=== design 1 ===
design_1/m3.png
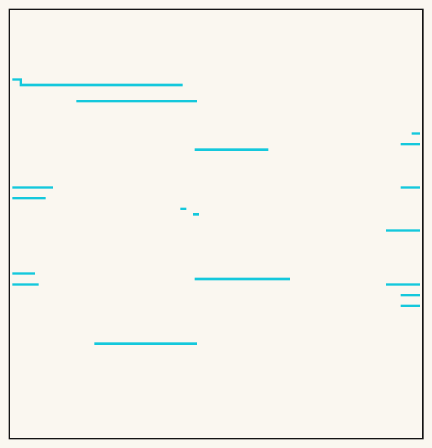

$ cat config.mk
export PLATFORM = sky130hd
export DESIGN_NAME = ps2_rx
export DESIGN_NICKNAME = d
export VERILOG_FILES = /design/src/rtl/ps2_rx_pkg.sv /design/src/rtl/ps2_rx_clk_filter.sv /design/src/rtl/ps2_rx.sv
export SDC_FILE = /design/constraint.sdc
export NUM_CORES = 1
export LEC_CHECK = 0
export CORE_AREA = 2 2 50 52
export CTS_CLUSTER_SIZE = 20
export DETAILED_ROUTE_END_ITERATION = 7
export DIE_AREA = 0 0 52 54
export GPL_TIMING_DRIVEN = 0
export PLACE_DENSITY = 0.76
export SLEW_MARGIN = 30
export SYNTH_ARGS = -nofsm -noshare
export SYNTH_HDL_FRONTEND = slang
export SYNTH_SLANG_ARGS = --single-unit
export TNS_END_PERCENT = 5
$ cat constraint.sdc
create_clock -name clk -period 3.43 [get_ports clk]
set_input_delay 0.343 -clock clk [delete_from_list [all_inputs] [get_ports clk]]
set_output_delay 0.343 -clock clk [all_outputs]
set_load 0.005 [all_outputs]
$ cat src/rtl/ps2_rx_pkg.sv
// Shared constants for the PS/2 receive path.
package ps2_rx_pkg;

    // Start + 8 data + parity + stop
    localparam int FRAME_BITS         = 11;
    localparam int DATA_BITS          = 8;
    localparam int DEFAULT_FILTER_LEN = 8;

    // Bit counter value loaded on the start edge; counts down to 0 on the stop edge
    localparam logic [3:0] LAST_BIT_CNT = 4'(FRAME_BITS - 2);

endpackage

$ cat src/rtl/ps2_rx_clk_filter.sv
// PS/2 clock conditioning: 2-flop synchroniser, glitch filter and a
// one-cycle pulse on every filtered falling edge. Shared with the transmitter.
module ps2_clk_filter #(
    parameter int FILTER_LEN = 8
) (
    input  logic clk,
    input  logic reset,
    input  logic ps2c,
    output logic fall
);

    logic                  c_meta;
    logic                  c_sync;
    logic [FILTER_LEN-1:0] filter;
    logic                  f_c_reg;
    logic                  f_c_next;

    // Synchronise the pad clock and shift it through the filter; idle bus is high
    always_ff @(posedge clk) begin
        if (reset) begin
            c_meta  <= 1'b1;
            c_sync  <= 1'b1;
            filter  <= '1;
            f_c_reg <= 1'b1;
        end else begin
            c_meta  <= ps2c;
            c_sync  <= c_meta;
            filter  <= {c_sync, filter[FILTER_LEN-1:1]};
            f_c_reg <= f_c_next;
        end
    end

    // Filtered level only changes once the whole window agrees
    always_comb begin
        f_c_next = f_c_reg;
        if (&filter)
            f_c_next = 1'b1;
        else if (~|filter)
            f_c_next = 1'b0;
    end

    assign fall = f_c_reg & ~f_c_next;

endmodule

$ cat src/rtl/ps2_rx.sv
// PS/2 device-to-host receiver: collects an 11-bit frame on filtered
// falling edges and presents the data byte with a one-cycle done strobe.
module ps2_rx
    import ps2_rx_pkg::*;
#(
    parameter int FILTER_LEN = DEFAULT_FILTER_LEN
) (
    input  logic                 clk,
    input  logic                 reset,
    input  logic                 ps2d,
    input  logic                 ps2c,
    input  logic                 rx_en,
    output logic                 rx_idle,
    output logic                 rx_done_tick,
    output logic [DATA_BITS-1:0] dout
);

    // Frame states: IDLE waits for a start edge, DPS shifts bits, LOAD strobes done
    typedef enum logic [1:0] {IDLE, DPS, LOAD} state_t;

    state_t                state;
    logic [3:0]            n;
    logic [FRAME_BITS-1:0] b;
    logic                  d_meta;
    logic                  d_sync;
    logic                  fall;

    ps2_clk_filter #(.FILTER_LEN(FILTER_LEN)) u_clk_filter (
        .clk   (clk),
        .reset (reset),
        .ps2c  (ps2c),
        .fall  (fall)
    );

    // Synchronise the data line; same latency as the clock path's synchroniser
    always_ff @(posedge clk) begin
        if (reset) begin
            d_meta <= 1'b1;
            d_sync <= 1'b1;
        end else begin
            d_meta <= ps2d;
            d_sync <= d_meta;
        end
    end

    // Frame FSM with registered idle/done outputs
    always_ff @(posedge clk) begin
        if (reset) begin
            state        <= IDLE;
            n            <= '0;
            b            <= '0;
            rx_idle      <= 1'b1;
            rx_done_tick <= 1'b0;
        end else begin
            rx_done_tick <= 1'b0;
            case (state)
                IDLE: begin
                    if (fall && rx_en) begin
                        b       <= {d_sync, b[FRAME_BITS-1:1]};
                        n       <= LAST_BIT_CNT;
                        state   <= DPS;
                        rx_idle <= 1'b0;
                    end
                end
                DPS: begin
                    // A started frame always runs to completion, regardless of rx_en
                    if (fall) begin
                        b <= {d_sync, b[FRAME_BITS-1:1]};
                        if (n == 4'd0) begin
                            state        <= LOAD;
                            rx_done_tick <= 1'b1;
                        end else begin
                            n <= n - 4'd1;
                        end
                    end
                end
                LOAD: begin
                    state   <= IDLE;
                    rx_idle <= 1'b1;
                end
                default: begin
                    state   <= IDLE;
                    rx_idle <= 1'b1;
                end
            endcase
        end
    end

    assign dout = b[DATA_BITS:1];

endmodule

=== design 2 ===
### src/rtl/piggy_report_tx_if.sv
// Report request/serial-line bundle between the piggy-bank top level and the
// UART report transmitter.
interface piggy_report_tx_if;
    logic        start;
    logic [15:0] balance;
    logic        tx;
    logic        busy;
    logic        done;

    modport master (output start, balance, input tx, busy, done);
    modport slave  (input start, balance, output tx, busy, done);
endinterface

### src/rtl/piggy_report_tx.sv
// Sends the latched balance as a 4-byte 8N1 UART frame:
// HEADER, bal[15:8], bal[7:0], XOR checksum.
module piggy_report_tx #(
    parameter int          CLKS_PER_BIT = 16,
    parameter logic [7:0]  HEADER       = 8'hA5
) (
    input  logic              clk,
    input  logic              rst,
    piggy_report_tx_if.slave  bus
);
    localparam int BW = (CLKS_PER_BIT > 1) ? $clog2(CLKS_PER_BIT) : 1;

    typedef enum logic [1:0] {IDLE, START, DATA, STOP} state_t;

    state_t        state, state_nxt;
    logic [BW-1:0] baud_cnt;
    logic [2:0]    bit_idx;
    logic [1:0]    byte_idx;
    logic [7:0]    shift;
    logic [7:0]    chk;
    logic [15:0]   bal;
    logic [7:0]    next_byte;
    logic          baud_end;
    logic          tx_q, busy_q, done_q;
    logic          tx_nxt, busy_nxt, done_nxt;

    assign baud_end = (baud_cnt == BW'(CLKS_PER_BIT - 1));

    always_comb begin
        case (byte_idx)
            2'd0:    next_byte = bal[15:8];
            2'd1:    next_byte = bal[7:0];
            default: next_byte = chk;
        endcase
    end

    // State register
    always_ff @(posedge clk) begin
        if (rst) state <= IDLE;
        else     state <= state_nxt;
    end

    // Next-state logic
    always_comb begin
        state_nxt = state;
        case (state)
            IDLE:  if (bus.start) state_nxt = START;
            START: if (baud_end) state_nxt = DATA;
            DATA:  if (baud_end && bit_idx == 3'd7) state_nxt = STOP;
            STOP:  if (baud_end) state_nxt = (byte_idx == 2'd3) ? IDLE : START;
            default: state_nxt = IDLE;
        endcase
    end

    // Output logic: values the registered outputs take on the next edge
    always_comb begin
        tx_nxt   = 1'b1;
        busy_nxt = (state_nxt != IDLE);
        done_nxt = (state == STOP) && baud_end && (byte_idx == 2'd3);
        case (state)
            IDLE:  tx_nxt = !bus.start;
            START: tx_nxt = baud_end ? shift[0] : 1'b0;
            DATA: begin
                if (!baud_end)             tx_nxt = shift[bit_idx];
                else if (bit_idx == 3'd7)  tx_nxt = 1'b1;
                else                       tx_nxt = shift[bit_idx + 3'd1];
            end
            STOP:  tx_nxt = baud_end ? (byte_idx == 2'd3) : 1'b1;
            default: tx_nxt = 1'b1;
        endcase
    end

    always_ff @(posedge clk) begin
        if (rst) begin
            tx_q   <= 1'b1;
            busy_q <= 1'b0;
            done_q <= 1'b0;
        end else begin
            tx_q   <= tx_nxt;
            busy_q <= busy_nxt;
            done_q <= done_nxt;
        end
    end

    // Datapath: baud timing, bit/byte indices and the byte being shifted out
    always_ff @(posedge clk) begin
        if (rst) begin
            baud_cnt <= '0;
            bit_idx  <= '0;
            byte_idx <= '0;
            shift    <= '0;
            chk      <= '0;
            bal      <= '0;
        end else if (state == IDLE) begin
            baud_cnt <= '0;
            if (bus.start) begin
                bal      <= bus.balance;
                chk      <= HEADER ^ bus.balance[15:8] ^ bus.balance[7:0];
                shift    <= HEADER;
                byte_idx <= 2'd0;
                bit_idx  <= 3'd0;
            end
        end else begin
            baud_cnt <= baud_end ? '0 : baud_cnt + BW'(1);
            if (baud_end) begin
                case (state)
                    START: bit_idx <= 3'd0;
                    DATA:  bit_idx <= bit_idx + 3'd1;
                    STOP: begin
                        if (byte_idx != 2'd3) begin
                            byte_idx <= byte_idx + 2'd1;
                            shift    <= next_byte;
                        end
                    end
                    default: ;
                endcase
            end
        end
    end

    assign bus.tx   = tx_q;
    assign bus.busy = busy_q;
    assign bus.done = done_q;
endmodule

### src/flat_wrapper.sv
// flat-port wrapper written by rule: the top's interface ports become plain ports
module piggy_report_tx_flat 
#(
    parameter int          CLKS_PER_BIT = 16,
    parameter logic [7:0]  HEADER       = 8'hA5
)
  (clk, rst, bus_start, bus_balance, bus_tx, bus_busy, bus_done);
  piggy_report_tx_if bus_i ();
  input  logic clk;
  input  logic rst;
  input wire logic [$bits(bus_i.start)-1:0] bus_start;
  input wire logic [$bits(bus_i.balance)-1:0] bus_balance;
  output wire logic [$bits(bus_i.tx)-1:0] bus_tx;
  output wire logic [$bits(bus_i.busy)-1:0] bus_busy;
  output wire logic [$bits(bus_i.done)-1:0] bus_done;
  assign bus_i.start = bus_start;
  assign bus_i.balance = bus_balance;
  assign bus_tx = bus_i.tx;
  assign bus_busy = bus_i.busy;
  assign bus_done = bus_i.done;
  piggy_report_tx #(.CLKS_PER_BIT(CLKS_PER_BIT), .HEADER(HEADER)) u_core (.clk(clk), .rst(rst), .bus(bus_i));
endmodule
### config.mk
export PLATFORM = sky130hd
export DESIGN_NAME = piggy_report_tx_flat
export DESIGN_NICKNAME = d
export VERILOG_FILES = /design/src/rtl/piggy_report_tx_if.sv /design/src/rtl/piggy_report_tx.sv /design/src/flat_wrapper.sv
export SDC_FILE = /design/constraint.sdc
export NUM_CORES = 1
export LEC_CHECK = 0
export ABC_CLOCK_PERIOD_IN_PS = 3000
export CAP_MARGIN = 25
export CORE_ASPECT_RATIO = 1.4
export CORE_MARGIN = 5
export CORE_UTILIZATION = 60
export CTS_CLUSTER_DIAMETER = 80
export DETAILED_ROUTE_END_ITERATION = 8
export PLACE_DENSITY_LB_ADDON = 0.05
export RECOVER_POWER = 25
export SLEW_MARGIN = 0
export SYNTH_ARGS = -nofsm -noshare
export SYNTH_HDL_FRONTEND = slang
export SYNTH_SLANG_ARGS = --single-unit
export TNS_END_PERCENT = 5
### constraint.sdc
create_clock -name clk -period 3 [get_ports clk]
set_clock_uncertainty 0.1 [all_clocks]
set_input_delay 0.3 -clock clk [delete_from_list [all_inputs] [get_ports clk]]
set_output_delay 0.3 -clock clk [all_outputs]
set_load 0.1 [all_outputs]

## Gallery

Placed cells, one colour a class.
Plate I
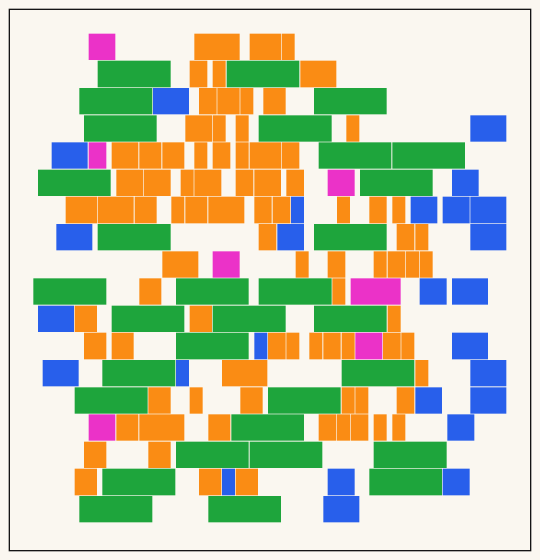
Plate II
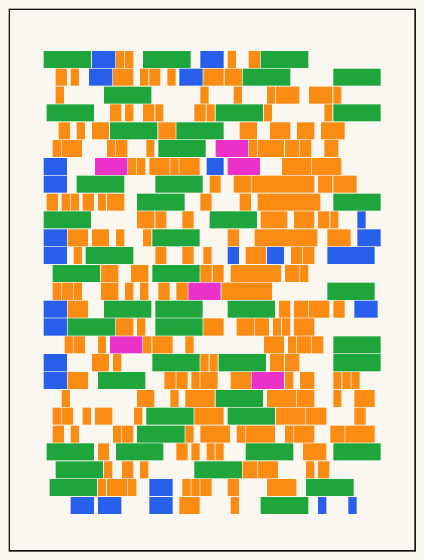
Plate I -> design 1
Plate II -> design 2
- most sequential cells: Plate II
- most cells: Plate II

design_1/congestion_map.png
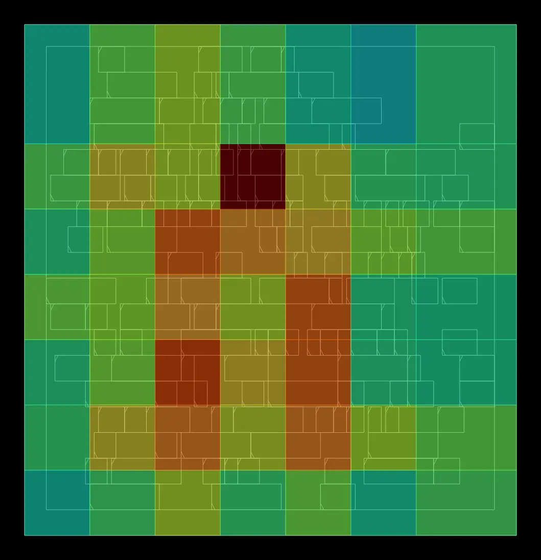
most used routing layer in global routing: met2
Layout Utilization: 60.73%
GRT met3 Usage: 8.333%
GR Layer Usage met1: 18.86%

design_1/m2.png
Cells faint in the background.
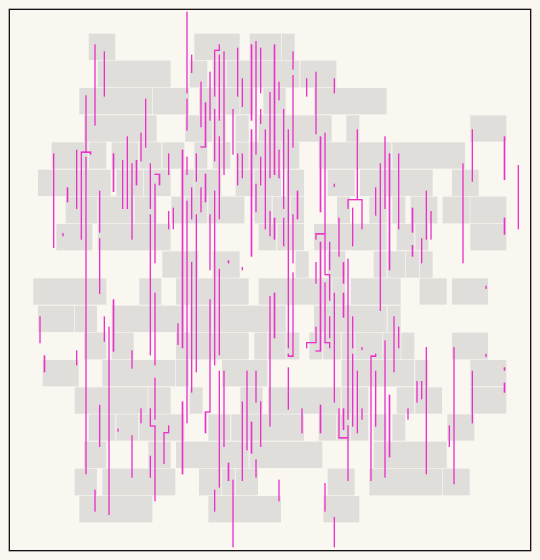
- share of all routed wire: 48%
- longest straight run: 31.6 um
- main direction: vertical
- nets with wire on the layer: 124
- wire length on this layer: 989 um
met2 Resource Use GR: 28.06%
number of vias after detailed routing: 884
drt total wl: 2041 um

About design_1/m3.png:
- nets with wire on the layer: 13
- wire length on this layer: 102 um
- share of all routed wire: 5.0%

==> run notes, design 1 <==
Flow results are below.

- The run finished with clean final reports.
- With fillers left out, the area of the finished cells amounts to 1409 um2.
- The DRC violation total left in the routed layout is recorded as 0.
- The average routed wire per standard cell is 11.40 um, for reference.
- The floorplan step defined a core boundary enclosing 2320 um2.
- Summing internal, switching and leakage power gives 588.5 uW.
- The share of post-route cells with drive strength above 1 is 23.49%, for reference.
- In this run the maximum-capacitance check reported violations numbering 0.
- The max-slew violation count is 0, for reference.
- In the log, the iteration count for the first detailed-route pass is 4.
- The flow reports that the clock network draws 35.8% of the design power.
- The net switching power is 124.5 uW, for reference.
- Entering global routing, the biggest net connects 11 pins.
- Per the synth stats, the flop cell with the highest instance count is sky130_fd_sc_hd__dfxtp_1.
- The kind of critical path is reg2reg, for reference.
- Per the timing report, the most critical flop-to-flop path finishes at n[0].
- The share of the clock period used by the worst path after layout is 47.84%, for reference.
- The number of global-route vias before repair is 801, for reference.
- The initial antenna violation count is 0.
- The number of different library cells in the post-synthesis netlist is 31, for reference.
- The setup TNS is 0 ns, for reference.
- The timing report gives the worst reg2reg path a setup slack of 1.79 ns.
- Of all cell types, the one taking the most synthesized area is sky130_fd_sc_hd__dfxtp_1.
- The boundary pin count is 15, for reference.
- In this run, the synthesized area fraction spent on AND-OR/OR-AND gates is recorded as 11.40%.
- The count of clock buffers in the final design is 6, for reference.
- The routed wirelength on the met1 layer is recorded as 903 um.
- The biggest fanout along the worst timing path is 5, for reference.
- The count of placed standard cells in the final layout, fillers left out is 179, for reference.
- Clock tree buffers and inverters occupy 3.996% of the routed design's cell area.
- Per the placement log, port buffering inserted 13 buffers.
- The synthesis report lists the Yosys warning total as 0.
- In this run the cell area measured after placement is 1353 um2.
- In the final layout, the fill cell count is 213.
- CTS added clock buffers totalling 5.
- The worst slack at placement is 1.590 ns, for reference.
- The design has 31 sequential cells.
- The flow reports power dissipated in the clock network as 211 uW.
- OpenSTA lists the critical path startpoint as n[0].
design_2/m1.png
Bar = 20 um. Supply wires on this layer in grey.
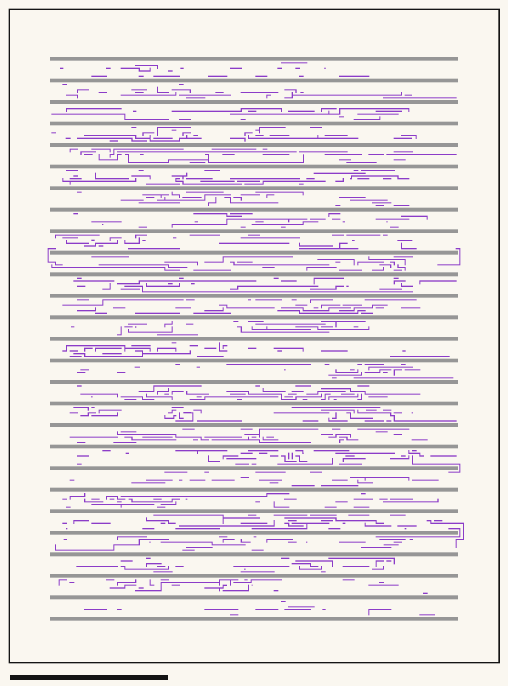
- main direction: horizontal
- wire length on this layer: 1930 um
- nets with wire on the layer: 271
- share of all routed wire: 42%
- longest straight run: 34.1 um

==> run notes, design 2 <==
Flow results are below.

- The filler cell count is 308, for reference.
- The least setup slack across all paths after layout is 0.7275 ns, for reference.
- The transition time recorded at the tightest slew-check pin is 1.160 ns.
- The cell area that synthesis handed to floorplanning was 2242 um2.
- The final layout contains 302 nets.
- The library cell with the highest instance count after synthesis is sky130_fd_sc_hd__nand2_1, for reference.
- The complex-gate fraction of the synthesized area is 20.70%, for reference.
- The detailed-routing wirelength on met1 is 1929 um, for reference.
- The proportion of power drawn by combinational gates is 16.0%, for reference.
- The setup TNS is 0 ns, for reference.
- The smallest clock period supported by the final layout is computed as 2.272 ns.
- The fmax is 440.0 MHz, for reference.
- For this design the total switching power over the nets is 332.3 uW.
- The count of instances resized after the clock tree is built is 0, for reference.
- Global routing consumed, on the met2 layer, 35.53% of the routing resources.
- The overall via count from detail_route is 1833, for reference.
- The worst setup path is captured at a flop.
- The register ranked first by flip-flop count is u_core.bal, for reference.
- The placed wire-length estimate after detailed placement is 3269 um, for reference.
- Summing the areas of all xor and xnor instances in the mapped netlist gives 3.906% of the synthesized area.
- According to the I/O placement log, the pin count is 22.
- The registers reported with the highest flop counts are u_core.bal (16), u_core.chk (8), u_core.shift (8).
- The critical path goes through inv_1, ha_1, nand2_1, a21oi_1, mux2i_1, nor2_1.
- The share of the clock period used by the worst path after layout is 75.75%, for reference.
- After detailed routing, the total wire length is 4560 um.
- Logic depth along the worst register-to-register path is recorded as 6.
- The kind of critical path is reg2reg, for reference.
- The count of state elements after synthesis is 46, for reference.
- The synthesized instance count is 256.
- The main area contributors are sky130_fd_sc_hd__dfxtp_1 41%, sky130_fd_sc_hd__nand2_1 8.9%, sky130_fd_sc_hd__a21oi_1 7.1%.
- The footprint of the multi-input gates is 1219 um2, for reference.
- Per the post-synthesis report, the nets total 285.
- Across the whole layout, storage elements make up 36.36% of the cell area.
- The endpoint of the lowest-slack register-to-register path is u_core.bit_idx[1], for reference.
- Looking at the power breakdown, sequential logic takes 53.9% of the total.
- The max-slew violation count is 0, for reference.
- The clock group share of total power is 30.0%, for reference.
- The number of vias per cell is 5.838, for reference.
- The flow ran to the end, and the final reports show no timing, DRC or antenna violations.
- met1 track demand over resource after global routing is 23.51%.
- The total area inside the core boundary comes to 3643 um2.
- The power of the clock network is 372 uW, for reference.
- The aggregate global-route resource usage is 20.41%, for reference.
- The dominant combinational cell family by area after synthesis is AND-OR/OR-AND gates, for reference.
- The layout has 7 inverters outside the clock class.
- The layout has 6 clock buffers.
- The synthesis run shows multiplexers occupying 6.306% of the cell area.
- Setup repair after global routing left no endpoint under its margin.
- TritonCTS built the clock tree.
- The required time at the worst-slack endpoint is 3.09 ns, for reference.
- The die boundary height is 82.33 um, for reference.
- Counting endpoints that fail hold in the final report gives 0.
- For this run the aggregate overflow at the end of global routing stands at 0.

=== design 3 ===
design_3/m3.png
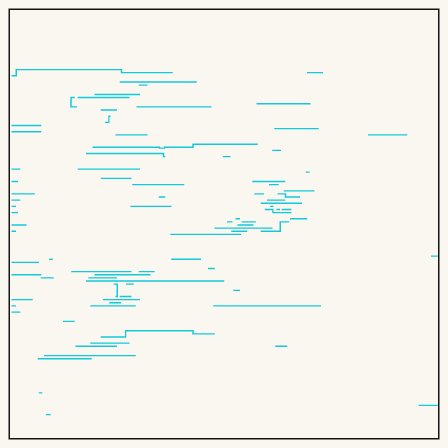

===== config.mk =====
export PLATFORM = sky130hd
export DESIGN_NAME = bt_cmd_ctrl
export DESIGN_NICKNAME = d
export VERILOG_FILES = /design/src/rtl/bt_cmd_ctrl.sv
export SDC_FILE = /design/constraint.sdc
export NUM_CORES = 1
export LEC_CHECK = 0
export CAP_MARGIN = 20
export CORE_UTILIZATION = 51
export CTS_CLUSTER_DIAMETER = 60
export DETAILED_ROUTE_END_ITERATION = 10
export GPL_TIMING_DRIVEN = 0
export PLACE_DENSITY = 0.72
export SYNTH_ARGS = -nofsm -noshare
export SYNTH_HDL_FRONTEND = slang
export SYNTH_SLANG_ARGS = --single-unit

===== constraint.sdc =====
create_clock -name clk -period 3.5 [get_ports clk]
set_input_delay 0.7 -clock clk [delete_from_list [all_inputs] [get_ports clk]]
set_output_delay 0.7 -clock clk [all_outputs]
set_load 0.05 [all_outputs]

===== src/rtl/bt_cmd_ctrl.sv =====
// rtl/bt_cmd_ctrl.sv - Bluetooth byte-command decoder driving playback volume, song, pause, mute and mode
module bt_cmd_ctrl #(
    parameter int         SONG_NUM    = 2,
    parameter int         SEL_W       = 5,
    parameter int         VOL_STEP    = 14,
    parameter logic [7:0] ATT_MAX     = 8'hFC,
    parameter int         ARG_TIMEOUT = 50_000_000
) (
    input  logic             clk,
    input  logic             rst_n,
    input  logic             i_rx_valid,
    input  logic [7:0]       i_rx_data,
    input  logic             i_FINISH,
    output logic [15:0]      o_vol,
    output logic [SEL_W-1:0] o_song_select,
    output logic             o_pause,
    output logic             o_mute,
    output logic [1:0]       o_mode,
    output logic             o_song_change,
    output logic             o_cmd_err
);

    typedef enum logic {IDLE, WAIT_ARG} state_t;

    localparam logic [7:0]       SONG_B   = 8'(SONG_NUM);
    localparam logic [15:0]      SONG_W16 = 16'(SONG_NUM);
    localparam logic [SEL_W-1:0] LAST_SEL = SEL_W'(SONG_NUM - 1);
    localparam logic [7:0]       STEP_B   = 8'(VOL_STEP);
    localparam logic [7:0]       DN_LIM   = ATT_MAX - STEP_B;
    localparam logic [31:0]      TMO_LAST = 32'(ARG_TIMEOUT - 1);

    state_t           state_q, state_d;
    logic             op_att_q, op_att_d;     // latched two-byte opcode: 1 = set attenuation, 0 = select song
    logic [31:0]      timer_q, timer_d;
    logic [7:0]       att_q, att_d;
    logic [SEL_W-1:0] sel_q, sel_d;
    logic             pause_q, pause_d;
    logic             mute_q, mute_d;
    logic [1:0]       mode_q, mode_d;
    logic             chg_q, chg_d;
    logic             err_q, err_d;
    logic [15:0]      lfsr_q, lfsr_d;
    logic             pend_q, pend_d;
    logic             fin_q;

    logic             fin_rise;
    logic [15:0]      rem;
    logic [SEL_W-1:0] cand;
    logic [SEL_W-1:0] shuf_sel;
    logic [7:0]       k;

    function automatic logic [SEL_W-1:0] sel_next(input logic [SEL_W-1:0] s);
        return (s == LAST_SEL) ? '0 : s + 1'b1;
    endfunction

    function automatic logic [SEL_W-1:0] sel_prev(input logic [SEL_W-1:0] s);
        return (s == '0) ? LAST_SEL : s - 1'b1;
    endfunction

    assign fin_rise = i_FINISH & ~fin_q;
    assign k        = {2'b00, i_rx_data[5:0]};

    // Shuffle candidate: LFSR modulo song count, bumped by one if it would replay the current song
    always_comb begin
        rem      = lfsr_q % SONG_W16;
        cand     = rem[SEL_W-1:0];
        shuf_sel = '0;
        if (SONG_NUM > 1) begin
            shuf_sel = (cand == sel_q) ? sel_next(cand) : cand;
        end
    end

    // Next-state and command decode; received bytes always win over pending end-of-song service
    always_comb begin
        state_d  = state_q;
        op_att_d = op_att_q;
        timer_d  = timer_q;
        att_d    = att_q;
        sel_d    = sel_q;
        pause_d  = pause_q;
        mute_d   = mute_q;
        mode_d   = mode_q;
        chg_d    = 1'b0;
        err_d    = 1'b0;
        lfsr_d   = {lfsr_q[14:0], lfsr_q[15] ^ lfsr_q[13] ^ lfsr_q[12] ^ lfsr_q[10]};
        pend_d   = pend_q | fin_rise;

        case (state_q)
            IDLE: begin
                if (i_rx_valid) begin
                    case (i_rx_data)
                        8'h01: pause_d = ~pause_q;
                        8'h02: begin sel_d = sel_next(sel_q); pause_d = 1'b0; chg_d = 1'b1; end
                        8'h03: begin sel_d = sel_prev(sel_q); pause_d = 1'b0; chg_d = 1'b1; end
                        8'h04: att_d = (att_q < STEP_B) ? 8'h00 : att_q - STEP_B;
                        8'h05: att_d = (att_q > DN_LIM) ? ATT_MAX : att_q + STEP_B;
                        8'h06: mute_d = ~mute_q;
                        8'h07: mode_d = (mode_q == 2'd2) ? 2'd0 : mode_q + 2'd1;
                        8'h10, 8'h11: begin
                            op_att_d = i_rx_data[0];
                            timer_d  = '0;
                            state_d  = WAIT_ARG;
                        end
                        default: begin
                            if (i_rx_data[7:6] == 2'b01 && k < SONG_B) begin
                                sel_d   = SEL_W'(k);
                                pause_d = 1'b0;
                                chg_d   = 1'b1;
                            end else begin
                                err_d = 1'b1;
                            end
                        end
                    endcase
                end else if (pend_q) begin
                    // A fresh edge arriving during service starts a new pending request
                    pend_d = fin_rise;
                    chg_d  = 1'b1;
                    case (mode_q)
                        2'd1:    sel_d = sel_q;
                        2'd2:    sel_d = shuf_sel;
                        default: sel_d = sel_next(sel_q);
                    endcase
                end
            end
            WAIT_ARG: begin
                if (i_rx_valid) begin
                    state_d = IDLE;
                    if (op_att_q) begin
                        att_d = (i_rx_data > ATT_MAX) ? ATT_MAX : i_rx_data;
                    end else if (i_rx_data < SONG_B) begin
                        sel_d   = SEL_W'(i_rx_data);
                        pause_d = 1'b0;
                        chg_d   = 1'b1;
                    end else begin
                        err_d = 1'b1;
                    end
                end else if (timer_q == TMO_LAST) begin
                    err_d   = 1'b1;
                    state_d = IDLE;
                end else begin
                    timer_d = timer_q + 32'd1;
                end
            end
            default: state_d = IDLE;
        endcase
    end

    // State and output registers
    always_ff @(posedge clk or negedge rst_n) begin
        if (!rst_n) begin
            state_q  <= IDLE;
            op_att_q <= 1'b0;
            timer_q  <= '0;
            att_q    <= 8'h00;
            sel_q    <= '0;
            pause_q  <= 1'b0;
            mute_q   <= 1'b0;
            mode_q   <= 2'd0;
            chg_q    <= 1'b0;
            err_q    <= 1'b0;
            lfsr_q   <= 16'hACE1;
            pend_q   <= 1'b0;
            fin_q    <= 1'b0;
        end else begin
            state_q  <= state_d;
            op_att_q <= op_att_d;
            timer_q  <= timer_d;
            att_q    <= att_d;
            sel_q    <= sel_d;
            pause_q  <= pause_d;
            mute_q   <= mute_d;
            mode_q   <= mode_d;
            chg_q    <= chg_d;
            err_q    <= err_d;
            lfsr_q   <= lfsr_d;
            pend_q   <= pend_d;
            fin_q    <= i_FINISH;
        end
    end

    assign o_vol         = mute_q ? {ATT_MAX, ATT_MAX} : {att_q, att_q};
    assign o_song_select = sel_q;
    assign o_pause       = pause_q;
    assign o_mute        = mute_q;
    assign o_mode        = mode_q;
    assign o_song_change = chg_q;
    assign o_cmd_err     = err_q;

endmodule


=== design 4 ===
===== src/rtl/weight_serial_loader.sv =====
// Serial weight-load transmitter: accepts weight words over a valid/ready
// handshake and shifts each one MSB-first onto a 1-bit line with a write
// strobe and word address, covering one full NUM_WEIGHTS-word load per Start.
module weight_serial_loader #(
    parameter int unsigned WIDTH       = 10,
    parameter int unsigned NUM_WEIGHTS = 65,
    parameter int unsigned ADDR_W      = 7,
    parameter int unsigned GAP_CYCLES  = 1
) (
    input  logic              Clock,
    input  logic              Rst,
    input  logic              Start,
    input  logic [WIDTH-1:0]  WordData,
    input  logic              WordValid,
    output logic              WordReady,
    output logic              In,
    output logic              WE,
    output logic [ADDR_W-1:0] Addr,
    output logic              Busy,
    output logic              Done
);

    localparam int unsigned BitW = (WIDTH > 1) ? $clog2(WIDTH) : 1;
    localparam int unsigned GapW = 2;

    localparam logic [BitW-1:0]   BitLast  = BitW'(WIDTH - 1);
    localparam logic [ADDR_W-1:0] LastWord = ADDR_W'(NUM_WEIGHTS - 1);
    // Gap counter counts down to zero, so it is loaded with GAP_CYCLES-1.
    localparam logic [GapW-1:0]   GapLoad  = GapW'((GAP_CYCLES > 0) ? GAP_CYCLES - 1 : 0);

    typedef enum logic [2:0] {
        StIdle,
        StFetch,
        StShift,
        StGap,
        StFin
    } state_e;

    state_e            state_q, state_d;
    logic [WIDTH-1:0]  shift_q, shift_d;
    logic [ADDR_W-1:0] count_q, count_d;
    logic [ADDR_W-1:0] addr_q, addr_d;
    logic [BitW-1:0]   bit_q, bit_d;
    logic [GapW-1:0]   gap_q, gap_d;
    logic              ready_q, ready_d;
    logic              in_q, in_d;
    logic              we_q, we_d;
    logic              busy_q, busy_d;
    logic              done_q, done_d;

    // Next-state logic; all outputs are registered copies decoded from the next state.
    always_comb begin
        state_d = state_q;
        shift_d = shift_q;
        count_d = count_q;
        addr_d  = addr_q;
        bit_d   = bit_q;
        gap_d   = gap_q;

        case (state_q)
            StIdle: begin
                if (Start) begin
                    state_d = StFetch;
                    count_d = '0;
                end
            end
            StFetch: begin
                // ready_q is high exactly while in StFetch, so one word per visit.
                if (WordValid && ready_q) begin
                    shift_d = WordData;
                    addr_d  = count_q;
                    bit_d   = BitLast;
                    state_d = StShift;
                end
            end
            StShift: begin
                shift_d = {shift_q[WIDTH-2:0], 1'b0};
                bit_d   = bit_q - 1'b1;
                if (bit_q == '0) begin
                    if (count_q == LastWord) begin
                        state_d = StFin;
                    end else begin
                        count_d = count_q + 1'b1;
                        if (GAP_CYCLES == 0) begin
                            state_d = StFetch;
                        end else begin
                            state_d = StGap;
                            gap_d   = GapLoad;
                        end
                    end
                end
            end
            StGap: begin
                if (gap_q == '0) begin
                    state_d = StFetch;
                end else begin
                    gap_d = gap_q - 1'b1;
                end
            end
            StFin: begin
                // Start here is deliberately dropped; the source re-issues it in idle.
                state_d = StIdle;
            end
            default: begin
                state_d = StIdle;
            end
        endcase

        ready_d = (state_d == StFetch);
        we_d    = (state_d == StShift);
        in_d    = we_d & shift_d[WIDTH-1];
        busy_d  = (state_d == StFetch) || (state_d == StShift) || (state_d == StGap);
        done_d  = (state_d == StFin);
    end

    // State and output registers with synchronous active-low reset.
    always_ff @(posedge Clock) begin
        if (!Rst) begin
            state_q <= StIdle;
            shift_q <= '0;
            count_q <= '0;
            addr_q  <= '0;
            bit_q   <= '0;
            gap_q   <= '0;
            ready_q <= 1'b0;
            in_q    <= 1'b0;
            we_q    <= 1'b0;
            busy_q  <= 1'b0;
            done_q  <= 1'b0;
        end else begin
            state_q <= state_d;
            shift_q <= shift_d;
            count_q <= count_d;
            addr_q  <= addr_d;
            bit_q   <= bit_d;
            gap_q   <= gap_d;
            ready_q <= ready_d;
            in_q    <= in_d;
            we_q    <= we_d;
            busy_q  <= busy_d;
            done_q  <= done_d;
        end
    end

    assign WordReady = ready_q;
    assign In        = in_q;
    assign WE        = we_q;
    assign Addr      = addr_q;
    assign Busy      = busy_q;
    assign Done      = done_q;

endmodule


===== config.mk =====
export PLATFORM = sky130hd
export DESIGN_NAME = weight_serial_loader
export DESIGN_NICKNAME = d
export VERILOG_FILES = /design/src/rtl/weight_serial_loader.sv
export SDC_FILE = /design/constraint.sdc
export NUM_CORES = 1
export LEC_CHECK = 0
export CORE_ASPECT_RATIO = 0.8
export CORE_MARGIN = 5
export CORE_UTILIZATION = 45
export DETAILED_ROUTE_END_ITERATION = 12
export DONT_BUFFER_PORTS = 1
export PLACE_DENSITY = 0.69
export SLEW_MARGIN = 10
export SYNTH_ARGS = -nofsm -noshare
export SYNTH_HDL_FRONTEND = slang
export SYNTH_SLANG_ARGS = --single-unit

===== constraint.sdc =====
create_clock -name Clock -period 5 [get_ports Clock]
set_input_delay 1 -clock Clock [delete_from_list [all_inputs] [get_ports Clock]]
set_output_delay 1 -clock Clock [all_outputs]
set_load 0.02 [all_outputs]

design_4/m1.png
Bar = 20 um. Supply wires on this layer in grey.
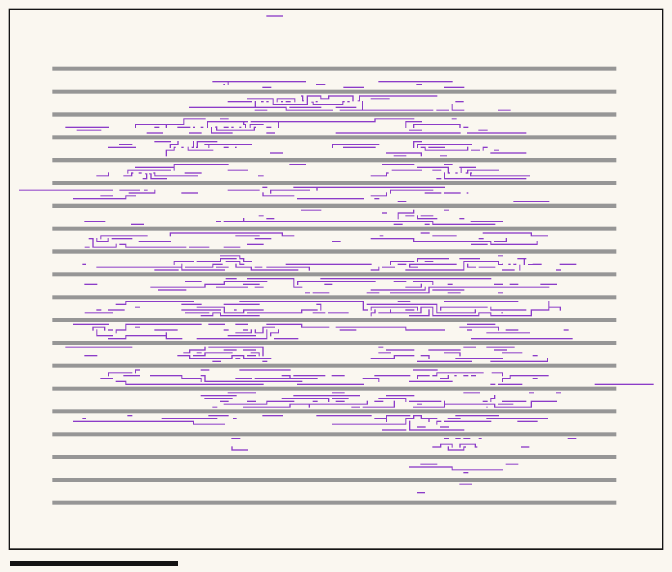
- main direction: horizontal
- share of all routed wire: 44%
- wire length on this layer: 1490 um
- nets with wire on the layer: 181
- longest straight run: 24.8 um

==> run notes, design 4 <==
Flow results are below.

- The leakage power in the latest report is 0.0006292 uW.
- Detailed placement ended at an HPWL of 2437 um.
- The gate-level netlist out of Yosys references 40 unique cell types.
- The number of buffers other than clock buffers in the final layout is 2, for reference.
- The most critical setup path has its startpoint at count_q[0].
- The flip-flop and latch count is 38, for reference.
- The cell depth of the worst flop-to-flop path is 6, for reference.
- The floorplan core area is 3471 um2, for reference.
- The flow ran to the end, and the final reports show no timing, DRC or antenna violations.
- The detailed-routing wirelength on met1 is 1486 um, for reference.
- The script logs the mean routed wire length per placed instance as 15.41 um.
- The main area contributors are sky130_fd_sc_hd__dfxtp_1 46%, sky130_fd_sc_hd__mux2i_1 6.7%, sky130_fd_sc_hd__nor2_1 5.9%.
- Counting flops with a built-in enable in the synthesized netlist gives 0.
- Derived from the worst setup path, the maximum achievable clock frequency is 461.4 MHz.
- By count the netlist is led by 38 x sky130_fd_sc_hd__dfxtp_1, 26 x sky130_fd_sc_hd__nor2_1, 11 x sky130_fd_sc_hd__mux2i_1, 11 x sky130_fd_sc_hd__nand2_1.
- The number of buffer and inverter stages on the critical path is 1, for reference.
- The required time at the worst-slack endpoint is 5.21 ns, for reference.
- Of the total synthesized cell area, the portion taken by full adders, half adders and majority gates is 3.797%.
- After detailed routing, the number of remaining DRC violations is 0.
design_3/m1.png
Bar = 20 um. Supply wires on this layer in grey.
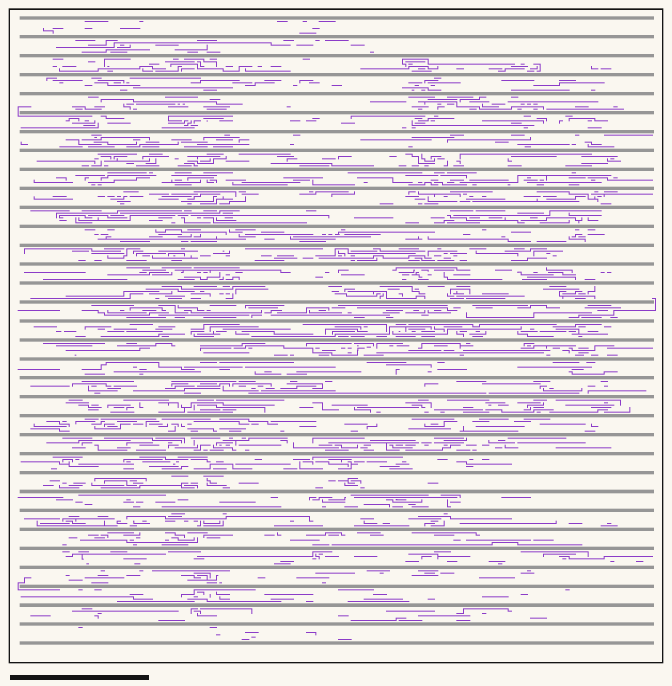
- wire length on this layer: 4760 um
- main direction: horizontal
- nets with wire on the layer: 486
GR Layer Usage met1: 34.01%
number of vias after detailed routing: 3950
drt total wl: 11010 um

Notes on design_3/m3.png above:
- wire length on this layer: 589 um
- longest straight run: 29.9 um
- share of all routed wire: 5.4%
GRT met3 Usage: 5.935%

==> run notes, design 3 <==
Flow results are below.

- The floorplan step records an initial core utilization of 52.36%.
- Clock tree synthesis found a total of 71 sinks.
- Looking at hold timing, the worst path starts from lfsr_q[2].
- The critical path ends at timer_q[25].
- The share of the clock period used by the worst path after layout is 96.99%, for reference.
- The multi-input logic cell count is 344, for reference.
- The clock reaches the later pin of the worst-skew pair after 0.36 ns.
- Per STA, the startpoint of the critical path is i_rx_valid.
- STA on the placed design reports a worst setup slack of -1.024 ns.
- The number of different library cells in the post-synthesis netlist is 66, for reference.
- For this run, the number of Yosys warnings is 0.
- The post-route report lists met1 wire length as 4757 um.
- The biggest fanout along the worst timing path is 10, for reference.
- The max-slew check reports its worst relative slack as 40.70%.
- The flow ran to the end, and the final reports show no timing, DRC or antenna violations.
- The clock-pin slew on the worst setup and hold paths is 0.07 ns, for reference.
- Row generation in the floorplan step produced 33 rows.
- The fraction of power consumed by sequential logic is 41.3%, for reference.
- The xor/xnor cell area share of the yosys netlist is 3.683%, for reference.
- The net switching power is 722.5 uW, for reference.
- The main area contributors are sky130_fd_sc_hd__dfrtp_1 37%, sky130_fd_sc_hd__dfstp_2 4.9%, sky130_fd_sc_hd__a21oi_1 3.3%.
- The floorplan core area is 8175 um2, for reference.
- CTS built an H-tree with a depth of 3.
- The plain and repair buffers instantiated in the layout total 72.

=== design 5 ===
design_5/congestion_map.png
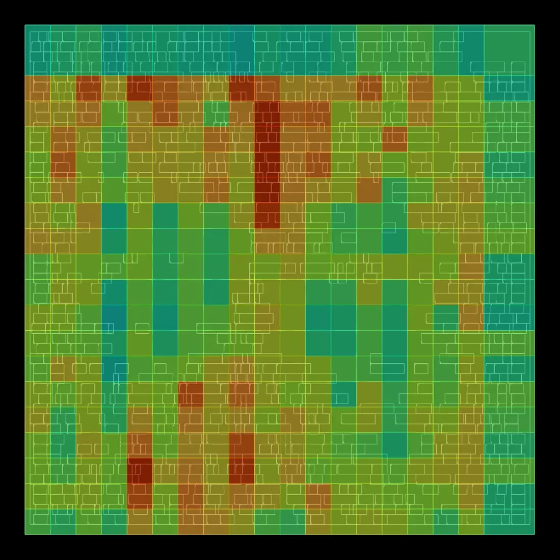

$ cat config.mk
export PLATFORM = sky130hd
export DESIGN_NAME = cpu_mem_arbiter
export DESIGN_NICKNAME = d
export VERILOG_FILES = /design/src/rtl/cpu_mem_arbiter_pkg.sv /design/src/rtl/cpu_mem_arbiter_grant.sv /design/src/rtl/cpu_mem_arbiter.sv
export SDC_FILE = /design/constraint.sdc
export NUM_CORES = 1
export LEC_CHECK = 0
export CAP_MARGIN = 20
export CORE_MARGIN = 1
export CORE_UTILIZATION = 30
export DETAILED_ROUTE_END_ITERATION = 12
export PLACE_DENSITY_LB_ADDON = 0.3
export SLEW_MARGIN = 10
export SYNTH_ARGS = -nofsm -noshare
export SYNTH_HDL_FRONTEND = slang
export SYNTH_SLANG_ARGS = --single-unit
$ cat constraint.sdc
create_clock -name sys_clk -period 5.3 [get_ports sys_clk]
set_clock_uncertainty 0.1 [all_clocks]
set_input_delay 0.795 -clock sys_clk [delete_from_list [all_inputs] [get_ports sys_clk]]
set_output_delay 0.795 -clock sys_clk [all_outputs]
set_load 0.02 [all_outputs]
$ cat src/rtl/cpu_mem_arbiter_pkg.sv
// Shared encodings for the CPU memory-port arbiter: FSM states, channel owners
// and the all-ones strobe pattern used for reads.
package cpu_mem_arbiter_pkg;

    localparam logic [1:0] ST_IDLE    = 2'd0;
    localparam logic [1:0] ST_ISSUE   = 2'd1;
    localparam logic [1:0] ST_WAIT_RD = 2'd2;
    localparam logic [1:0] ST_RESP    = 2'd3;

    localparam logic OWN_INST = 1'b0;
    localparam logic OWN_DATA = 1'b1;

    // Wide enough for any supported data width; users slice the low bits.
    localparam int               STRB_MAX_W    = 64;
    localparam logic [STRB_MAX_W-1:0] STRB_ALL_ONES = '1;

endpackage

$ cat src/rtl/cpu_mem_arbiter_grant.sv
// Grant selection between fetch and data channels (fixed priority or
// round-robin) together with the last-owner register.
module mem_arb_grant
    import cpu_mem_arbiter_pkg::*;
#(
    parameter int RR_EN = 0
) (
    input  logic sys_clk,
    input  logic sys_reset_n,
    input  logic eval_en,
    input  logic inst_req,
    input  logic data_req,
    output logic grant_valid,
    output logic grant_owner
);

    logic last_owner;

    always_comb begin
        grant_valid = eval_en & (inst_req | data_req);
        grant_owner = OWN_INST;
        if (inst_req && data_req) begin
            grant_owner = (RR_EN != 0) ? ~last_owner : OWN_DATA;
        end else if (data_req) begin
            grant_owner = OWN_DATA;
        end
    end

    always_ff @(posedge sys_clk or negedge sys_reset_n) begin
        if (!sys_reset_n) begin
            last_owner <= OWN_INST;
        end else if (grant_valid) begin
            last_owner <= grant_owner;
        end
    end

endmodule

$ cat src/rtl/cpu_mem_arbiter.sv
// Shares one memory port between CPU fetch and data channels, one transaction
// at a time, buffering read responses and counting grants per channel.
module cpu_mem_arbiter
    import cpu_mem_arbiter_pkg::*;
#(
    parameter int ADDR_W = 32,
    parameter int DATA_W = 32,
    parameter int RR_EN  = 0
) (
    input  logic                sys_clk,
    input  logic                sys_reset_n,
    input  logic [ADDR_W-1:0]   PC,
    input  logic                Inst_Req_Valid,
    output logic                Inst_Req_Ready,
    output logic [DATA_W-1:0]   Instruction,
    output logic                Inst_Valid,
    input  logic                Inst_Ready,
    input  logic [ADDR_W-1:0]   Address,
    input  logic                MemRead,
    input  logic                MemWrite,
    input  logic [DATA_W-1:0]   Write_data,
    input  logic [DATA_W/8-1:0] Write_strb,
    output logic                Mem_Req_Ack,
    output logic [DATA_W-1:0]   Read_data,
    output logic                Read_data_Valid,
    input  logic                Read_data_Ready,
    output logic                mem_req_valid,
    input  logic                mem_req_ready,
    output logic                mem_wen,
    output logic [ADDR_W-1:0]   mem_addr,
    output logic [DATA_W-1:0]   mem_wdata,
    output logic [DATA_W/8-1:0] mem_wstrb,
    input  logic [DATA_W-1:0]   mem_rdata,
    input  logic                mem_rdata_valid,
    output logic                mem_rdata_ready,
    output logic [31:0]         inst_grant_cnt,
    output logic [31:0]         data_grant_cnt
);

    localparam int STRB_W = DATA_W / 8;

    logic [1:0]        state;
    logic              owner;
    logic [DATA_W-1:0] rsp_buf;
    logic              data_req;
    logic              grant_valid;
    logic              grant_owner;
    logic              in_issue;
    logic              in_resp;
    logic              is_write;
    logic              resp_taken;

    assign data_req = MemRead | MemWrite;
    assign in_issue = (state == ST_ISSUE);
    assign in_resp  = (state == ST_RESP);
    // A data request with MemWrite set is a write even if MemRead is also high.
    assign is_write = (owner == OWN_DATA) & MemWrite;

    mem_arb_grant #(
        .RR_EN (RR_EN)
    ) u_grant (
        .sys_clk     (sys_clk),
        .sys_reset_n (sys_reset_n),
        .eval_en     (state == ST_IDLE),
        .inst_req    (Inst_Req_Valid),
        .data_req    (data_req),
        .grant_valid (grant_valid),
        .grant_owner (grant_owner)
    );

    // Valid/ready: a transfer happens on any rising edge where both are high;
    // a requester holds its request and payload until its ready/ack is seen.
    always_comb begin
        mem_req_valid   = in_issue;
        Inst_Req_Ready  = in_issue & (owner == OWN_INST) & mem_req_ready;
        Mem_Req_Ack     = in_issue & (owner == OWN_DATA) & mem_req_ready;
        mem_wen         = in_issue & is_write;
        mem_addr        = '0;
        mem_wdata       = '0;
        mem_wstrb       = '0;
        if (in_issue) begin
            mem_addr  = (owner == OWN_DATA) ? Address : PC;
            mem_wstrb = is_write ? Write_strb : STRB_ALL_ONES[STRB_W-1:0];
            if (is_write) begin
                mem_wdata = Write_data;
            end
        end
        mem_rdata_ready = (state == ST_WAIT_RD);
        Inst_Valid      = in_resp & (owner == OWN_INST);
        Read_data_Valid = in_resp & (owner == OWN_DATA);
        Instruction     = Inst_Valid ? rsp_buf : '0;
        Read_data       = Read_data_Valid ? rsp_buf : '0;
        resp_taken      = (owner == OWN_INST) ? Inst_Ready : Read_data_Ready;
    end

    always_ff @(posedge sys_clk or negedge sys_reset_n) begin
        if (!sys_reset_n) begin
            state          <= ST_IDLE;
            owner          <= OWN_INST;
            rsp_buf        <= '0;
            inst_grant_cnt <= '0;
            data_grant_cnt <= '0;
        end else begin
            case (state)
                ST_IDLE: begin
                    if (grant_valid) begin
                        owner <= grant_owner;
                        if (grant_owner == OWN_DATA) begin
                            data_grant_cnt <= data_grant_cnt + 32'd1;
                        end else begin
                            inst_grant_cnt <= inst_grant_cnt + 32'd1;
                        end
                        state <= ST_ISSUE;
                    end
                end
                ST_ISSUE: begin
                    if (mem_req_ready) begin
                        state <= is_write ? ST_IDLE : ST_WAIT_RD;
                    end
                end
                ST_WAIT_RD: begin
                    if (mem_rdata_valid) begin
                        rsp_buf <= mem_rdata;
                        state   <= ST_RESP;
                    end
                end
                ST_RESP: begin
                    if (resp_taken) begin
                        state <= ST_IDLE;
                    end
                end
                default: state <= ST_IDLE;
            endcase
        end
    end

endmodule

=== design 6 ===
$ cat src/rtl/traffic_pkg.sv
// Shared definitions for the traffic phase controller: mode codes, controller
// state encoding and a small binary-to-BCD helper for the countdown display.
package traffic_pkg;

    // Board switch encoding of the operating mode.
    localparam logic [1:0] MODE_DARK    = 2'b00;
    localparam logic [1:0] MODE_NORMAL  = 2'b01;
    localparam logic [1:0] MODE_FLASH_R = 2'b10;
    localparam logic [1:0] MODE_FLASH_Y = 2'b11;

    typedef enum logic [2:0] {
        StDark,
        StFlash,
        StAllred,
        StGreen,
        StWalk,
        StPedClear,
        StYellow
    } state_t;

    // Two-digit BCD of a value in 0..99: {tens, units}.
    function automatic logic [7:0] bin_to_bcd(input logic [6:0] value);
        return {4'(value / 7'd10), 4'(value % 7'd10)};
    endfunction

endpackage

$ cat src/rtl/tick_prescaler.sv
// Timing-tick prescaler.
//   clock   : system clock
//   resetn  : asynchronous active-low reset
//   restart : synchronous restart, count returns to 0 on the next edge
//   tick    : one-cycle pulse while the count sits at TICK_DIV-1
module tick_prescaler #(
    parameter int unsigned TICK_DIV = 50000000
) (
    input  logic clock,
    input  logic resetn,
    input  logic restart,
    output logic tick
);

    localparam int unsigned CW = (TICK_DIV > 1) ? $clog2(TICK_DIV) : 1;
    localparam logic [CW-1:0] LAST = CW'(TICK_DIV - 1);

    logic [CW-1:0] count_q, count_d;

    assign tick = (count_q == LAST);

    always_comb begin
        count_d = count_q + CW'(1);
        if (restart || tick) begin
            count_d = '0;
        end
    end

    always_ff @(posedge clock or negedge resetn) begin
        if (!resetn) begin
            count_q <= '0;
        end else begin
            count_q <= count_d;
        end
    end

endmodule

$ cat src/rtl/traffic_phase_controller.sv
// Round-robin intersection controller for NUM_PHASES approaches with
// on-demand pedestrian service.
//   clock, resetn : clock and asynchronous active-low reset
//   mode          : 00 dark, 01 normal, 10 flash red, 11 flash yellow
//   ped_req       : pedestrian push-buttons (level), one per phase
//   veh_*         : vehicle red/yellow/green lamps per phase
//   ped_walk/dont : pedestrian lamps per phase; ped_beep audible cue
//   ped_count     : BCD clearance countdown of the served phase, else 0
//   phase         : currently served phase
// All lamp outputs are registered from the state of the previous cycle.
module traffic_phase_controller
    import traffic_pkg::*;
#(
    parameter int unsigned NUM_PHASES      = 2,
    parameter int unsigned TICK_DIV        = 50000000,
    parameter int unsigned GREEN_TICKS     = 10,
    parameter int unsigned WALK_TICKS      = 5,
    parameter int unsigned PED_CLEAR_TICKS = 15,
    parameter int unsigned YELLOW_TICKS    = 3,
    parameter int unsigned ALLRED_TICKS    = 1,
    localparam int unsigned PW = (NUM_PHASES > 1) ? $clog2(NUM_PHASES) : 1
) (
    input  logic                  clock,
    input  logic                  resetn,
    input  logic [1:0]            mode,
    input  logic [NUM_PHASES-1:0] ped_req,
    output logic [NUM_PHASES-1:0] veh_red,
    output logic [NUM_PHASES-1:0] veh_yellow,
    output logic [NUM_PHASES-1:0] veh_green,
    output logic [NUM_PHASES-1:0] ped_walk,
    output logic [NUM_PHASES-1:0] ped_dont,
    output logic [NUM_PHASES-1:0] ped_beep,
    output logic [7:0]            ped_count,
    output logic [PW-1:0]         phase
);

    localparam int unsigned CW = 8;

    state_t                state_q, state_d;
    logic [PW-1:0]         phase_q, phase_d;
    logic [CW-1:0]         cnt_q, cnt_d;
    logic [NUM_PHASES-1:0] latch_q, latch_d;
    logic                  flash_q, flash_d;
    logic                  yel_q, yel_d;
    logic                  tick, restart, last_tick, normal_state;

    logic [NUM_PHASES-1:0] sel;
    logic [NUM_PHASES-1:0] red_d, yellow_d, green_d, walk_d, dont_d, beep_d;
    logic [NUM_PHASES-1:0] red_q, yellow_q, green_q, walk_q, dont_q, beep_q;
    logic [7:0]            count_d, count_q;
    logic [PW-1:0]         phase_out_q;

    tick_prescaler #(
        .TICK_DIV(TICK_DIV)
    ) u_prescaler (
        .clock  (clock),
        .resetn (resetn),
        .restart(restart),
        .tick   (tick)
    );

    // Next-state, duration counter and pedestrian latches.
    always_comb begin
        state_d      = state_q;
        phase_d      = phase_q;
        cnt_d        = cnt_q;
        latch_d      = latch_q;
        flash_d      = flash_q ^ tick;
        yel_d        = yel_q;
        last_tick    = tick && (cnt_q == '0);
        normal_state = (state_q != StDark) && (state_q != StFlash);

        if (normal_state) begin
            latch_d = latch_q | ped_req;
        end

        if (mode == MODE_FLASH_R) begin
            yel_d = 1'b0;
        end else if (mode == MODE_FLASH_Y) begin
            yel_d = 1'b1;
        end

        if (mode != MODE_NORMAL) begin
            state_d = (mode == MODE_DARK) ? StDark : StFlash;
            latch_d = '0;
        end else begin
            unique case (state_q)
                StDark, StFlash: begin
                    state_d = StAllred;
                    phase_d = '0;
                end
                StAllred: if (last_tick) state_d = latch_q[phase_q] ? StWalk : StGreen;
                StGreen: if (last_tick) state_d = StYellow;
                StWalk: if (last_tick) state_d = StPedClear;
                StPedClear: if (last_tick) state_d = StYellow;
                StYellow: begin
                    if (last_tick) begin
                        state_d = StAllred;
                        phase_d = (phase_q == PW'(NUM_PHASES - 1)) ? '0 : phase_q + PW'(1);
                    end
                end
                default: state_d = StDark;
            endcase
            // Serving the walk consumes the request; a same-cycle press is lost.
            if (state_d == StWalk && state_q != StWalk) begin
                latch_d[phase_d] = 1'b0;
            end
        end

        restart = (state_d != state_q);
        if (restart) begin
            case (state_d)
                StAllred:   cnt_d = CW'(ALLRED_TICKS - 1);
                StGreen:    cnt_d = CW'(GREEN_TICKS - 1);
                StWalk:     cnt_d = CW'(WALK_TICKS - 1);
                StPedClear: cnt_d = CW'(PED_CLEAR_TICKS - 1);
                StYellow:   cnt_d = CW'(YELLOW_TICKS - 1);
                default:    cnt_d = '0;
            endcase
        end else if (tick && cnt_q != '0) begin
            cnt_d = cnt_q - CW'(1);
        end
    end

    // Lamp decode from the current state; registered below.
    always_comb begin
        sel      = '0;
        sel[phase_q] = 1'b1;
        red_d    = '0;
        yellow_d = '0;
        green_d  = '0;
        walk_d   = '0;
        dont_d   = '0;
        beep_d   = '0;
        count_d  = '0;
        unique case (state_q)
            StDark: begin
            end
            StFlash: begin
                if (yel_q) yellow_d = {NUM_PHASES{flash_q}};
                else       red_d    = {NUM_PHASES{flash_q}};
            end
            StAllred: begin
                red_d  = '1;
                dont_d = '1;
            end
            StGreen: begin
                red_d   = ~sel;
                green_d = sel;
                dont_d  = '1;
            end
            StWalk: begin
                red_d   = ~sel;
                green_d = sel;
                walk_d  = sel;
                dont_d  = ~sel;
            end
            StPedClear: begin
                red_d   = ~sel;
                green_d = sel;
                dont_d  = ~sel | (flash_q ? sel : '0);
                beep_d  = flash_q ? sel : '0;
                count_d = bin_to_bcd(7'(cnt_q + CW'(1)));
            end
            StYellow: begin
                red_d    = ~sel;
                yellow_d = sel;
                dont_d   = '1;
            end
            default: begin
            end
        endcase
    end

    always_ff @(posedge clock or negedge resetn) begin
        if (!resetn) begin
            state_q <= StDark;
            phase_q <= '0;
            cnt_q   <= '0;
            latch_q <= '0;
            flash_q <= 1'b0;
            yel_q   <= 1'b0;
        end else begin
            state_q <= state_d;
            phase_q <= phase_d;
            cnt_q   <= cnt_d;
            latch_q <= latch_d;
            flash_q <= flash_d;
            yel_q   <= yel_d;
        end
    end

    always_ff @(posedge clock or negedge resetn) begin
        if (!resetn) begin
            red_q       <= '0;
            yellow_q    <= '0;
            green_q     <= '0;
            walk_q      <= '0;
            dont_q      <= '0;
            beep_q      <= '0;
            count_q     <= '0;
            phase_out_q <= '0;
        end else begin
            red_q       <= red_d;
            yellow_q    <= yellow_d;
            green_q     <= green_d;
            walk_q      <= walk_d;
            dont_q      <= dont_d;
            beep_q      <= beep_d;
            count_q     <= count_d;
            phase_out_q <= phase_q;
        end
    end

    assign veh_red    = red_q;
    assign veh_yellow = yellow_q;
    assign veh_green  = green_q;
    assign ped_walk   = walk_q;
    assign ped_dont   = dont_q;
    assign ped_beep   = beep_q;
    assign ped_count  = count_q;
    assign phase      = phase_out_q;

endmodule

$ cat config.mk
export PLATFORM = sky130hd
export DESIGN_NAME = traffic_phase_controller
export DESIGN_NICKNAME = d
export VERILOG_FILES = /design/src/rtl/traffic_pkg.sv /design/src/rtl/tick_prescaler.sv /design/src/rtl/traffic_phase_controller.sv
export SDC_FILE = /design/constraint.sdc
export NUM_CORES = 1
export LEC_CHECK = 0
export CAP_MARGIN = 20
export CORE_ASPECT_RATIO = 2
export CORE_MARGIN = 1.5
export CORE_UTILIZATION = 45
export CTS_CLUSTER_SIZE = 14
export DETAILED_ROUTE_END_ITERATION = 12
export SYNTH_ARGS = -nofsm -noshare
export SYNTH_HDL_FRONTEND = slang
export SYNTH_HIERARCHICAL = 1
export SYNTH_SLANG_ARGS = --single-unit
$ cat constraint.sdc
create_clock -name clock -period 4.26 [get_ports clock]
set_clock_uncertainty 0.2 [all_clocks]
set_input_delay 0.639 -clock clock [delete_from_list [all_inputs] [get_ports clock]]
set_output_delay 0.639 -clock clock [all_outputs]
set_load 0.03 [all_outputs]
=== design 7 ===
<file path="config.mk">
export PLATFORM = sky130hd
export DESIGN_NAME = inst_loader
export DESIGN_NICKNAME = d
export VERILOG_FILES = /design/src/rtl/scp_pkg.sv /design/src/rtl/inst_loader_word_assembler.sv /design/src/rtl/inst_loader.sv
export SDC_FILE = /design/constraint.sdc
export NUM_CORES = 1
export LEC_CHECK = 0
export CORE_UTILIZATION = 52
export DETAILED_ROUTE_END_ITERATION = 8
export GPL_ROUTABILITY_DRIVEN = 0
export PLACE_DENSITY_LB_ADDON = 0.1
export SLEW_MARGIN = 10
export SYNTH_ARGS = -nofsm -noshare
export SYNTH_HDL_FRONTEND = slang
export SYNTH_SLANG_ARGS = --single-unit
</file>
<file path="constraint.sdc">
create_clock -name clk -period 4.45 [get_ports clk]
set_input_delay 1.1125 -clock clk [delete_from_list [all_inputs] [get_ports clk]]
set_output_delay 1.1125 -clock clk [all_outputs]
set_load 0.02 [all_outputs]
</file>
<file path="src/rtl/scp_pkg.sv">
// Shared constants for the serial code-path loader: frame sync byte and FSM state encodings.
package scp_pkg;

  localparam logic [7:0] SYNC_BYTE = 8'hA5;

  localparam logic [2:0] ST_IDLE  = 3'd0;
  localparam logic [2:0] ST_COUNT = 3'd1;
  localparam logic [2:0] ST_DATA  = 3'd2;
  localparam logic [2:0] ST_CHECK = 3'd3;
  localparam logic [2:0] ST_DONE  = 3'd4;
  localparam logic [2:0] ST_ERROR = 3'd5;

  // States in which the loader still consumes bytes from the stream.
  function automatic logic state_accepts(input logic [2:0] st);
    return (st == ST_IDLE) || (st == ST_COUNT) || (st == ST_DATA) || (st == ST_CHECK);
  endfunction

endpackage

</file>
<file path="src/rtl/inst_loader_word_assembler.sv">
// Packs an MSB-first byte stream into 32-bit words; word_done flags the cycle the 4th byte arrives.
module word_assembler (
  input  logic        clk,
  input  logic        rst,
  input  logic        clr,
  input  logic        byte_valid,
  input  logic [7:0]  byte_data,
  output logic [31:0] word,
  output logic        word_done
);

  // Only the three oldest bytes need storage; the 4th comes straight from the input.
  logic [23:0] shift_reg;
  logic [31:0] shift_next;
  logic [1:0]  cnt_reg;

  assign shift_next[7:0] = byte_data;

  generate
    for (genvar gi = 1; gi < 4; gi++) begin : g_lane
      assign shift_next[8*gi +: 8] = shift_reg[8*(gi-1) +: 8];
    end
  endgenerate

  assign word      = shift_next;
  assign word_done = byte_valid && (cnt_reg == 2'd3);

  always_ff @(posedge clk) begin
    if (rst || clr) begin
      shift_reg <= '0;
      cnt_reg   <= '0;
    end else if (byte_valid) begin
      shift_reg <= shift_next[23:0];
      cnt_reg   <= cnt_reg + 2'd1;
    end
  end

endmodule

</file>
<file path="src/rtl/inst_loader.sv">
// Boot loader: parses a SYNC/COUNT/DATA/CHECK byte frame, writes words to instruction memory,
// and releases the core from reset only after the XOR checksum matches.
module inst_loader
  import scp_pkg::*;
#(
  parameter int          DEPTH_WORDS = 64,
  parameter logic [31:0] BASE_ADDR   = 32'h0000_0000
) (
  input  logic        clk,
  input  logic        rst,
  input  logic        rx_valid,
  input  logic [7:0]  rx_data,
  output logic        rx_ready,
  output logic        mem_we,
  output logic [31:0] mem_addr,
  output logic [31:0] mem_wdata,
  output logic        core_rst,
  output logic        done,
  output logic        err
);

  localparam int         IDX_W      = $clog2(DEPTH_WORDS + 1);
  localparam logic [7:0] DEPTH_BYTE = 8'(DEPTH_WORDS);

  logic [2:0]       state_reg, state_next;
  logic [IDX_W-1:0] count_reg;
  logic [IDX_W-1:0] idx_reg;
  logic [7:0]       csum_reg;
  logic             mem_we_reg;
  logic [31:0]      mem_addr_reg;
  logic [31:0]      mem_wdata_reg;

  logic        accept;
  logic        data_byte;
  logic        asm_clr;
  logic [31:0] asm_word;
  logic        word_done;
  logic        last_word;

  assign rx_ready  = !rst && state_accepts(state_reg);
  assign accept    = rx_valid && rx_ready;
  assign data_byte = accept && (state_reg == ST_DATA);
  assign asm_clr   = accept && (state_reg == ST_COUNT);
  assign last_word = (idx_reg == count_reg - 1'b1);

  word_assembler u_asm (
    .clk        (clk),
    .rst        (rst),
    .clr        (asm_clr),
    .byte_valid (data_byte),
    .byte_data  (rx_data),
    .word       (asm_word),
    .word_done  (word_done)
  );

  always_comb begin
    state_next = state_reg;
    case (state_reg)
      ST_IDLE: begin
        if (accept && rx_data == SYNC_BYTE) state_next = ST_COUNT;
      end
      ST_COUNT: begin
        if (accept) begin
          if (rx_data == 8'd0 || rx_data > DEPTH_BYTE) state_next = ST_ERROR;
          else                                         state_next = ST_DATA;
        end
      end
      ST_DATA: begin
        if (word_done && last_word) state_next = ST_CHECK;
      end
      ST_CHECK: begin
        if (accept) state_next = (rx_data == csum_reg) ? ST_DONE : ST_ERROR;
      end
      default: state_next = state_reg;
    endcase
  end

  always_ff @(posedge clk) begin
    if (rst) begin
      state_reg     <= ST_IDLE;
      count_reg     <= '0;
      idx_reg       <= '0;
      csum_reg      <= '0;
      mem_we_reg    <= 1'b0;
      mem_addr_reg  <= BASE_ADDR;
      mem_wdata_reg <= '0;
    end else begin
      state_reg  <= state_next;
      mem_we_reg <= word_done;
      if (asm_clr) begin
        count_reg <= rx_data[IDX_W-1:0];
        idx_reg   <= '0;
        csum_reg  <= '0;
      end
      if (data_byte) csum_reg <= csum_reg ^ rx_data;
      // Address and data are captured with the strobe so they hold between writes.
      if (word_done) begin
        idx_reg       <= idx_reg + 1'b1;
        mem_addr_reg  <= BASE_ADDR + {{(30-IDX_W){1'b0}}, idx_reg, 2'b00};
        mem_wdata_reg <= asm_word;
      end
    end
  end

  assign mem_we    = mem_we_reg;
  assign mem_addr  = mem_addr_reg;
  assign mem_wdata = mem_wdata_reg;
  assign core_rst  = (state_reg != ST_DONE);
  assign done      = (state_reg == ST_DONE);
  assign err       = (state_reg == ST_ERROR);

endmodule

</file>

==> screenshots <==
Signal wires on met2.
Cells faint in the background.
(a)
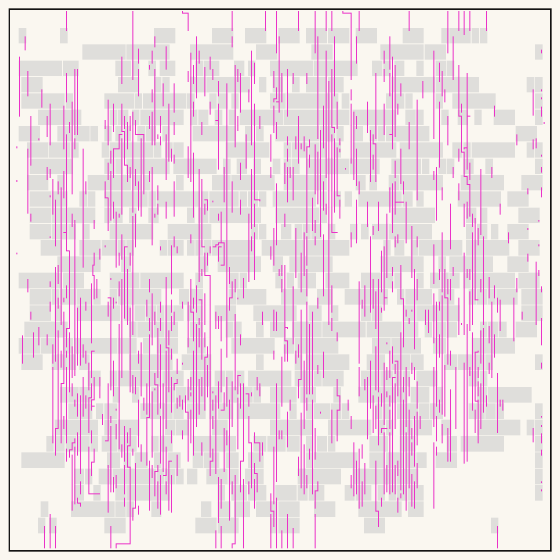
(b)
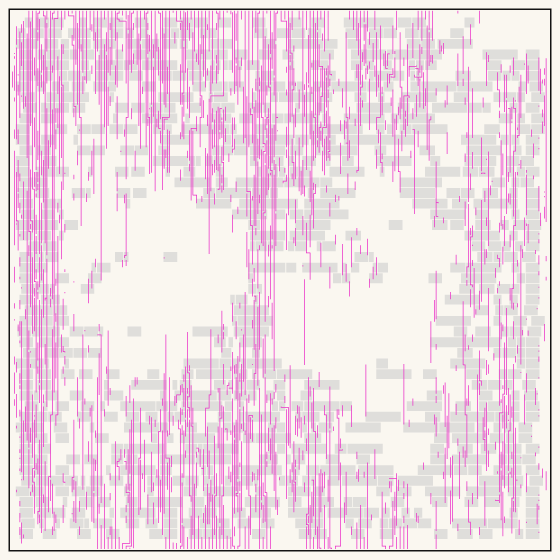
(c)
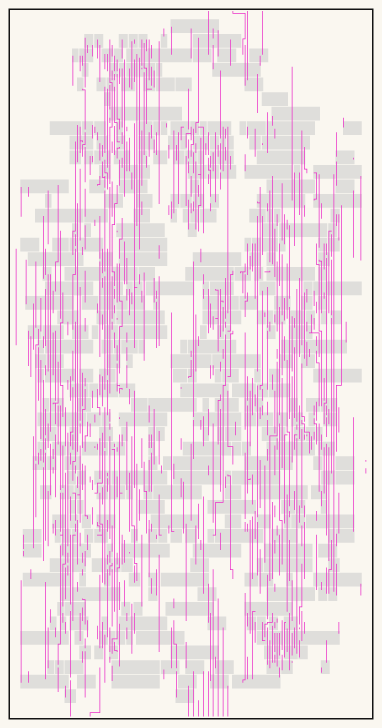
For design 5, see (b).
For design 7, see (a).
For design 6, see (c).

design_5/m1.png
Bar = 50 um. Supply wires on this layer in grey.
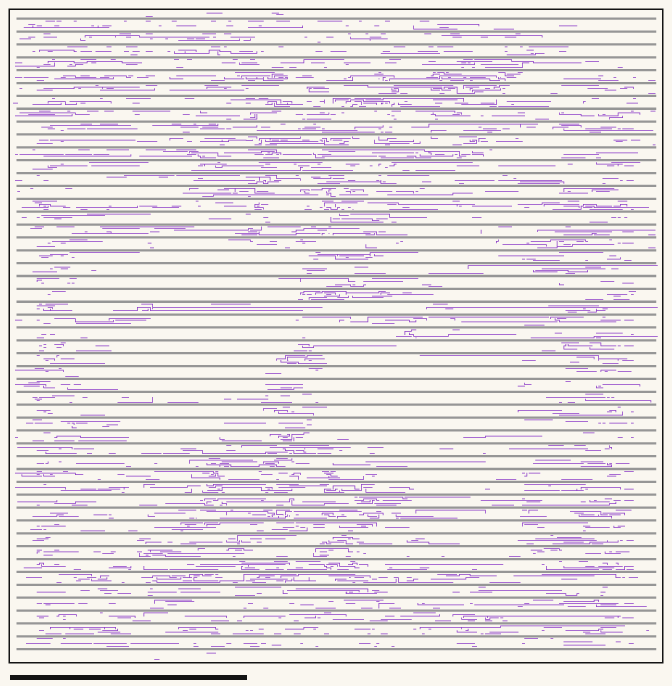
- share of all routed wire: 38%
- longest straight run: 48.8 um
drt total wl: 18390 um
number of vias after detailed routing: 5208
GR Layer Usage met1: 20.57%

About design_5/congestion_map.png:
Layout Utilization: 52.70%
total global routing track utilization: 18.57%
most used routing layer in global routing: met2
met2 Resource Use GR: 34.48%
GRT met3 Usage: 5.077%

==> run notes, design 5 <==
Flow results are below.

- The Yosys step of the flow raised 0 warnings.
- The inverter tally of the final layout excluding the clock network is 7, for reference.
- The number of post-CTS setup repair buffers is 0, for reference.
- The number of clock sinks seen by CTS is 99, for reference.
- The synthesized netlist net count is 703, for reference.
- The area reported by Yosys stat is 5535 um2, for reference.
- The final instance area is 9499 um2, for reference.
- The flow ran to the end, and the final reports show no timing, DRC or antenna violations.
- Dividing the synthesized area by the synthesized cell count gives 9.884 um2.
- The flow measured a signed area growth from synthesis to layout of 71.61%.
- The most frequently used flop master after synthesis is sky130_fd_sc_hd__dfrtp_1, for reference.
- The count of endpoints failing hold in the final timing report is 0, for reference.
- The worst hold endpoint is data_grant_cnt[31], for reference.
- The net switching power is 1367 uW, for reference.
- The placement summary gives the final routability congestion estimate as 0.7897.
- The registers reported with the highest flop counts are data_grant_cnt (32), inst_grant_cnt (32), rsp_buf (32).
- The post-route total power is 3641 uW, for reference.
- The share of total power dissipated in sequential elements is 29.8%.
- The number of global-route vias before repair is 4788, for reference.
- The number of logic stages on the critical path including buffering is 4, for reference.
- Of the post-synthesis cell area, the dominant cell type holds 44.76%.
- The floorplan report lists the tap cell count as 229.
- The uppermost layer routed is met4, for reference.
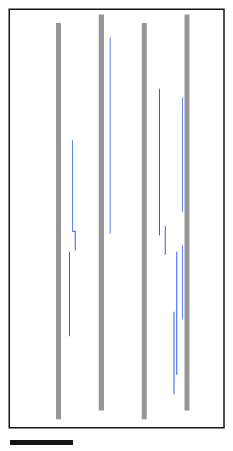
design_6/m4.png
Bar = 20 um. Supply wires on this layer in grey.
- longest straight run: 61.9 um
- main direction: vertical
number of vias after detailed routing: 3182
drt total wl: 9039 um

design_6/m1.png
Bar = 20 um. Supply wires on this layer in grey.
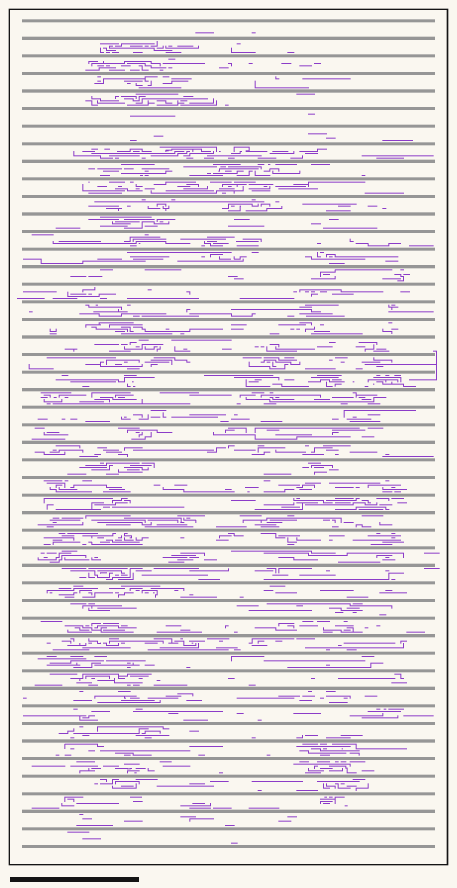
- longest straight run: 26.2 um
- nets with wire on the layer: 416
- share of all routed wire: 38%
GR Layer Usage met1: 25.60%

==> run notes, design 6 <==
Flow results are below.

- Per the post-synthesis report, the nets total 431.
- The detailed-routing wirelength on met1 is 3472 um, for reference.
- Registers are responsible for 42.0% of the overall power.
- For the worst-skew pair, the clock arrives at the later sink with an insertion delay of 0.33 ns.
- The adder-cell share of the synthesized area is 2.264%, for reference.
- Per report_power, the clock group accounts for 51.0% of the total.
- TritonCTS built the clock tree.
- The most frequently used flop master after synthesis is sky130_fd_sc_hd__dfrtp_1, for reference.
- The multiplexer share of the synthesized area is 1.965%, for reference.
- The timing report attributes the biggest portion of critical-path delay to simple AND/OR/NAND/NOR gates.
- For this run, asynchronously set or reset flops after synthesis account for 100.0%.
- The flow ran to the end, and the final reports show no timing, DRC or antenna violations.
- Leaving out filler cells and counting taps, the final layout contains 540.
- The DRC violation total after the first TritonRoute iteration is 288, for reference.
- After detailed placement, the total cell area comes to 4054 um2.
- Cell internal power was estimated by the tool at 1144 uW.
- The synthesized netlist has a Yosys-reported chip area of 3757 um2.
- Buffers outside the clock tree occupy 6.365% of the routed design's cell area.
- The power in combinational cells is 103 uW, for reference.
- The antenna cell count is 0, for reference.
- Of the total power, the share spent switching nets is 22.66%.
- The transition time recorded at the tightest slew-check pin is 1.057 ns.
- The script parses the final routing iteration and logs DRC violations as 0.
- In the final design, more cell area goes to logic gates than to any other class.
- Traced cell by cell, the critical path runs through ha_1, and3_1, xnor2_1, a211oi_1, a21o_1, or2_1, a21oi_1, nor2_1, nor2_1, ha_1, inv_1, nor4_1, a221o_1, a21oi_2, a221oi_1.
- Before any placement, the netlist area is recorded as 3757 um2.
- The fraction of post-synthesis cell area in the top cell type by area is 41.96%, for reference.
- The layout report lists the clock-cell share of area as 7.110%.
- Dividing total power by cell area gives a power density of 338.8 nW/um2.
- Counting pins that exceed their max-slew limit in the final report gives 0.
- The worst setup path is of the reg2reg kind.
- The fmax is 261.0 MHz, for reference.
- Hold timing on the final database bottoms out at a slack of 0.2141 ns.
- Setup repair after global routing left no endpoint under its margin.
- After routing the design area is 4364 um2.
design_7/m3.png
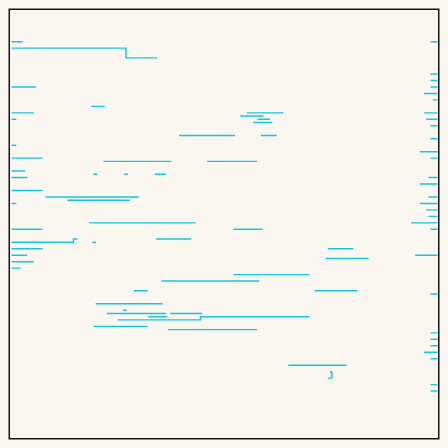
- main direction: horizontal
- wire length on this layer: 465 um
- share of all routed wire: 5.4%
- longest straight run: 23.9 um
- nets with wire on the layer: 68

==> run notes, design 7 <==
Flow results are below.

- Per report_power, the clock group accounts for 39.2% of the total.
- Across the placement rows, the number of tap cells is 99.
- At the end of the flow the core is filled with cells to 63.45%.
- At the floorplan stage, the core utilization is reported as 54.58%.
- Following the worst setup path forward leads to its endpoint at rx_ready.
- The final design was reported to hold multi-input combinational gates totalling 374.
- The type of element capturing the critical path is an output port, for reference.
- Summed over all nets, wire length on met3 after detailed routing comes to 464 um.
- Across all register-to-register paths, the minimum setup slack is 2.35 ns.
- The complex-gate fraction of the synthesized area is 12.44%, for reference.
- The run finished with clean final reports.
- The register with the most flip-flops in the layout has 32 of them.
- The number of post-CTS setup repair buffers is 0, for reference.
- The die is 89.96 um wide.
- The timing report lists the critical path depth as 3 cells.

=== design 8 ===
### config.mk
export PLATFORM = sky130hd
export DESIGN_NAME = safety_core_mem_arbiter_flat
export DESIGN_NICKNAME = d
export VERILOG_FILES = /design/src/rtl/safety_core_mem_arbiter_if.sv /design/src/rtl/safety_core_mem_arbiter.sv /design/src/flat_wrapper.sv
export SDC_FILE = /design/constraint.sdc
export NUM_CORES = 1
export LEC_CHECK = 0
export ABC_AREA = 1
export CAP_MARGIN = 20
export CELL_PAD_IN_SITES_DETAIL_PLACEMENT = 0
export CELL_PAD_IN_SITES_GLOBAL_PLACEMENT = 2
export CORE_AREA = 5 5 145 147
export CTS_CLUSTER_SIZE = 28
export DETAILED_ROUTE_END_ITERATION = 16
export DIE_AREA = 0 0 150 152
export GPL_ROUTABILITY_DRIVEN = 0
export GPL_TIMING_DRIVEN = 0
export PLACE_DENSITY_LB_ADDON = 0.1
export SLEW_MARGIN = 20
export SYNTH_ARGS = -nofsm -noshare
export SYNTH_HDL_FRONTEND = slang
export SYNTH_SLANG_ARGS = --single-unit
### constraint.sdc
create_clock -name clk_i -period 2.2 [get_ports clk_i]
set_input_delay 0.33 -clock clk_i [delete_from_list [all_inputs] [get_ports clk_i]]
set_output_delay 0.33 -clock clk_i [all_outputs]
set_load 0.05 [all_outputs]
### src/rtl/safety_core_mem_arbiter_if.sv
// OBI-style request/response bundle shared by the core-side ports and the memory port.
// The arbiter sits on the slave side of the core ports and the master side of the memory port.
interface safety_core_mem_arbiter_if #(
  parameter int unsigned AddrWidth = 32,
  parameter int unsigned DataWidth = 32
);

  logic                   req;
  logic                   gnt;
  logic                   we;
  logic [DataWidth/8-1:0] be;
  logic [AddrWidth-1:0]   addr;
  logic [DataWidth-1:0]   wdata;
  logic                   rvalid;
  logic [DataWidth-1:0]   rdata;
  logic                   err;

  modport master (
    output req,
    output we,
    output be,
    output addr,
    output wdata,
    input  gnt,
    input  rvalid,
    input  rdata,
    input  err
  );

  modport slave (
    input  req,
    input  we,
    input  be,
    input  addr,
    input  wdata,
    output gnt,
    output rvalid,
    output rdata,
    output err
  );

endinterface

### src/rtl/safety_core_mem_arbiter.sv
// Round-robin arbiter sharing one OBI memory port between the data (port 0) and shadow (port 1)
// interfaces; an in-order ID FIFO records the source of each granted access to route responses.
module safety_core_mem_arbiter #(
  parameter int unsigned AddrWidth      = 32,
  parameter int unsigned DataWidth      = 32,
  parameter int unsigned MaxOutstanding = 2
) (
  input  logic                                 clk_i,
  input  logic                                 rst_ni,
  safety_core_mem_arbiter_if.slave             data_bus,
  safety_core_mem_arbiter_if.slave             shadow_bus,
  safety_core_mem_arbiter_if.master            mem_bus,
  output logic [$clog2(MaxOutstanding+1)-1:0]  outstanding_o,
  output logic                                 spurious_rsp_o
);

  localparam int unsigned BeWidth  = DataWidth / 8;
  localparam int unsigned CntWidth = $clog2(MaxOutstanding + 1);
  localparam int unsigned PtrWidth = (MaxOutstanding > 1) ? $clog2(MaxOutstanding) : 1;

  localparam logic PortData   = 1'b0;
  localparam logic PortShadow = 1'b1;

  logic [1:0] req;

  logic lock_q, lock_d;
  logic lock_port_q, lock_port_d;
  logic rr_q, rr_d;

  logic [MaxOutstanding-1:0] id_q, id_d;
  logic [PtrWidth-1:0]       wr_ptr_q, wr_ptr_d;
  logic [PtrWidth-1:0]       rd_ptr_q, rd_ptr_d;
  logic [CntWidth-1:0]       count_q, count_d;

  logic full, empty;
  logic win, win_vld;
  logic mem_req, accept, pop, head;
  logic rsp_data, rsp_shadow;

  logic                 win_we;
  logic [BeWidth-1:0]   win_be;
  logic [AddrWidth-1:0] win_addr;
  logic [DataWidth-1:0] win_wdata;

  function automatic logic [PtrWidth-1:0] ptr_inc(input logic [PtrWidth-1:0] p);
    return (p == PtrWidth'(MaxOutstanding - 1)) ? '0 : p + 1'b1;
  endfunction

  assign req   = {shadow_bus.req, data_bus.req};
  assign full  = (count_q == CntWidth'(MaxOutstanding));
  assign empty = (count_q == '0);

  // A stalled request keeps the port it was issued for, regardless of the rr pointer.
  always_comb begin
    win     = PortData;
    win_vld = 1'b0;
    if (lock_q) begin
      win     = lock_port_q;
      win_vld = req[lock_port_q];
    end else begin
      unique case (req)
        2'b01: begin
          win     = PortData;
          win_vld = 1'b1;
        end
        2'b10: begin
          win     = PortShadow;
          win_vld = 1'b1;
        end
        2'b11: begin
          win     = rr_q;
          win_vld = 1'b1;
        end
        default: begin
          win     = PortData;
          win_vld = 1'b0;
        end
      endcase
    end
  end

  assign mem_req = win_vld & ~full;
  assign accept  = mem_req & mem_bus.gnt;
  assign pop     = mem_bus.rvalid & ~empty;
  assign head    = id_q[rd_ptr_q];

  always_comb begin
    win_we    = 1'b0;
    win_be    = '0;
    win_addr  = '0;
    win_wdata = '0;
    if (mem_req) begin
      if (win == PortShadow) begin
        win_we    = shadow_bus.we;
        win_be    = shadow_bus.be;
        win_addr  = shadow_bus.addr;
        win_wdata = shadow_bus.wdata;
      end else begin
        win_we    = data_bus.we;
        win_be    = data_bus.be;
        win_addr  = data_bus.addr;
        win_wdata = data_bus.wdata;
      end
    end
  end

  assign mem_bus.req   = mem_req;
  assign mem_bus.we    = win_we;
  assign mem_bus.be    = win_be;
  assign mem_bus.addr  = win_addr;
  assign mem_bus.wdata = win_wdata;

  assign data_bus.gnt   = accept & (win == PortData);
  assign shadow_bus.gnt = accept & (win == PortShadow);

  assign rsp_data   = pop & (head == PortData);
  assign rsp_shadow = pop & (head == PortShadow);

  assign data_bus.rvalid   = rsp_data;
  assign data_bus.rdata    = rsp_data ? mem_bus.rdata : '0;
  assign data_bus.err      = rsp_data & mem_bus.err;
  assign shadow_bus.rvalid = rsp_shadow;
  assign shadow_bus.rdata  = rsp_shadow ? mem_bus.rdata : '0;
  assign shadow_bus.err    = rsp_shadow & mem_bus.err;

  assign spurious_rsp_o = mem_bus.rvalid & empty;
  assign outstanding_o  = count_q;

  always_comb begin
    lock_d      = lock_q;
    lock_port_d = lock_port_q;
    rr_d        = rr_q;
    id_d        = id_q;
    wr_ptr_d    = wr_ptr_q;
    rd_ptr_d    = rd_ptr_q;
    count_d     = count_q;

    if (accept) begin
      lock_d         = 1'b0;
      rr_d           = ~win;
      id_d[wr_ptr_q] = win;
      wr_ptr_d       = ptr_inc(wr_ptr_q);
    end else if (mem_req) begin
      lock_d      = 1'b1;
      lock_port_d = win;
    end

    if (pop) begin
      rd_ptr_d = ptr_inc(rd_ptr_q);
    end

    unique case ({accept, pop})
      2'b10:   count_d = count_q + 1'b1;
      2'b01:   count_d = count_q - 1'b1;
      default: count_d = count_q;
    endcase
  end

  always_ff @(posedge clk_i or negedge rst_ni) begin
    if (!rst_ni) begin
      lock_q      <= 1'b0;
      lock_port_q <= PortData;
      rr_q        <= PortData;
      id_q        <= '0;
      wr_ptr_q    <= '0;
      rd_ptr_q    <= '0;
      count_q     <= '0;
    end else begin
      lock_q      <= lock_d;
      lock_port_q <= lock_port_d;
      rr_q        <= rr_d;
      id_q        <= id_d;
      wr_ptr_q    <= wr_ptr_d;
      rd_ptr_q    <= rd_ptr_d;
      count_q     <= count_d;
    end
  end

  a_count_bound : assert property (@(posedge clk_i) disable iff (!rst_ni)
    count_q <= CntWidth'(MaxOutstanding));

  // Requesters must hold the payload of a stalled access until it is granted.
  a_locked_stable : assert property (@(posedge clk_i) disable iff (!rst_ni)
    (lock_q && mem_req && $past(mem_req)) |-> ($stable(win_addr) && $stable(win_we)));

endmodule

### src/flat_wrapper.sv
// flat-port wrapper written by rule: the top's interface ports become plain ports
module safety_core_mem_arbiter_flat 
#(
  parameter int unsigned AddrWidth      = 32,
  parameter int unsigned DataWidth      = 32,
  parameter int unsigned MaxOutstanding = 2
)
  (clk_i, rst_ni, outstanding_o, spurious_rsp_o, data_bus_req, data_bus_we, data_bus_be, data_bus_addr, data_bus_wdata, data_bus_gnt, data_bus_rvalid, data_bus_rdata, data_bus_err, shadow_bus_req, shadow_bus_we, shadow_bus_be, shadow_bus_addr, shadow_bus_wdata, shadow_bus_gnt, shadow_bus_rvalid, shadow_bus_rdata, shadow_bus_err, mem_bus_req, mem_bus_we, mem_bus_be, mem_bus_addr, mem_bus_wdata, mem_bus_gnt, mem_bus_rvalid, mem_bus_rdata, mem_bus_err);
  safety_core_mem_arbiter_if #(.AddrWidth(AddrWidth), .DataWidth(DataWidth)) data_bus_i ();
  safety_core_mem_arbiter_if #(.AddrWidth(AddrWidth), .DataWidth(DataWidth)) shadow_bus_i ();
  safety_core_mem_arbiter_if #(.AddrWidth(AddrWidth), .DataWidth(DataWidth)) mem_bus_i ();
  input  logic clk_i;
  input  logic rst_ni;
  output logic [$clog2(MaxOutstanding+1)-1:0] outstanding_o;
  output logic spurious_rsp_o;
  input wire logic [$bits(data_bus_i.req)-1:0] data_bus_req;
  input wire logic [$bits(data_bus_i.we)-1:0] data_bus_we;
  input wire logic [$bits(data_bus_i.be)-1:0] data_bus_be;
  input wire logic [$bits(data_bus_i.addr)-1:0] data_bus_addr;
  input wire logic [$bits(data_bus_i.wdata)-1:0] data_bus_wdata;
  output wire logic [$bits(data_bus_i.gnt)-1:0] data_bus_gnt;
  output wire logic [$bits(data_bus_i.rvalid)-1:0] data_bus_rvalid;
  output wire logic [$bits(data_bus_i.rdata)-1:0] data_bus_rdata;
  output wire logic [$bits(data_bus_i.err)-1:0] data_bus_err;
  input wire logic [$bits(shadow_bus_i.req)-1:0] shadow_bus_req;
  input wire logic [$bits(shadow_bus_i.we)-1:0] shadow_bus_we;
  input wire logic [$bits(shadow_bus_i.be)-1:0] shadow_bus_be;
  input wire logic [$bits(shadow_bus_i.addr)-1:0] shadow_bus_addr;
  input wire logic [$bits(shadow_bus_i.wdata)-1:0] shadow_bus_wdata;
  output wire logic [$bits(shadow_bus_i.gnt)-1:0] shadow_bus_gnt;
  output wire logic [$bits(shadow_bus_i.rvalid)-1:0] shadow_bus_rvalid;
  output wire logic [$bits(shadow_bus_i.rdata)-1:0] shadow_bus_rdata;
  output wire logic [$bits(shadow_bus_i.err)-1:0] shadow_bus_err;
  output wire logic [$bits(mem_bus_i.req)-1:0] mem_bus_req;
  output wire logic [$bits(mem_bus_i.we)-1:0] mem_bus_we;
  output wire logic [$bits(mem_bus_i.be)-1:0] mem_bus_be;
  output wire logic [$bits(mem_bus_i.addr)-1:0] mem_bus_addr;
  output wire logic [$bits(mem_bus_i.wdata)-1:0] mem_bus_wdata;
  input wire logic [$bits(mem_bus_i.gnt)-1:0] mem_bus_gnt;
  input wire logic [$bits(mem_bus_i.rvalid)-1:0] mem_bus_rvalid;
  input wire logic [$bits(mem_bus_i.rdata)-1:0] mem_bus_rdata;
  input wire logic [$bits(mem_bus_i.err)-1:0] mem_bus_err;
  assign data_bus_i.req = data_bus_req;
  assign data_bus_i.we = data_bus_we;
  assign data_bus_i.be = data_bus_be;
  assign data_bus_i.addr = data_bus_addr;
  assign data_bus_i.wdata = data_bus_wdata;
  assign data_bus_gnt = data_bus_i.gnt;
  assign data_bus_rvalid = data_bus_i.rvalid;
  assign data_bus_rdata = data_bus_i.rdata;
  assign data_bus_err = data_bus_i.err;
  assign shadow_bus_i.req = shadow_bus_req;
  assign shadow_bus_i.we = shadow_bus_we;
  assign shadow_bus_i.be = shadow_bus_be;
  assign shadow_bus_i.addr = shadow_bus_addr;
  assign shadow_bus_i.wdata = shadow_bus_wdata;
  assign shadow_bus_gnt = shadow_bus_i.gnt;
  assign shadow_bus_rvalid = shadow_bus_i.rvalid;
  assign shadow_bus_rdata = shadow_bus_i.rdata;
  assign shadow_bus_err = shadow_bus_i.err;
  assign mem_bus_req = mem_bus_i.req;
  assign mem_bus_we = mem_bus_i.we;
  assign mem_bus_be = mem_bus_i.be;
  assign mem_bus_addr = mem_bus_i.addr;
  assign mem_bus_wdata = mem_bus_i.wdata;
  assign mem_bus_i.gnt = mem_bus_gnt;
  assign mem_bus_i.rvalid = mem_bus_rvalid;
  assign mem_bus_i.rdata = mem_bus_rdata;
  assign mem_bus_i.err = mem_bus_err;
  safety_core_mem_arbiter #(.AddrWidth(AddrWidth), .DataWidth(DataWidth), .MaxOutstanding(MaxOutstanding)) u_core (.clk_i(clk_i), .rst_ni(rst_ni), .data_bus(data_bus_i), .shadow_bus(shadow_bus_i), .mem_bus(mem_bus_i), .outstanding_o(outstanding_o), .spurious_rsp_o(spurious_rsp_o));
endmodule
=== design 9 ===
### src/rtl/pwm_cfg_sequencer.sv
// Configuration sequencer for the centered-PWM core: validates duty/period requests and
// commits them (optionally as a stepped duty ramp) only on period boundaries.
module pwm_cfg_sequencer #(
  parameter int unsigned MAX_DUTY  = 99,
  parameter int unsigned RAMP_STEP = 1,
  parameter int unsigned RAMP_HOLD = 1
) (
  input  logic       clk,
  input  logic       rstn,
  input  logic       req_valid,
  output logic       req_ready,
  input  logic [6:0] req_duty,
  input  logic [1:0] req_pow2,
  input  logic [1:0] req_pow5,
  input  logic       req_ramp,
  input  logic       period_tick,
  input  logic       stop,
  output logic [6:0] duty_percent_out,
  output logic [1:0] pow2_out,
  output logic [1:0] pow5_out,
  output logic       busy,
  output logic       err_pulse
);

  typedef enum logic [1:0] {S_IDLE, S_ARMED, S_RAMP, S_STOPPED} state_t;

  localparam logic [6:0] MAX7  = 7'(MAX_DUTY);
  localparam logic [6:0] STEP7 = 7'(RAMP_STEP);
  localparam logic [7:0] HOLD8 = 8'(RAMP_HOLD);

  state_t     r_state, w_state_nxt;
  logic [6:0] r_tgt_duty, w_tgt_duty_nxt;
  logic [1:0] r_tgt_pow2, w_tgt_pow2_nxt;
  logic [1:0] r_tgt_pow5, w_tgt_pow5_nxt;
  logic       r_tgt_ramp, w_tgt_ramp_nxt;
  logic [7:0] r_hold, w_hold_nxt;
  logic [6:0] r_duty, w_duty_nxt;
  logic [1:0] r_pow2, w_pow2_nxt;
  logic [1:0] r_pow5, w_pow5_nxt;
  logic       r_busy, w_busy_nxt;
  logic       r_err, w_err_nxt;

  logic       w_accept;
  logic       w_reject;
  logic [6:0] w_diff;
  logic [6:0] w_step_duty;
  logic [7:0] w_hold_inc;

  assign req_ready        = rstn && (r_state == S_IDLE) && !stop;
  assign w_accept         = req_valid && req_ready;
  assign w_reject         = w_accept && (req_duty > MAX7);
  assign w_hold_inc       = r_hold + 8'd1;
  assign duty_percent_out = r_duty;
  assign pow2_out         = r_pow2;
  assign pow5_out         = r_pow5;
  assign busy             = r_busy;
  assign err_pulse        = r_err;

  // Next ramp value: move by RAMP_STEP but land exactly on the target when closer than a step.
  always_comb begin
    w_diff      = '0;
    w_step_duty = r_tgt_duty;
    if (r_tgt_duty >= r_duty) begin
      w_diff = r_tgt_duty - r_duty;
      if (w_diff > STEP7) w_step_duty = r_duty + STEP7;
    end else begin
      w_diff = r_duty - r_tgt_duty;
      if (w_diff > STEP7) w_step_duty = r_duty - STEP7;
    end
  end

  always_comb begin
    w_state_nxt    = r_state;
    w_tgt_duty_nxt = r_tgt_duty;
    w_tgt_pow2_nxt = r_tgt_pow2;
    w_tgt_pow5_nxt = r_tgt_pow5;
    w_tgt_ramp_nxt = r_tgt_ramp;
    w_hold_nxt     = r_hold;
    w_duty_nxt     = r_duty;
    w_pow2_nxt     = r_pow2;
    w_pow5_nxt     = r_pow5;
    w_err_nxt      = w_reject;

    case (r_state)
      S_IDLE: begin
        if (w_accept && !w_reject) begin
          w_tgt_duty_nxt = req_duty;
          w_tgt_pow2_nxt = req_pow2;
          w_tgt_pow5_nxt = req_pow5;
          w_tgt_ramp_nxt = req_ramp;
          w_state_nxt    = S_ARMED;
        end
      end
      S_ARMED: begin
        if (period_tick) begin
          w_pow2_nxt = r_tgt_pow2;
          w_pow5_nxt = r_tgt_pow5;
          if (!r_tgt_ramp || (r_duty == r_tgt_duty)) begin
            w_duty_nxt  = r_tgt_duty;
            w_state_nxt = S_IDLE;
          end else begin
            w_duty_nxt  = w_step_duty;
            w_hold_nxt  = '0;
            w_state_nxt = (w_step_duty == r_tgt_duty) ? S_IDLE : S_RAMP;
          end
        end
      end
      S_RAMP: begin
        if (period_tick) begin
          if (w_hold_inc == HOLD8) begin
            w_duty_nxt = w_step_duty;
            w_hold_nxt = '0;
            if (w_step_duty == r_tgt_duty) w_state_nxt = S_IDLE;
          end else begin
            w_hold_nxt = w_hold_inc;
          end
        end
      end
      S_STOPPED: begin
        w_duty_nxt = '0;
        if (!stop) w_state_nxt = S_IDLE;
      end
      default: w_state_nxt = S_IDLE;
    endcase

    // Stop on a period boundary overrides whatever the state logic above decided.
    if (stop && period_tick) begin
      w_duty_nxt     = '0;
      w_pow2_nxt     = r_pow2;
      w_pow5_nxt     = r_pow5;
      w_tgt_duty_nxt = '0;
      w_tgt_pow2_nxt = '0;
      w_tgt_pow5_nxt = '0;
      w_tgt_ramp_nxt = 1'b0;
      w_hold_nxt     = '0;
      w_state_nxt    = S_STOPPED;
    end

    w_busy_nxt = (w_state_nxt == S_ARMED) || (w_state_nxt == S_RAMP);
  end

  always_ff @(posedge clk or negedge rstn) begin
    if (!rstn) begin
      r_state    <= S_IDLE;
      r_tgt_duty <= '0;
      r_tgt_pow2 <= '0;
      r_tgt_pow5 <= '0;
      r_tgt_ramp <= 1'b0;
      r_hold     <= '0;
      r_duty     <= '0;
      r_pow2     <= '0;
      r_pow5     <= '0;
      r_busy     <= 1'b0;
      r_err      <= 1'b0;
    end else begin
      r_state    <= w_state_nxt;
      r_tgt_duty <= w_tgt_duty_nxt;
      r_tgt_pow2 <= w_tgt_pow2_nxt;
      r_tgt_pow5 <= w_tgt_pow5_nxt;
      r_tgt_ramp <= w_tgt_ramp_nxt;
      r_hold     <= w_hold_nxt;
      r_duty     <= w_duty_nxt;
      r_pow2     <= w_pow2_nxt;
      r_pow5     <= w_pow5_nxt;
      r_busy     <= w_busy_nxt;
      r_err      <= w_err_nxt;
    end
  end

endmodule
### config.mk
export PLATFORM = sky130hd
export DESIGN_NAME = pwm_cfg_sequencer
export DESIGN_NICKNAME = d
export VERILOG_FILES = /design/src/rtl/pwm_cfg_sequencer.sv
export SDC_FILE = /design/constraint.sdc
export NUM_CORES = 1
export LEC_CHECK = 0
export ABC_CLOCK_PERIOD_IN_PS = 4200
export CORE_UTILIZATION = 35
export CTS_CLUSTER_SIZE = 20
export DETAILED_ROUTE_END_ITERATION = 7
export SLEW_MARGIN = 20
export SYNTH_ARGS = -nofsm -noshare
export SYNTH_HDL_FRONTEND = slang
export SYNTH_SLANG_ARGS = --single-unit
export TNS_END_PERCENT = 1
### constraint.sdc
create_clock -name clk -period 4.2 [get_ports clk]
set_clock_uncertainty 0.1 [all_clocks]
set_input_delay 0.84 -clock clk [delete_from_list [all_inputs] [get_ports clk]]
set_output_delay 0.84 -clock clk [all_outputs]
set_load 0.01 [all_outputs]
=== design 10 ===
### src/rtl/craft_round_ctrl.sv
// Round sequencer for the iterative CRAFT-64 engine: IDLE -> LOAD -> ROUND x NUM_ROUNDS -> DONE.
// Optional CRAFT_DECRYPT_EN adds the dec input and rc_dir output for descending round order.
module craft_round_ctrl #(
  parameter int NUM_ROUNDS = 32,
  parameter int ROUND_W    = 8
) (
  input  logic               clk,
  input  logic               rst,
  input  logic               start,
  input  logic               abort,
`ifdef CRAFT_DECRYPT_EN
  input  logic               dec,
  output logic               rc_dir,
`endif
  output logic               ready,
  output logic               busy,
  output logic               state_load,
  output logic               state_en,
  output logic [ROUND_W-1:0] round,
  output logic               last_round,
  output logic               rc_init,
  output logic               rc_ce,
  output logic               out_valid,
  input  logic               out_ready
);

  typedef enum logic [1:0] {S_IDLE, S_LOAD, S_ROUND, S_DONE} state_t;

  localparam logic [ROUND_W-1:0] LAST_IDX = ROUND_W'(NUM_ROUNDS - 1);

  state_t             state_q, state_d;
  logic [ROUND_W-1:0] round_q, round_d;
  logic               dir_q, dir_d;
  logic               busy_q, busy_d;
  logic               load_q, load_d;
  logic               en_q, en_d;
  logic               last_q, last_d;
  logic               rcinit_q, rcinit_d;
  logic               rcce_q, rcce_d;
  logic               valid_q, valid_d;
  logic               accept;
  logic [ROUND_W-1:0] first_idx, end_idx;

  assign first_idx = dir_q ? LAST_IDX : '0;
  assign end_idx   = dir_q ? '0 : LAST_IDX;

  always_comb begin
    state_d = state_q;
    accept  = 1'b0;
    unique case (state_q)
      S_IDLE:  if (start) begin
                 state_d = S_LOAD;
                 accept  = 1'b1;
               end
      S_LOAD:  state_d = S_ROUND;
      S_ROUND: if (round_q == end_idx) state_d = S_DONE;
      S_DONE:  if (out_ready) begin
                 state_d = start ? S_LOAD : S_IDLE;
                 accept  = start;
               end
      default: state_d = S_IDLE;
    endcase
    if (abort) begin
      state_d = S_IDLE;
      accept  = 1'b0;
    end

    dir_d = dir_q;
`ifdef CRAFT_DECRYPT_EN
    if (accept) dir_d = dec;
`else
    dir_d = 1'b0;
`endif
    if (state_d == S_IDLE) dir_d = 1'b0;

    // The counter doubles as the round output, so it is zero outside ROUND.
    round_d = '0;
    if (state_d == S_ROUND) begin
      if (state_q == S_LOAD) round_d = first_idx;
      else if (dir_q)        round_d = round_q - ROUND_W'(1);
      else                   round_d = round_q + ROUND_W'(1);
    end

    busy_d   = (state_d == S_LOAD) || (state_d == S_ROUND);
    load_d   = (state_d == S_LOAD);
    rcinit_d = (state_d == S_LOAD);
    en_d     = (state_d == S_ROUND);
    last_d   = (state_d == S_ROUND) && (round_d == end_idx);
    rcce_d   = (state_d == S_ROUND) && (round_d != end_idx);
    valid_d  = (state_d == S_DONE);
  end

  always_ff @(posedge clk or negedge rst) begin
    if (!rst) begin
      state_q  <= S_IDLE;
      round_q  <= '0;
      dir_q    <= 1'b0;
      busy_q   <= 1'b0;
      load_q   <= 1'b0;
      en_q     <= 1'b0;
      last_q   <= 1'b0;
      rcinit_q <= 1'b0;
      rcce_q   <= 1'b0;
      valid_q  <= 1'b0;
    end else begin
      state_q  <= state_d;
      round_q  <= round_d;
      dir_q    <= dir_d;
      busy_q   <= busy_d;
      load_q   <= load_d;
      en_q     <= en_d;
      last_q   <= last_d;
      rcinit_q <= rcinit_d;
      rcce_q   <= rcce_d;
      valid_q  <= valid_d;
    end
  end

  // ready in DONE follows out_ready so a new start can be taken on the handshake cycle.
  assign ready      = (state_q == S_IDLE) || ((state_q == S_DONE) && out_ready);
  assign busy       = busy_q;
  assign state_load = load_q;
  assign state_en   = en_q;
  assign round      = round_q;
  assign last_round = last_q;
  assign rc_init    = rcinit_q;
  assign rc_ce      = rcce_q;
  assign out_valid  = valid_q;
`ifdef CRAFT_DECRYPT_EN
  assign rc_dir     = dir_q;
`endif

endmodule

### config.mk
export PLATFORM = sky130hd
export DESIGN_NAME = craft_round_ctrl
export DESIGN_NICKNAME = d
export VERILOG_FILES = /design/src/rtl/craft_round_ctrl.sv
export SDC_FILE = /design/constraint.sdc
export NUM_CORES = 1
export LEC_CHECK = 0
export CAP_MARGIN = 25
export CORE_MARGIN = 10
export CORE_UTILIZATION = 40
export DETAILED_ROUTE_END_ITERATION = 12
export PLACE_DENSITY = 0.76
export RECOVER_POWER = 25
export SKIP_CTS_REPAIR_TIMING = 1
export SLEW_MARGIN = 30
export SYNTH_ARGS = -nofsm -noshare
export SYNTH_HDL_FRONTEND = slang
export SYNTH_SLANG_ARGS = --single-unit
### constraint.sdc
create_clock -name clk -period 2.6 [get_ports clk]
set_input_delay 0.26 -clock clk [delete_from_list [all_inputs] [get_ports clk]]
set_output_delay 0.26 -clock clk [all_outputs]
set_load 0.01 [all_outputs]
=== design 11 ===
==> config.mk <==
export PLATFORM = sky130hd
export DESIGN_NAME = udp_tx_sched
export DESIGN_NICKNAME = d
export VERILOG_FILES = /design/src/rtl/udp_tx_sched.sv
export SDC_FILE = /design/constraint.sdc
export NUM_CORES = 1
export LEC_CHECK = 0
export CELL_PAD_IN_SITES_DETAIL_PLACEMENT = 0
export CELL_PAD_IN_SITES_GLOBAL_PLACEMENT = 1
export CORE_MARGIN = 3
export CORE_UTILIZATION = 41
export DETAILED_ROUTE_END_ITERATION = 8
export PLACE_DENSITY_LB_ADDON = 0.1
export SLEW_MARGIN = 15
export SYNTH_ARGS = -nofsm -noshare
export SYNTH_HDL_FRONTEND = slang
export SYNTH_SLANG_ARGS = --single-unit
==> constraint.sdc <==
create_clock -name clk -period 4.6 [get_ports clk]
set_input_delay 0.92 -clock clk [delete_from_list [all_inputs] [get_ports clk]]
set_output_delay 0.92 -clock clk [all_outputs]
set_load 0.02 [all_outputs]
==> src/rtl/udp_tx_sched.sv <==
// Frame launch scheduler between the ADC sample FIFO and the UDP TX engine:
// full frames when available, timed flush of a stale remainder, done watchdog.
module udp_tx_sched #(
  parameter int PKT_LEN       = 1024,
  parameter int CNT_W         = 11,
  parameter int FLUSH_TIMEOUT = 125000,
  parameter int START_W       = 4,
  parameter int IFG_CYCLES    = 12,
  parameter int DONE_TIMEOUT  = 65535
) (
  input  logic             clk,
  input  logic             rst,
  input  logic             en,
  input  logic [CNT_W-1:0] fifo_cnt,
  input  logic             tx_done,
  output logic             tx_start_en,
  output logic [15:0]      tx_byte_num,
  output logic             busy,
  output logic [31:0]      pkt_cnt,
  output logic             err_timeout,
  output logic [15:0]      err_cnt
);
  localparam int PH_MAX = (START_W > IFG_CYCLES) ? START_W : IFG_CYCLES;
  localparam int PH_W   = $clog2(PH_MAX + 1);
  localparam int FT_W   = $clog2(FLUSH_TIMEOUT + 1);
  localparam int WD_W   = $clog2(DONE_TIMEOUT + 1);

  localparam logic [CNT_W-1:0] PKT_LEN_C  = CNT_W'(PKT_LEN);
  localparam logic [FT_W-1:0]  FLUSH_C    = FT_W'(FLUSH_TIMEOUT);
  localparam logic [WD_W-1:0]  WD_LAST    = WD_W'(DONE_TIMEOUT - 1);
  localparam logic [PH_W-1:0]  START_LAST = PH_W'(START_W - 1);
  localparam logic [PH_W-1:0]  GAP_LAST   = PH_W'(IFG_CYCLES - 1);

  typedef enum logic [1:0] {S_IDLE, S_START, S_WAIT_DONE, S_GAP} state_t;

  state_t          state_q, state_d;
  logic [PH_W-1:0] ph_q, ph_d;
  logic [WD_W-1:0] wd_q, wd_d;
  logic [FT_W-1:0] flush_q, flush_d;
  logic            tx_start_en_q, tx_start_en_d;
  logic [15:0]     byte_q, byte_d;
  logic            busy_q, busy_d;
  logic [31:0]     pkt_cnt_q, pkt_cnt_d;
  logic            err_timeout_q, err_timeout_d;
  logic [15:0]     err_cnt_q, err_cnt_d;

  always_comb begin
    state_d       = state_q;
    ph_d          = ph_q;
    wd_d          = wd_q;
    flush_d       = '0;
    byte_d        = byte_q;
    pkt_cnt_d     = pkt_cnt_q;
    err_timeout_d = 1'b0;
    err_cnt_d     = err_cnt_q;

    case (state_q)
      S_IDLE: begin
        ph_d = '0;
        wd_d = '0;
        if (en && fifo_cnt >= PKT_LEN_C) begin
          state_d = S_START;
          byte_d  = 16'(PKT_LEN);
        end else if (en && fifo_cnt != '0 && flush_q == FLUSH_C) begin
          state_d = S_START;
          byte_d  = 16'(fifo_cnt);
        end else if (en && fifo_cnt != '0) begin
          // reaching FLUSH_TIMEOUT always launches, so this never overruns
          flush_d = flush_q + 1'b1;
        end
        // the launch cycle itself counts toward the watchdog
        if (state_d == S_START) wd_d = WD_W'(1);
      end

      S_START, S_WAIT_DONE: begin
        wd_d = wd_q + 1'b1;
        if (tx_done) begin
          state_d   = S_GAP;
          ph_d      = '0;
          pkt_cnt_d = pkt_cnt_q + 32'd1;
        end else if (wd_q == WD_LAST) begin
          state_d       = S_GAP;
          ph_d          = '0;
          err_timeout_d = 1'b1;
          if (err_cnt_q != 16'hFFFF) err_cnt_d = err_cnt_q + 16'd1;
        end else if (state_q == S_START) begin
          if (ph_q == START_LAST) state_d = S_WAIT_DONE;
          ph_d = ph_q + 1'b1;
        end
      end

      S_GAP: begin
        if (ph_q == GAP_LAST) state_d = S_IDLE;
        ph_d = ph_q + 1'b1;
      end

      default: state_d = S_IDLE;
    endcase

    tx_start_en_d = (state_d == S_START);
    busy_d        = (state_d != S_IDLE);
  end

  always_ff @(posedge clk or posedge rst) begin
    if (rst) begin
      state_q       <= S_IDLE;
      ph_q          <= '0;
      wd_q          <= '0;
      flush_q       <= '0;
      tx_start_en_q <= 1'b0;
      byte_q        <= '0;
      busy_q        <= 1'b0;
      pkt_cnt_q     <= '0;
      err_timeout_q <= 1'b0;
      err_cnt_q     <= '0;
    end else begin
      state_q       <= state_d;
      ph_q          <= ph_d;
      wd_q          <= wd_d;
      flush_q       <= flush_d;
      tx_start_en_q <= tx_start_en_d;
      byte_q        <= byte_d;
      busy_q        <= busy_d;
      pkt_cnt_q     <= pkt_cnt_d;
      err_timeout_q <= err_timeout_d;
      err_cnt_q     <= err_cnt_d;
    end
  end

  assign tx_start_en = tx_start_en_q;
  assign tx_byte_num = byte_q;
  assign busy        = busy_q;
  assign pkt_cnt     = pkt_cnt_q;
  assign err_timeout = err_timeout_q;
  assign err_cnt     = err_cnt_q;
endmodule
design_8/m1.png
Bar = 50 um. Supply wires on this layer in grey.
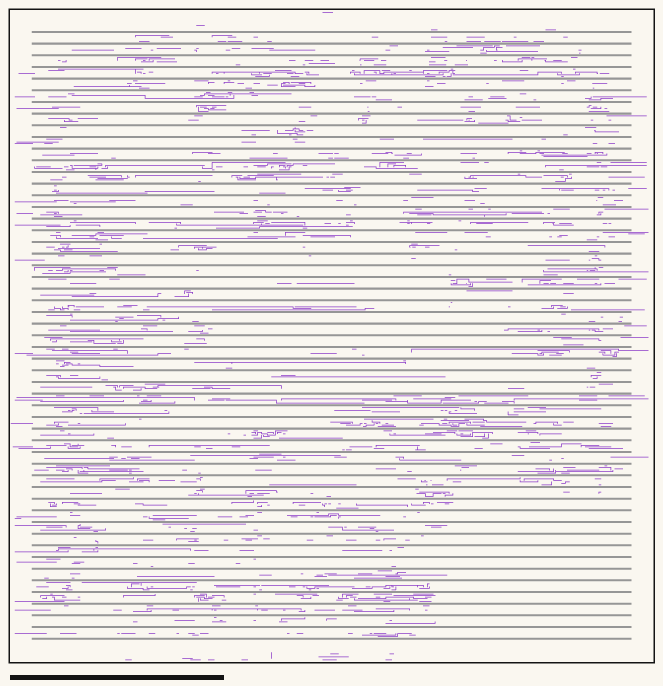
- share of all routed wire: 33%
- nets with wire on the layer: 763

==> run notes, design 8 <==
Flow results are below.

- In the per-layer breakdown of the detailed-route log, met1 shows 5146 um.
- The share of cell area taken by flip-flops and latches is 3.888%, for reference.
- The final design was reported to hold multi-input combinational gates totalling 315.
- Measured on the final layout, buffering overhead outside the clock network stands at 57.08%.
- The mapped cell area is 1914 um2, for reference.
- The multi-input combinational area share is 28.72%, for reference.
- Post-CTS repair ended up resizing 685 cells.
- IR analysis of the VDD net gives a maximum drop of 571.0 uV.
- The post-route total power is 9169 uW, for reference.
- The clock-pin slew on the worst setup and hold paths is 0.04 ns, for reference.
- The group that draws the most power in this run is combinational cells.
- Per the detail_route log, the uppermost layer with routed signals is met4.
- The run finished with clean final reports.
- The initial antenna violation count was 2.
- The core occupancy in the finished layout is 29.45%, for reference.
- STA classifies the critical path endpoint as an output port.
- In this run the mean area of a mapped cell was 4.810 um2.
- The clock tree buffer depth is 2, for reference.
- The cell type of the slowest stage on the worst timing path is sky130_fd_sc_hd__clkdlybuf4s50_1, for reference.
- The internal power is 3161 uW, for reference.
- The area reported by Yosys stat is 1914 um2, for reference.
- In this run the static leakage power is 0.002675 uW.
- The final timing report gives a worst setup slack of 0.08941 ns.
- The total clock buffers created by CTS is 3, for reference.
- The endpoint of the lowest-slack register-to-register path is u_core.outstanding_o[1], for reference.
- The number of H-tree levels is 1, for reference.
- The count of clock buffers in the final design is 3, for reference.
- The count of state elements after synthesis is 9, for reference.
- Headroom to the max-slew limit came out at 66.20%.
- For the finished layout, the period the worst path requires is 2.111 ns.
- The worst reg2reg path startpoint is u_core.lock_q, for reference.
design_11/m2.png
Cells faint in the background.
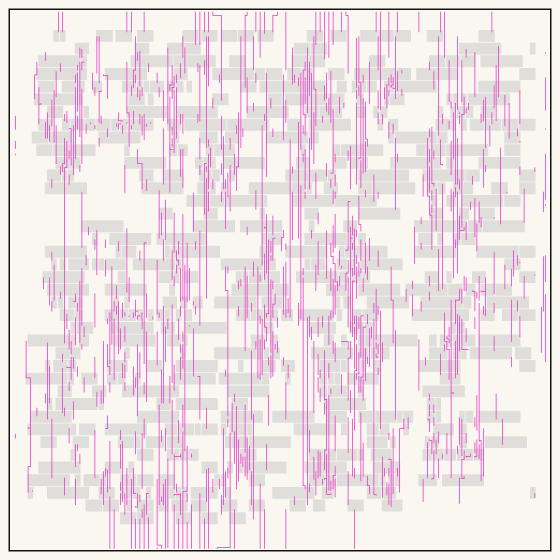
- share of all routed wire: 49%
- nets with wire on the layer: 495
- wire length on this layer: 4950 um
- longest straight run: 44.5 um
- main direction: vertical
met2 Resource Use GR: 26.08%
number of vias after detailed routing: 3610

design_11/m1.png
Bar = 20 um. Supply wires on this layer in grey.
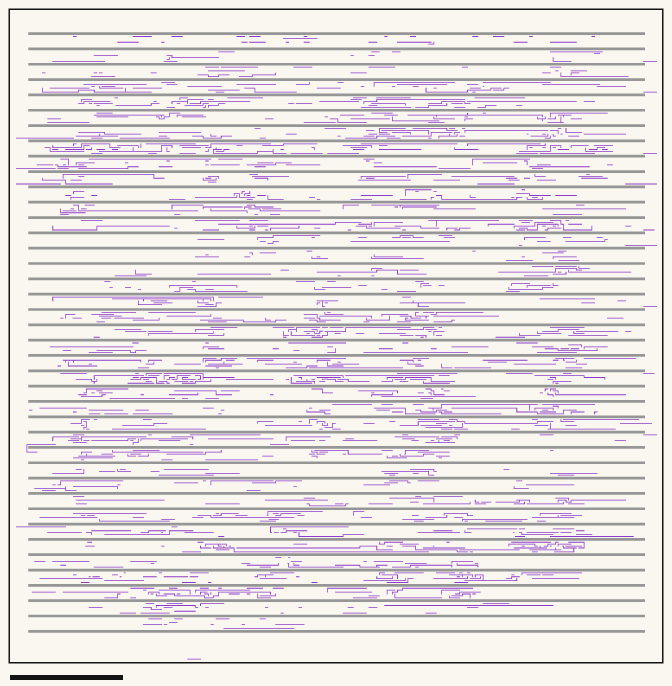
- longest straight run: 34.5 um
- wire length on this layer: 4790 um
- main direction: horizontal
- nets with wire on the layer: 533

==> run notes, design 11 <==
Flow results are below.

- The run finished with clean final reports.
- Clock cells make up 4.756% of the layout cell area.
- The max-slew violation count is 0, for reference.
- Power attributed to sequential cells is 1110 uW.
- The share of post-route cells with drive strength above 1 is 6.173%, for reference.
- The clock period could shrink to 2.670 ns.
- The proportion of power drawn by combinational gates is 28.9%, for reference.
- By area, sequential cells come first.
- The initial antenna violation count is 0, for reference.
- In the floorplan report the effective utilization is 42.49%.
- The number of logic stages on the critical path including buffering is 7, for reference.
- In the final layout, flip-flops and latches occupy 2527 um2.
- The largest stage delay on the critical path is 0.52 ns, for reference.
- The proportion of final cell area spent on non-clock buffers is 12.78%, for reference.
- The power of the clock network is 746 uW, for reference.
- The detailed-routing wirelength on met1 is 4790 um, for reference.
- The total clock buffers created by CTS is 9, for reference.
- STA puts the critical path data arrival time at 2.89 ns.
- Max fanout on the critical path was recorded as 6.
- The post-synthesis simple-gate area fraction is 21.83%, for reference.
- In the synthesized netlist, the cells that appear most often are 101 x sky130_fd_sc_hd__dfrtp_1, 55 x sky130_fd_sc_hd__nor2_1, 47 x sky130_fd_sc_hd__nand2_1.
- In this run the mean area of a mapped cell was 10.22 um2.
- In this run, post-CTS hold repair placed 0 buffers.
- The worst setup path is captured at a flop.
- The count of state elements after synthesis is 101, for reference.
- The critical path in this run is classified as in2reg.
- The core occupancy in the finished layout is 52.78%, for reference.
- The average routed wire per standard cell is 14.19 um, for reference.
- The worst slack at placement is 1.550 ns, for reference.
- The dominant power group in this design is sequential cells.
- The library cell with the highest instance count after synthesis is sky130_fd_sc_hd__dfrtp_1, for reference.
- Derived from the worst setup path, the maximum achievable clock frequency is 374.5 MHz.
- The clock tree buffer depth is 2, for reference.
- TritonCTS reports the number of clock sinks as 101.
- The clock tree synthesis step divided the H-tree into 3 levels.
- Entering global routing, the biggest net connects 50 pins.
- Buffers placed on the I/O ports in this run total 76.
- Hold-check failures listed in the final report amount to 0.
- The leakage power total is 0.002682 uW, for reference.
- The clock group share of total power is 28.5%, for reference.
- The die boundary height is 115.7 um, for reference.
- The final antenna diode tally reported by the flow is 0.
- The mapped cell area is 4935 um2, for reference.
- The clock-pin slew on the worst setup and hold paths is 0.06 ns, for reference.
- The met1 usage in global routing is 21.17%, for reference.
- The chip occupies 13390 um2.
- The root buffer cell is sky130_fd_sc_hd__clkbuf_16, for reference.
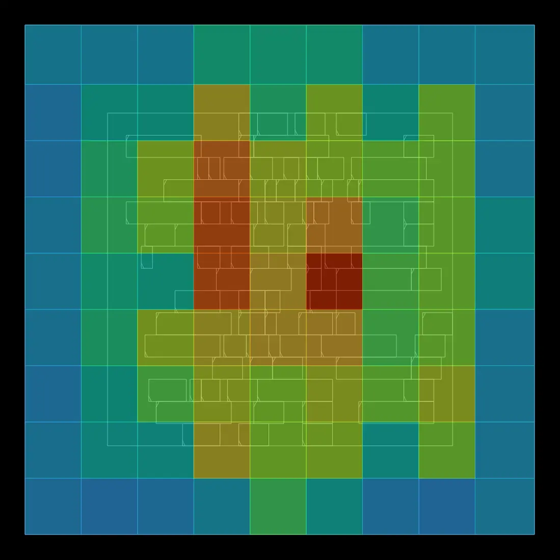
design_10/congestion_map.png
GR Layer Usage met1: 8.574%
total global routing track utilization: 8.260%
Routed WL per cell: 13.58 um
most used routing layer in global routing: met2
GRT met3 Usage: 3.584%

==> run notes, design 10 <==
Flow results are below.

- The fraction of registers with async set/reset is 100.0%, for reference.
- The flow ran to the end, and the final reports show no timing, DRC or antenna violations.
- The routed design uses 94 um of met3 wire.
- The power in sequential cells is 266 uW, for reference.
- STA classifies the critical path endpoint as a flop.
- Per the skew report, the later register of the worst-skew pair sees a clock latency of 0.29 ns.
- The biggest fanout along the worst timing path is 8, for reference.
- The count of state elements after synthesis is 16, for reference.
- The power of the clock network is 161 uW, for reference.
- Per Yosys stat, the portion of area used by sequential elements is 55.46%.
- Per the layout report, the design carries 153 filler cells.
- By count the netlist is led by 16 x sky130_fd_sc_hd__dfrtp_1, 6 x sky130_fd_sc_hd__nor2_1, 4 x sky130_fd_sc_hd__ha_1, 4 x sky130_fd_sc_hd__inv_1.
- The share of post-route cells with drive strength above 1 is 12.94%, for reference.
- The detailed router reported a total wirelength of 1494 um.
- The number of clock sinks seen by CTS is 16, for reference.
- The row count is 15, for reference.
- Total power normalized to cell area comes to 505.0 nW/um2.
- The data arrival time reported for the critical path is 2.56 ns.
- The biggest area consumer among cell classes is sequential cells, for reference.
- The footprint of the multi-input gates is 301.5 um2, for reference.
- The top power consumer group is sequential cells, for reference.
- The kind of cell adding the most delay to the critical path is simple AND/OR/NAND/NOR gates, for reference.
- The routed layout reports a DRC error count of 0.
- In this design, the stage delay of the slowest critical-path cell is 0.44 ns.
- Yosys instantiated no cell more often than sky130_fd_sc_hd__dfrtp_1.
- The count of synthesis-stage warnings from yosys is 0, for reference.
- The clock network takes up 3.685% of total cell area after layout.
- The clock period could shrink to 2.397 ns.
design_9/m3.png
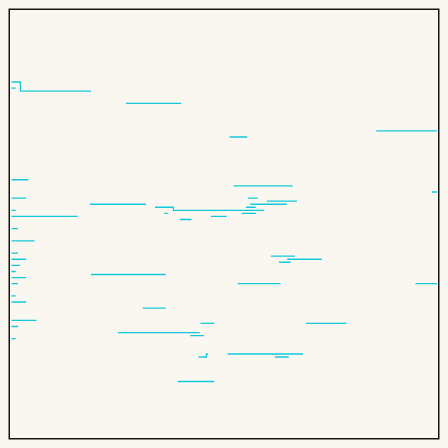
- share of all routed wire: 3.7%
- main direction: horizontal
- wire length on this layer: 286 um
- nets with wire on the layer: 43
drt total wl: 7716 um
number of vias after detailed routing: 2810
GRT met3 Usage: 2.632%

==> run notes, design 9 <==
Flow results are below.

- The flow ran to the end, and the final reports show no timing, DRC or antenna violations.
- The routed design shows a wire length per standard cell of 15.31 um.
- The share of cell area taken by flip-flops and latches is 24.85%, for reference.
- For reference, the top cells by count after synthesis are 47 x sky130_fd_sc_hd__nand2_1, 35 x sky130_fd_sc_hd__dfrtp_1, 26 x sky130_fd_sc_hd__nand3_1.
- The largest net degree at the start of global routing is 36, for reference.
- The endpoint of the lowest-slack register-to-register path is r_state[0], for reference.
- The met2 wire length is 3528 um, for reference.
- The script parses the final routing iteration and logs DRC violations as 0.
- The actual slew at the worst max-slew pin is 0.7914 ns, for reference.
- The final timing report lists a hold violation count of 0.
- The count of state elements after synthesis is 35, for reference.
- The mean area per synthesized cell is 8.246 um2, for reference.
- The area used by sequential logic in the layout is 875.8 um2, for reference.
- The flow inserted 105 tap cells.
- The most frequently used flop master after synthesis is sky130_fd_sc_hd__dfrtp_1, for reference.
- Per the layout report, the design carries 22 non-clock inverters.
- In this build the clock could be raised as far as 259.0 MHz.
- The chip area line in the Yosys stat output reads 3043 um2.
- The initial antenna violation count is 0.
- The cell type with the largest total area after synthesis is sky130_fd_sc_hd__dfrtp_1, for reference.
- Looking at the gate-level netlist, the highest instance count belongs to sky130_fd_sc_hd__nand2_1.
- Counting cells, the worst reg-to-reg path comes to 12.
- In this run, distinct cell masters in the synthesized netlist total 60.
- Of all flip-flops after synthesis, the portion carrying an async set or reset was 100.0%.
- On the worst setup and hold paths after CTS, the clock-pin slew comes to 0.07 ns.
- The xor/xnor cell area share of the yosys netlist is 6.044%, for reference.

==> layout pictures side by side <==
Placed cells, one colour a class.
image #1
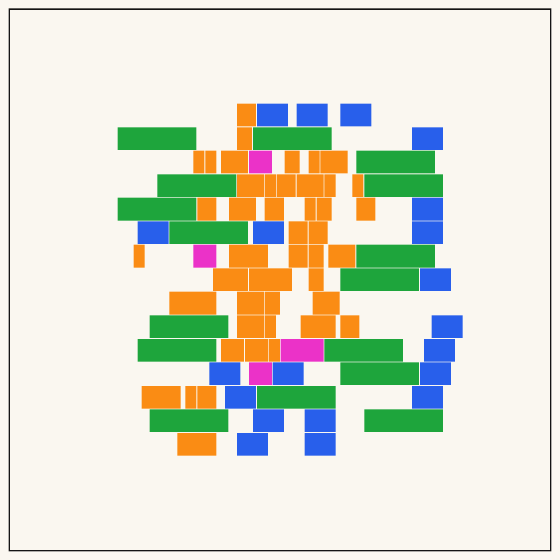
image #2
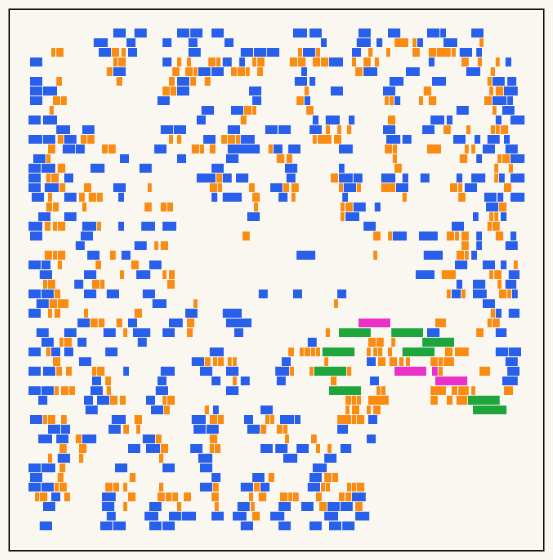
image #3
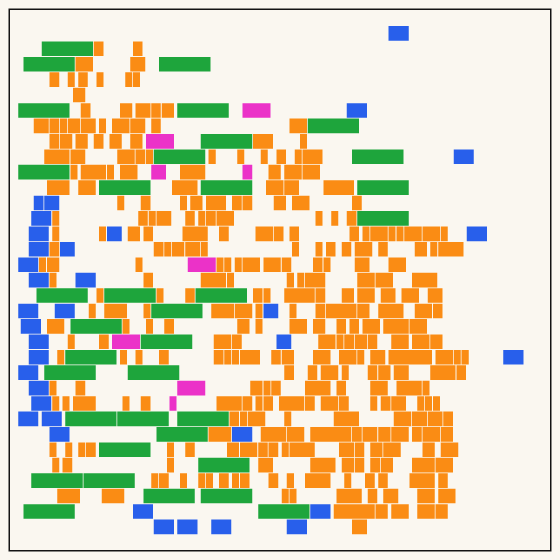
image #4
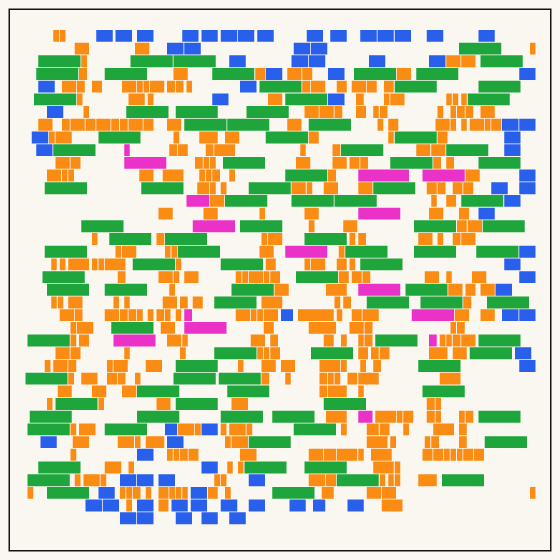
| picture | from |
|---|---|
| image #4 | design 11 |
| image #1 | design 10 |
| image #3 | design 9 |
| image #2 | design 8 |



==> screenshots <==
Signal wires on met2.
Cells faint in the background.
picture 1
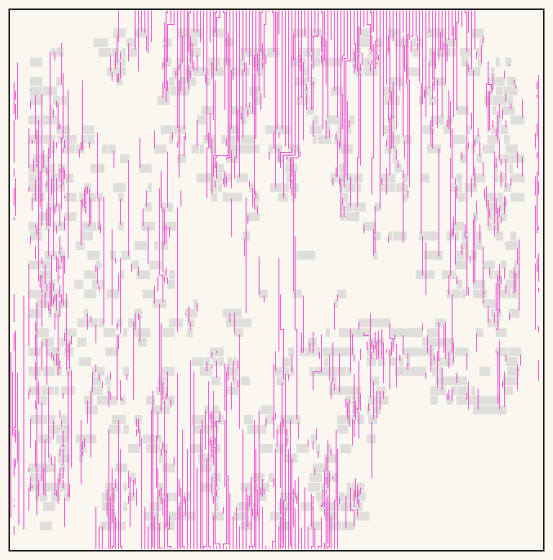
picture 2
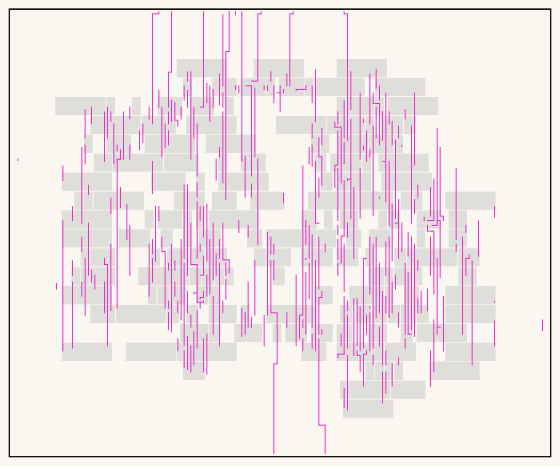
picture 3
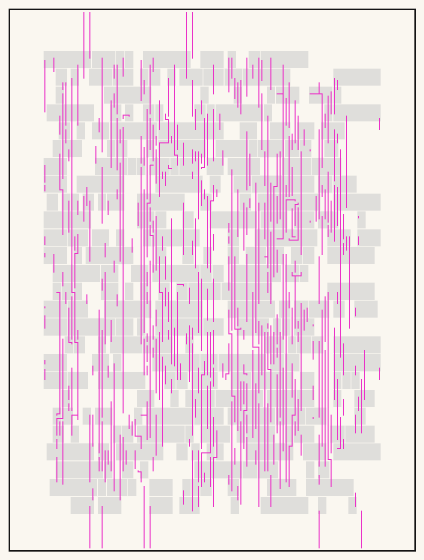
picture 4
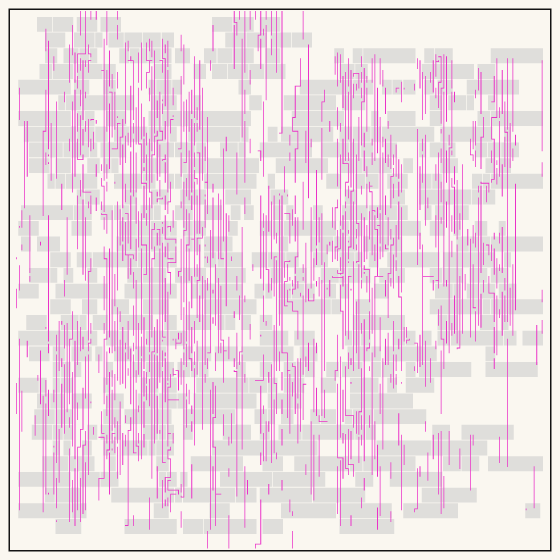
picture 5
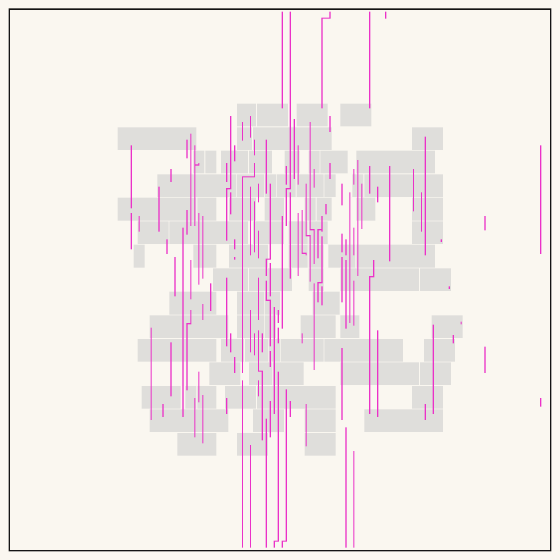
picture 6
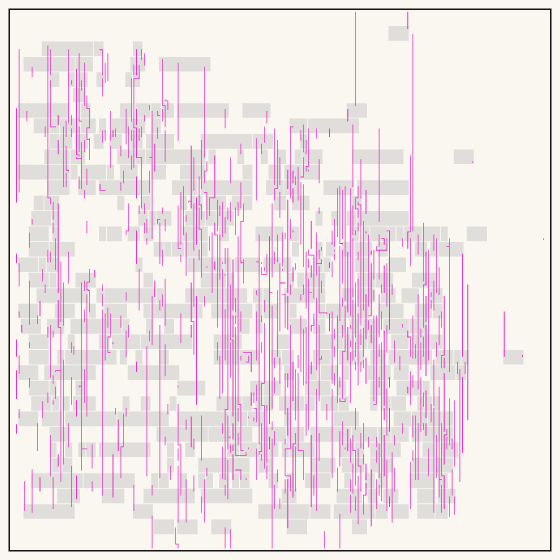
design 8 -> picture 1
design 9 -> picture 6
design 2 -> picture 3
design 10 -> picture 5
design 3 -> picture 4
design 4 -> picture 2


==> notes/layouts.md <==
Pictures saved along the way, in no particular order.

Signal wires on met1.
Bar = 20 um. Supply wires on this layer in grey.
panel A
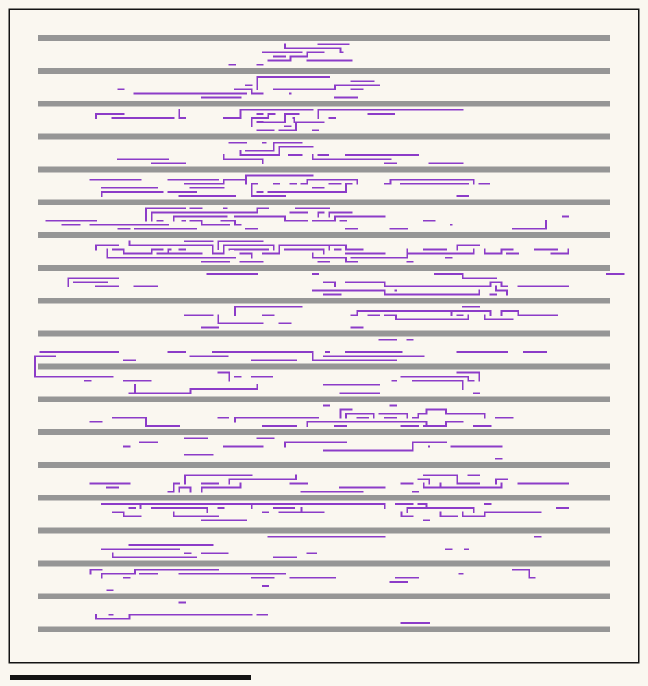
panel B
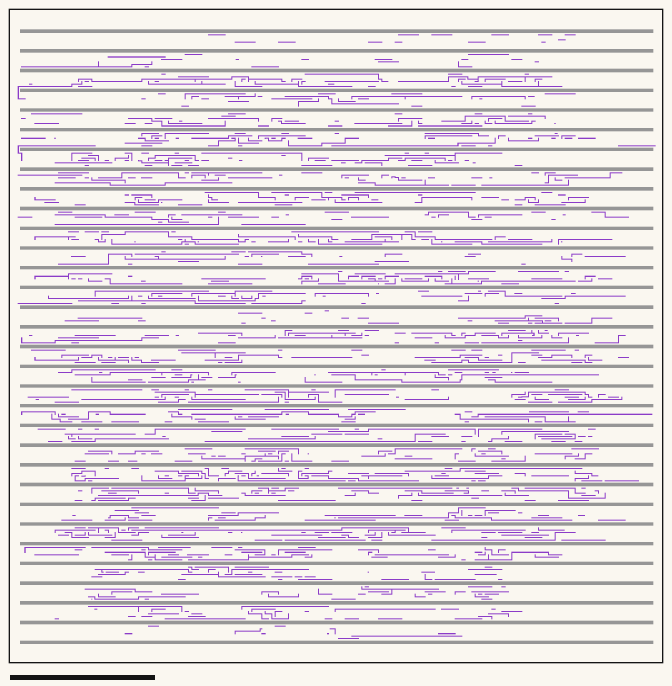
panel C
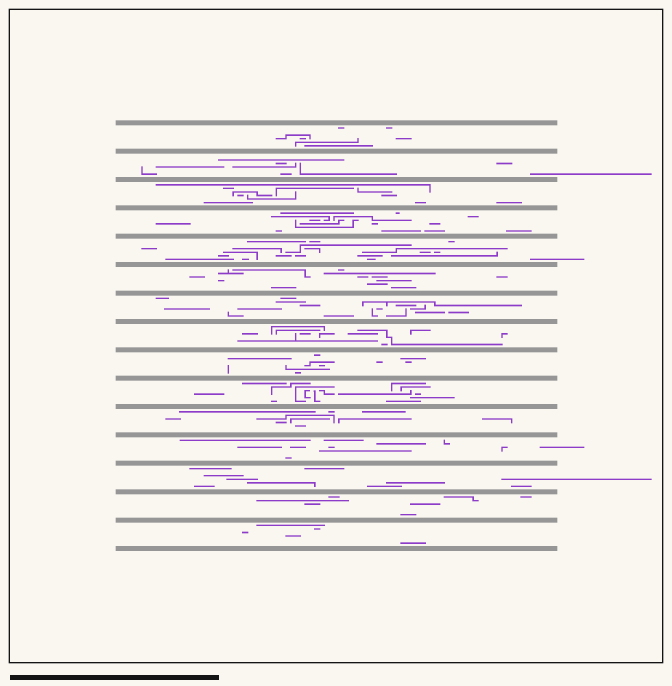
panel D
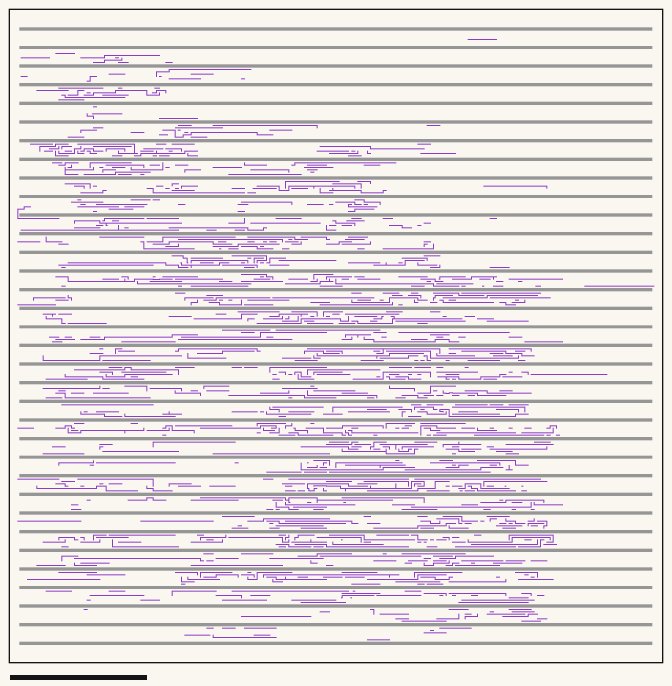
| picture | from |
|---|---|
| panel B | design 7 |
| panel C | design 10 |
| panel D | design 9 |
| panel A | design 1 |
The one with the smallest die is panel A.

Power is estimated from default activity; no workload was simulated.
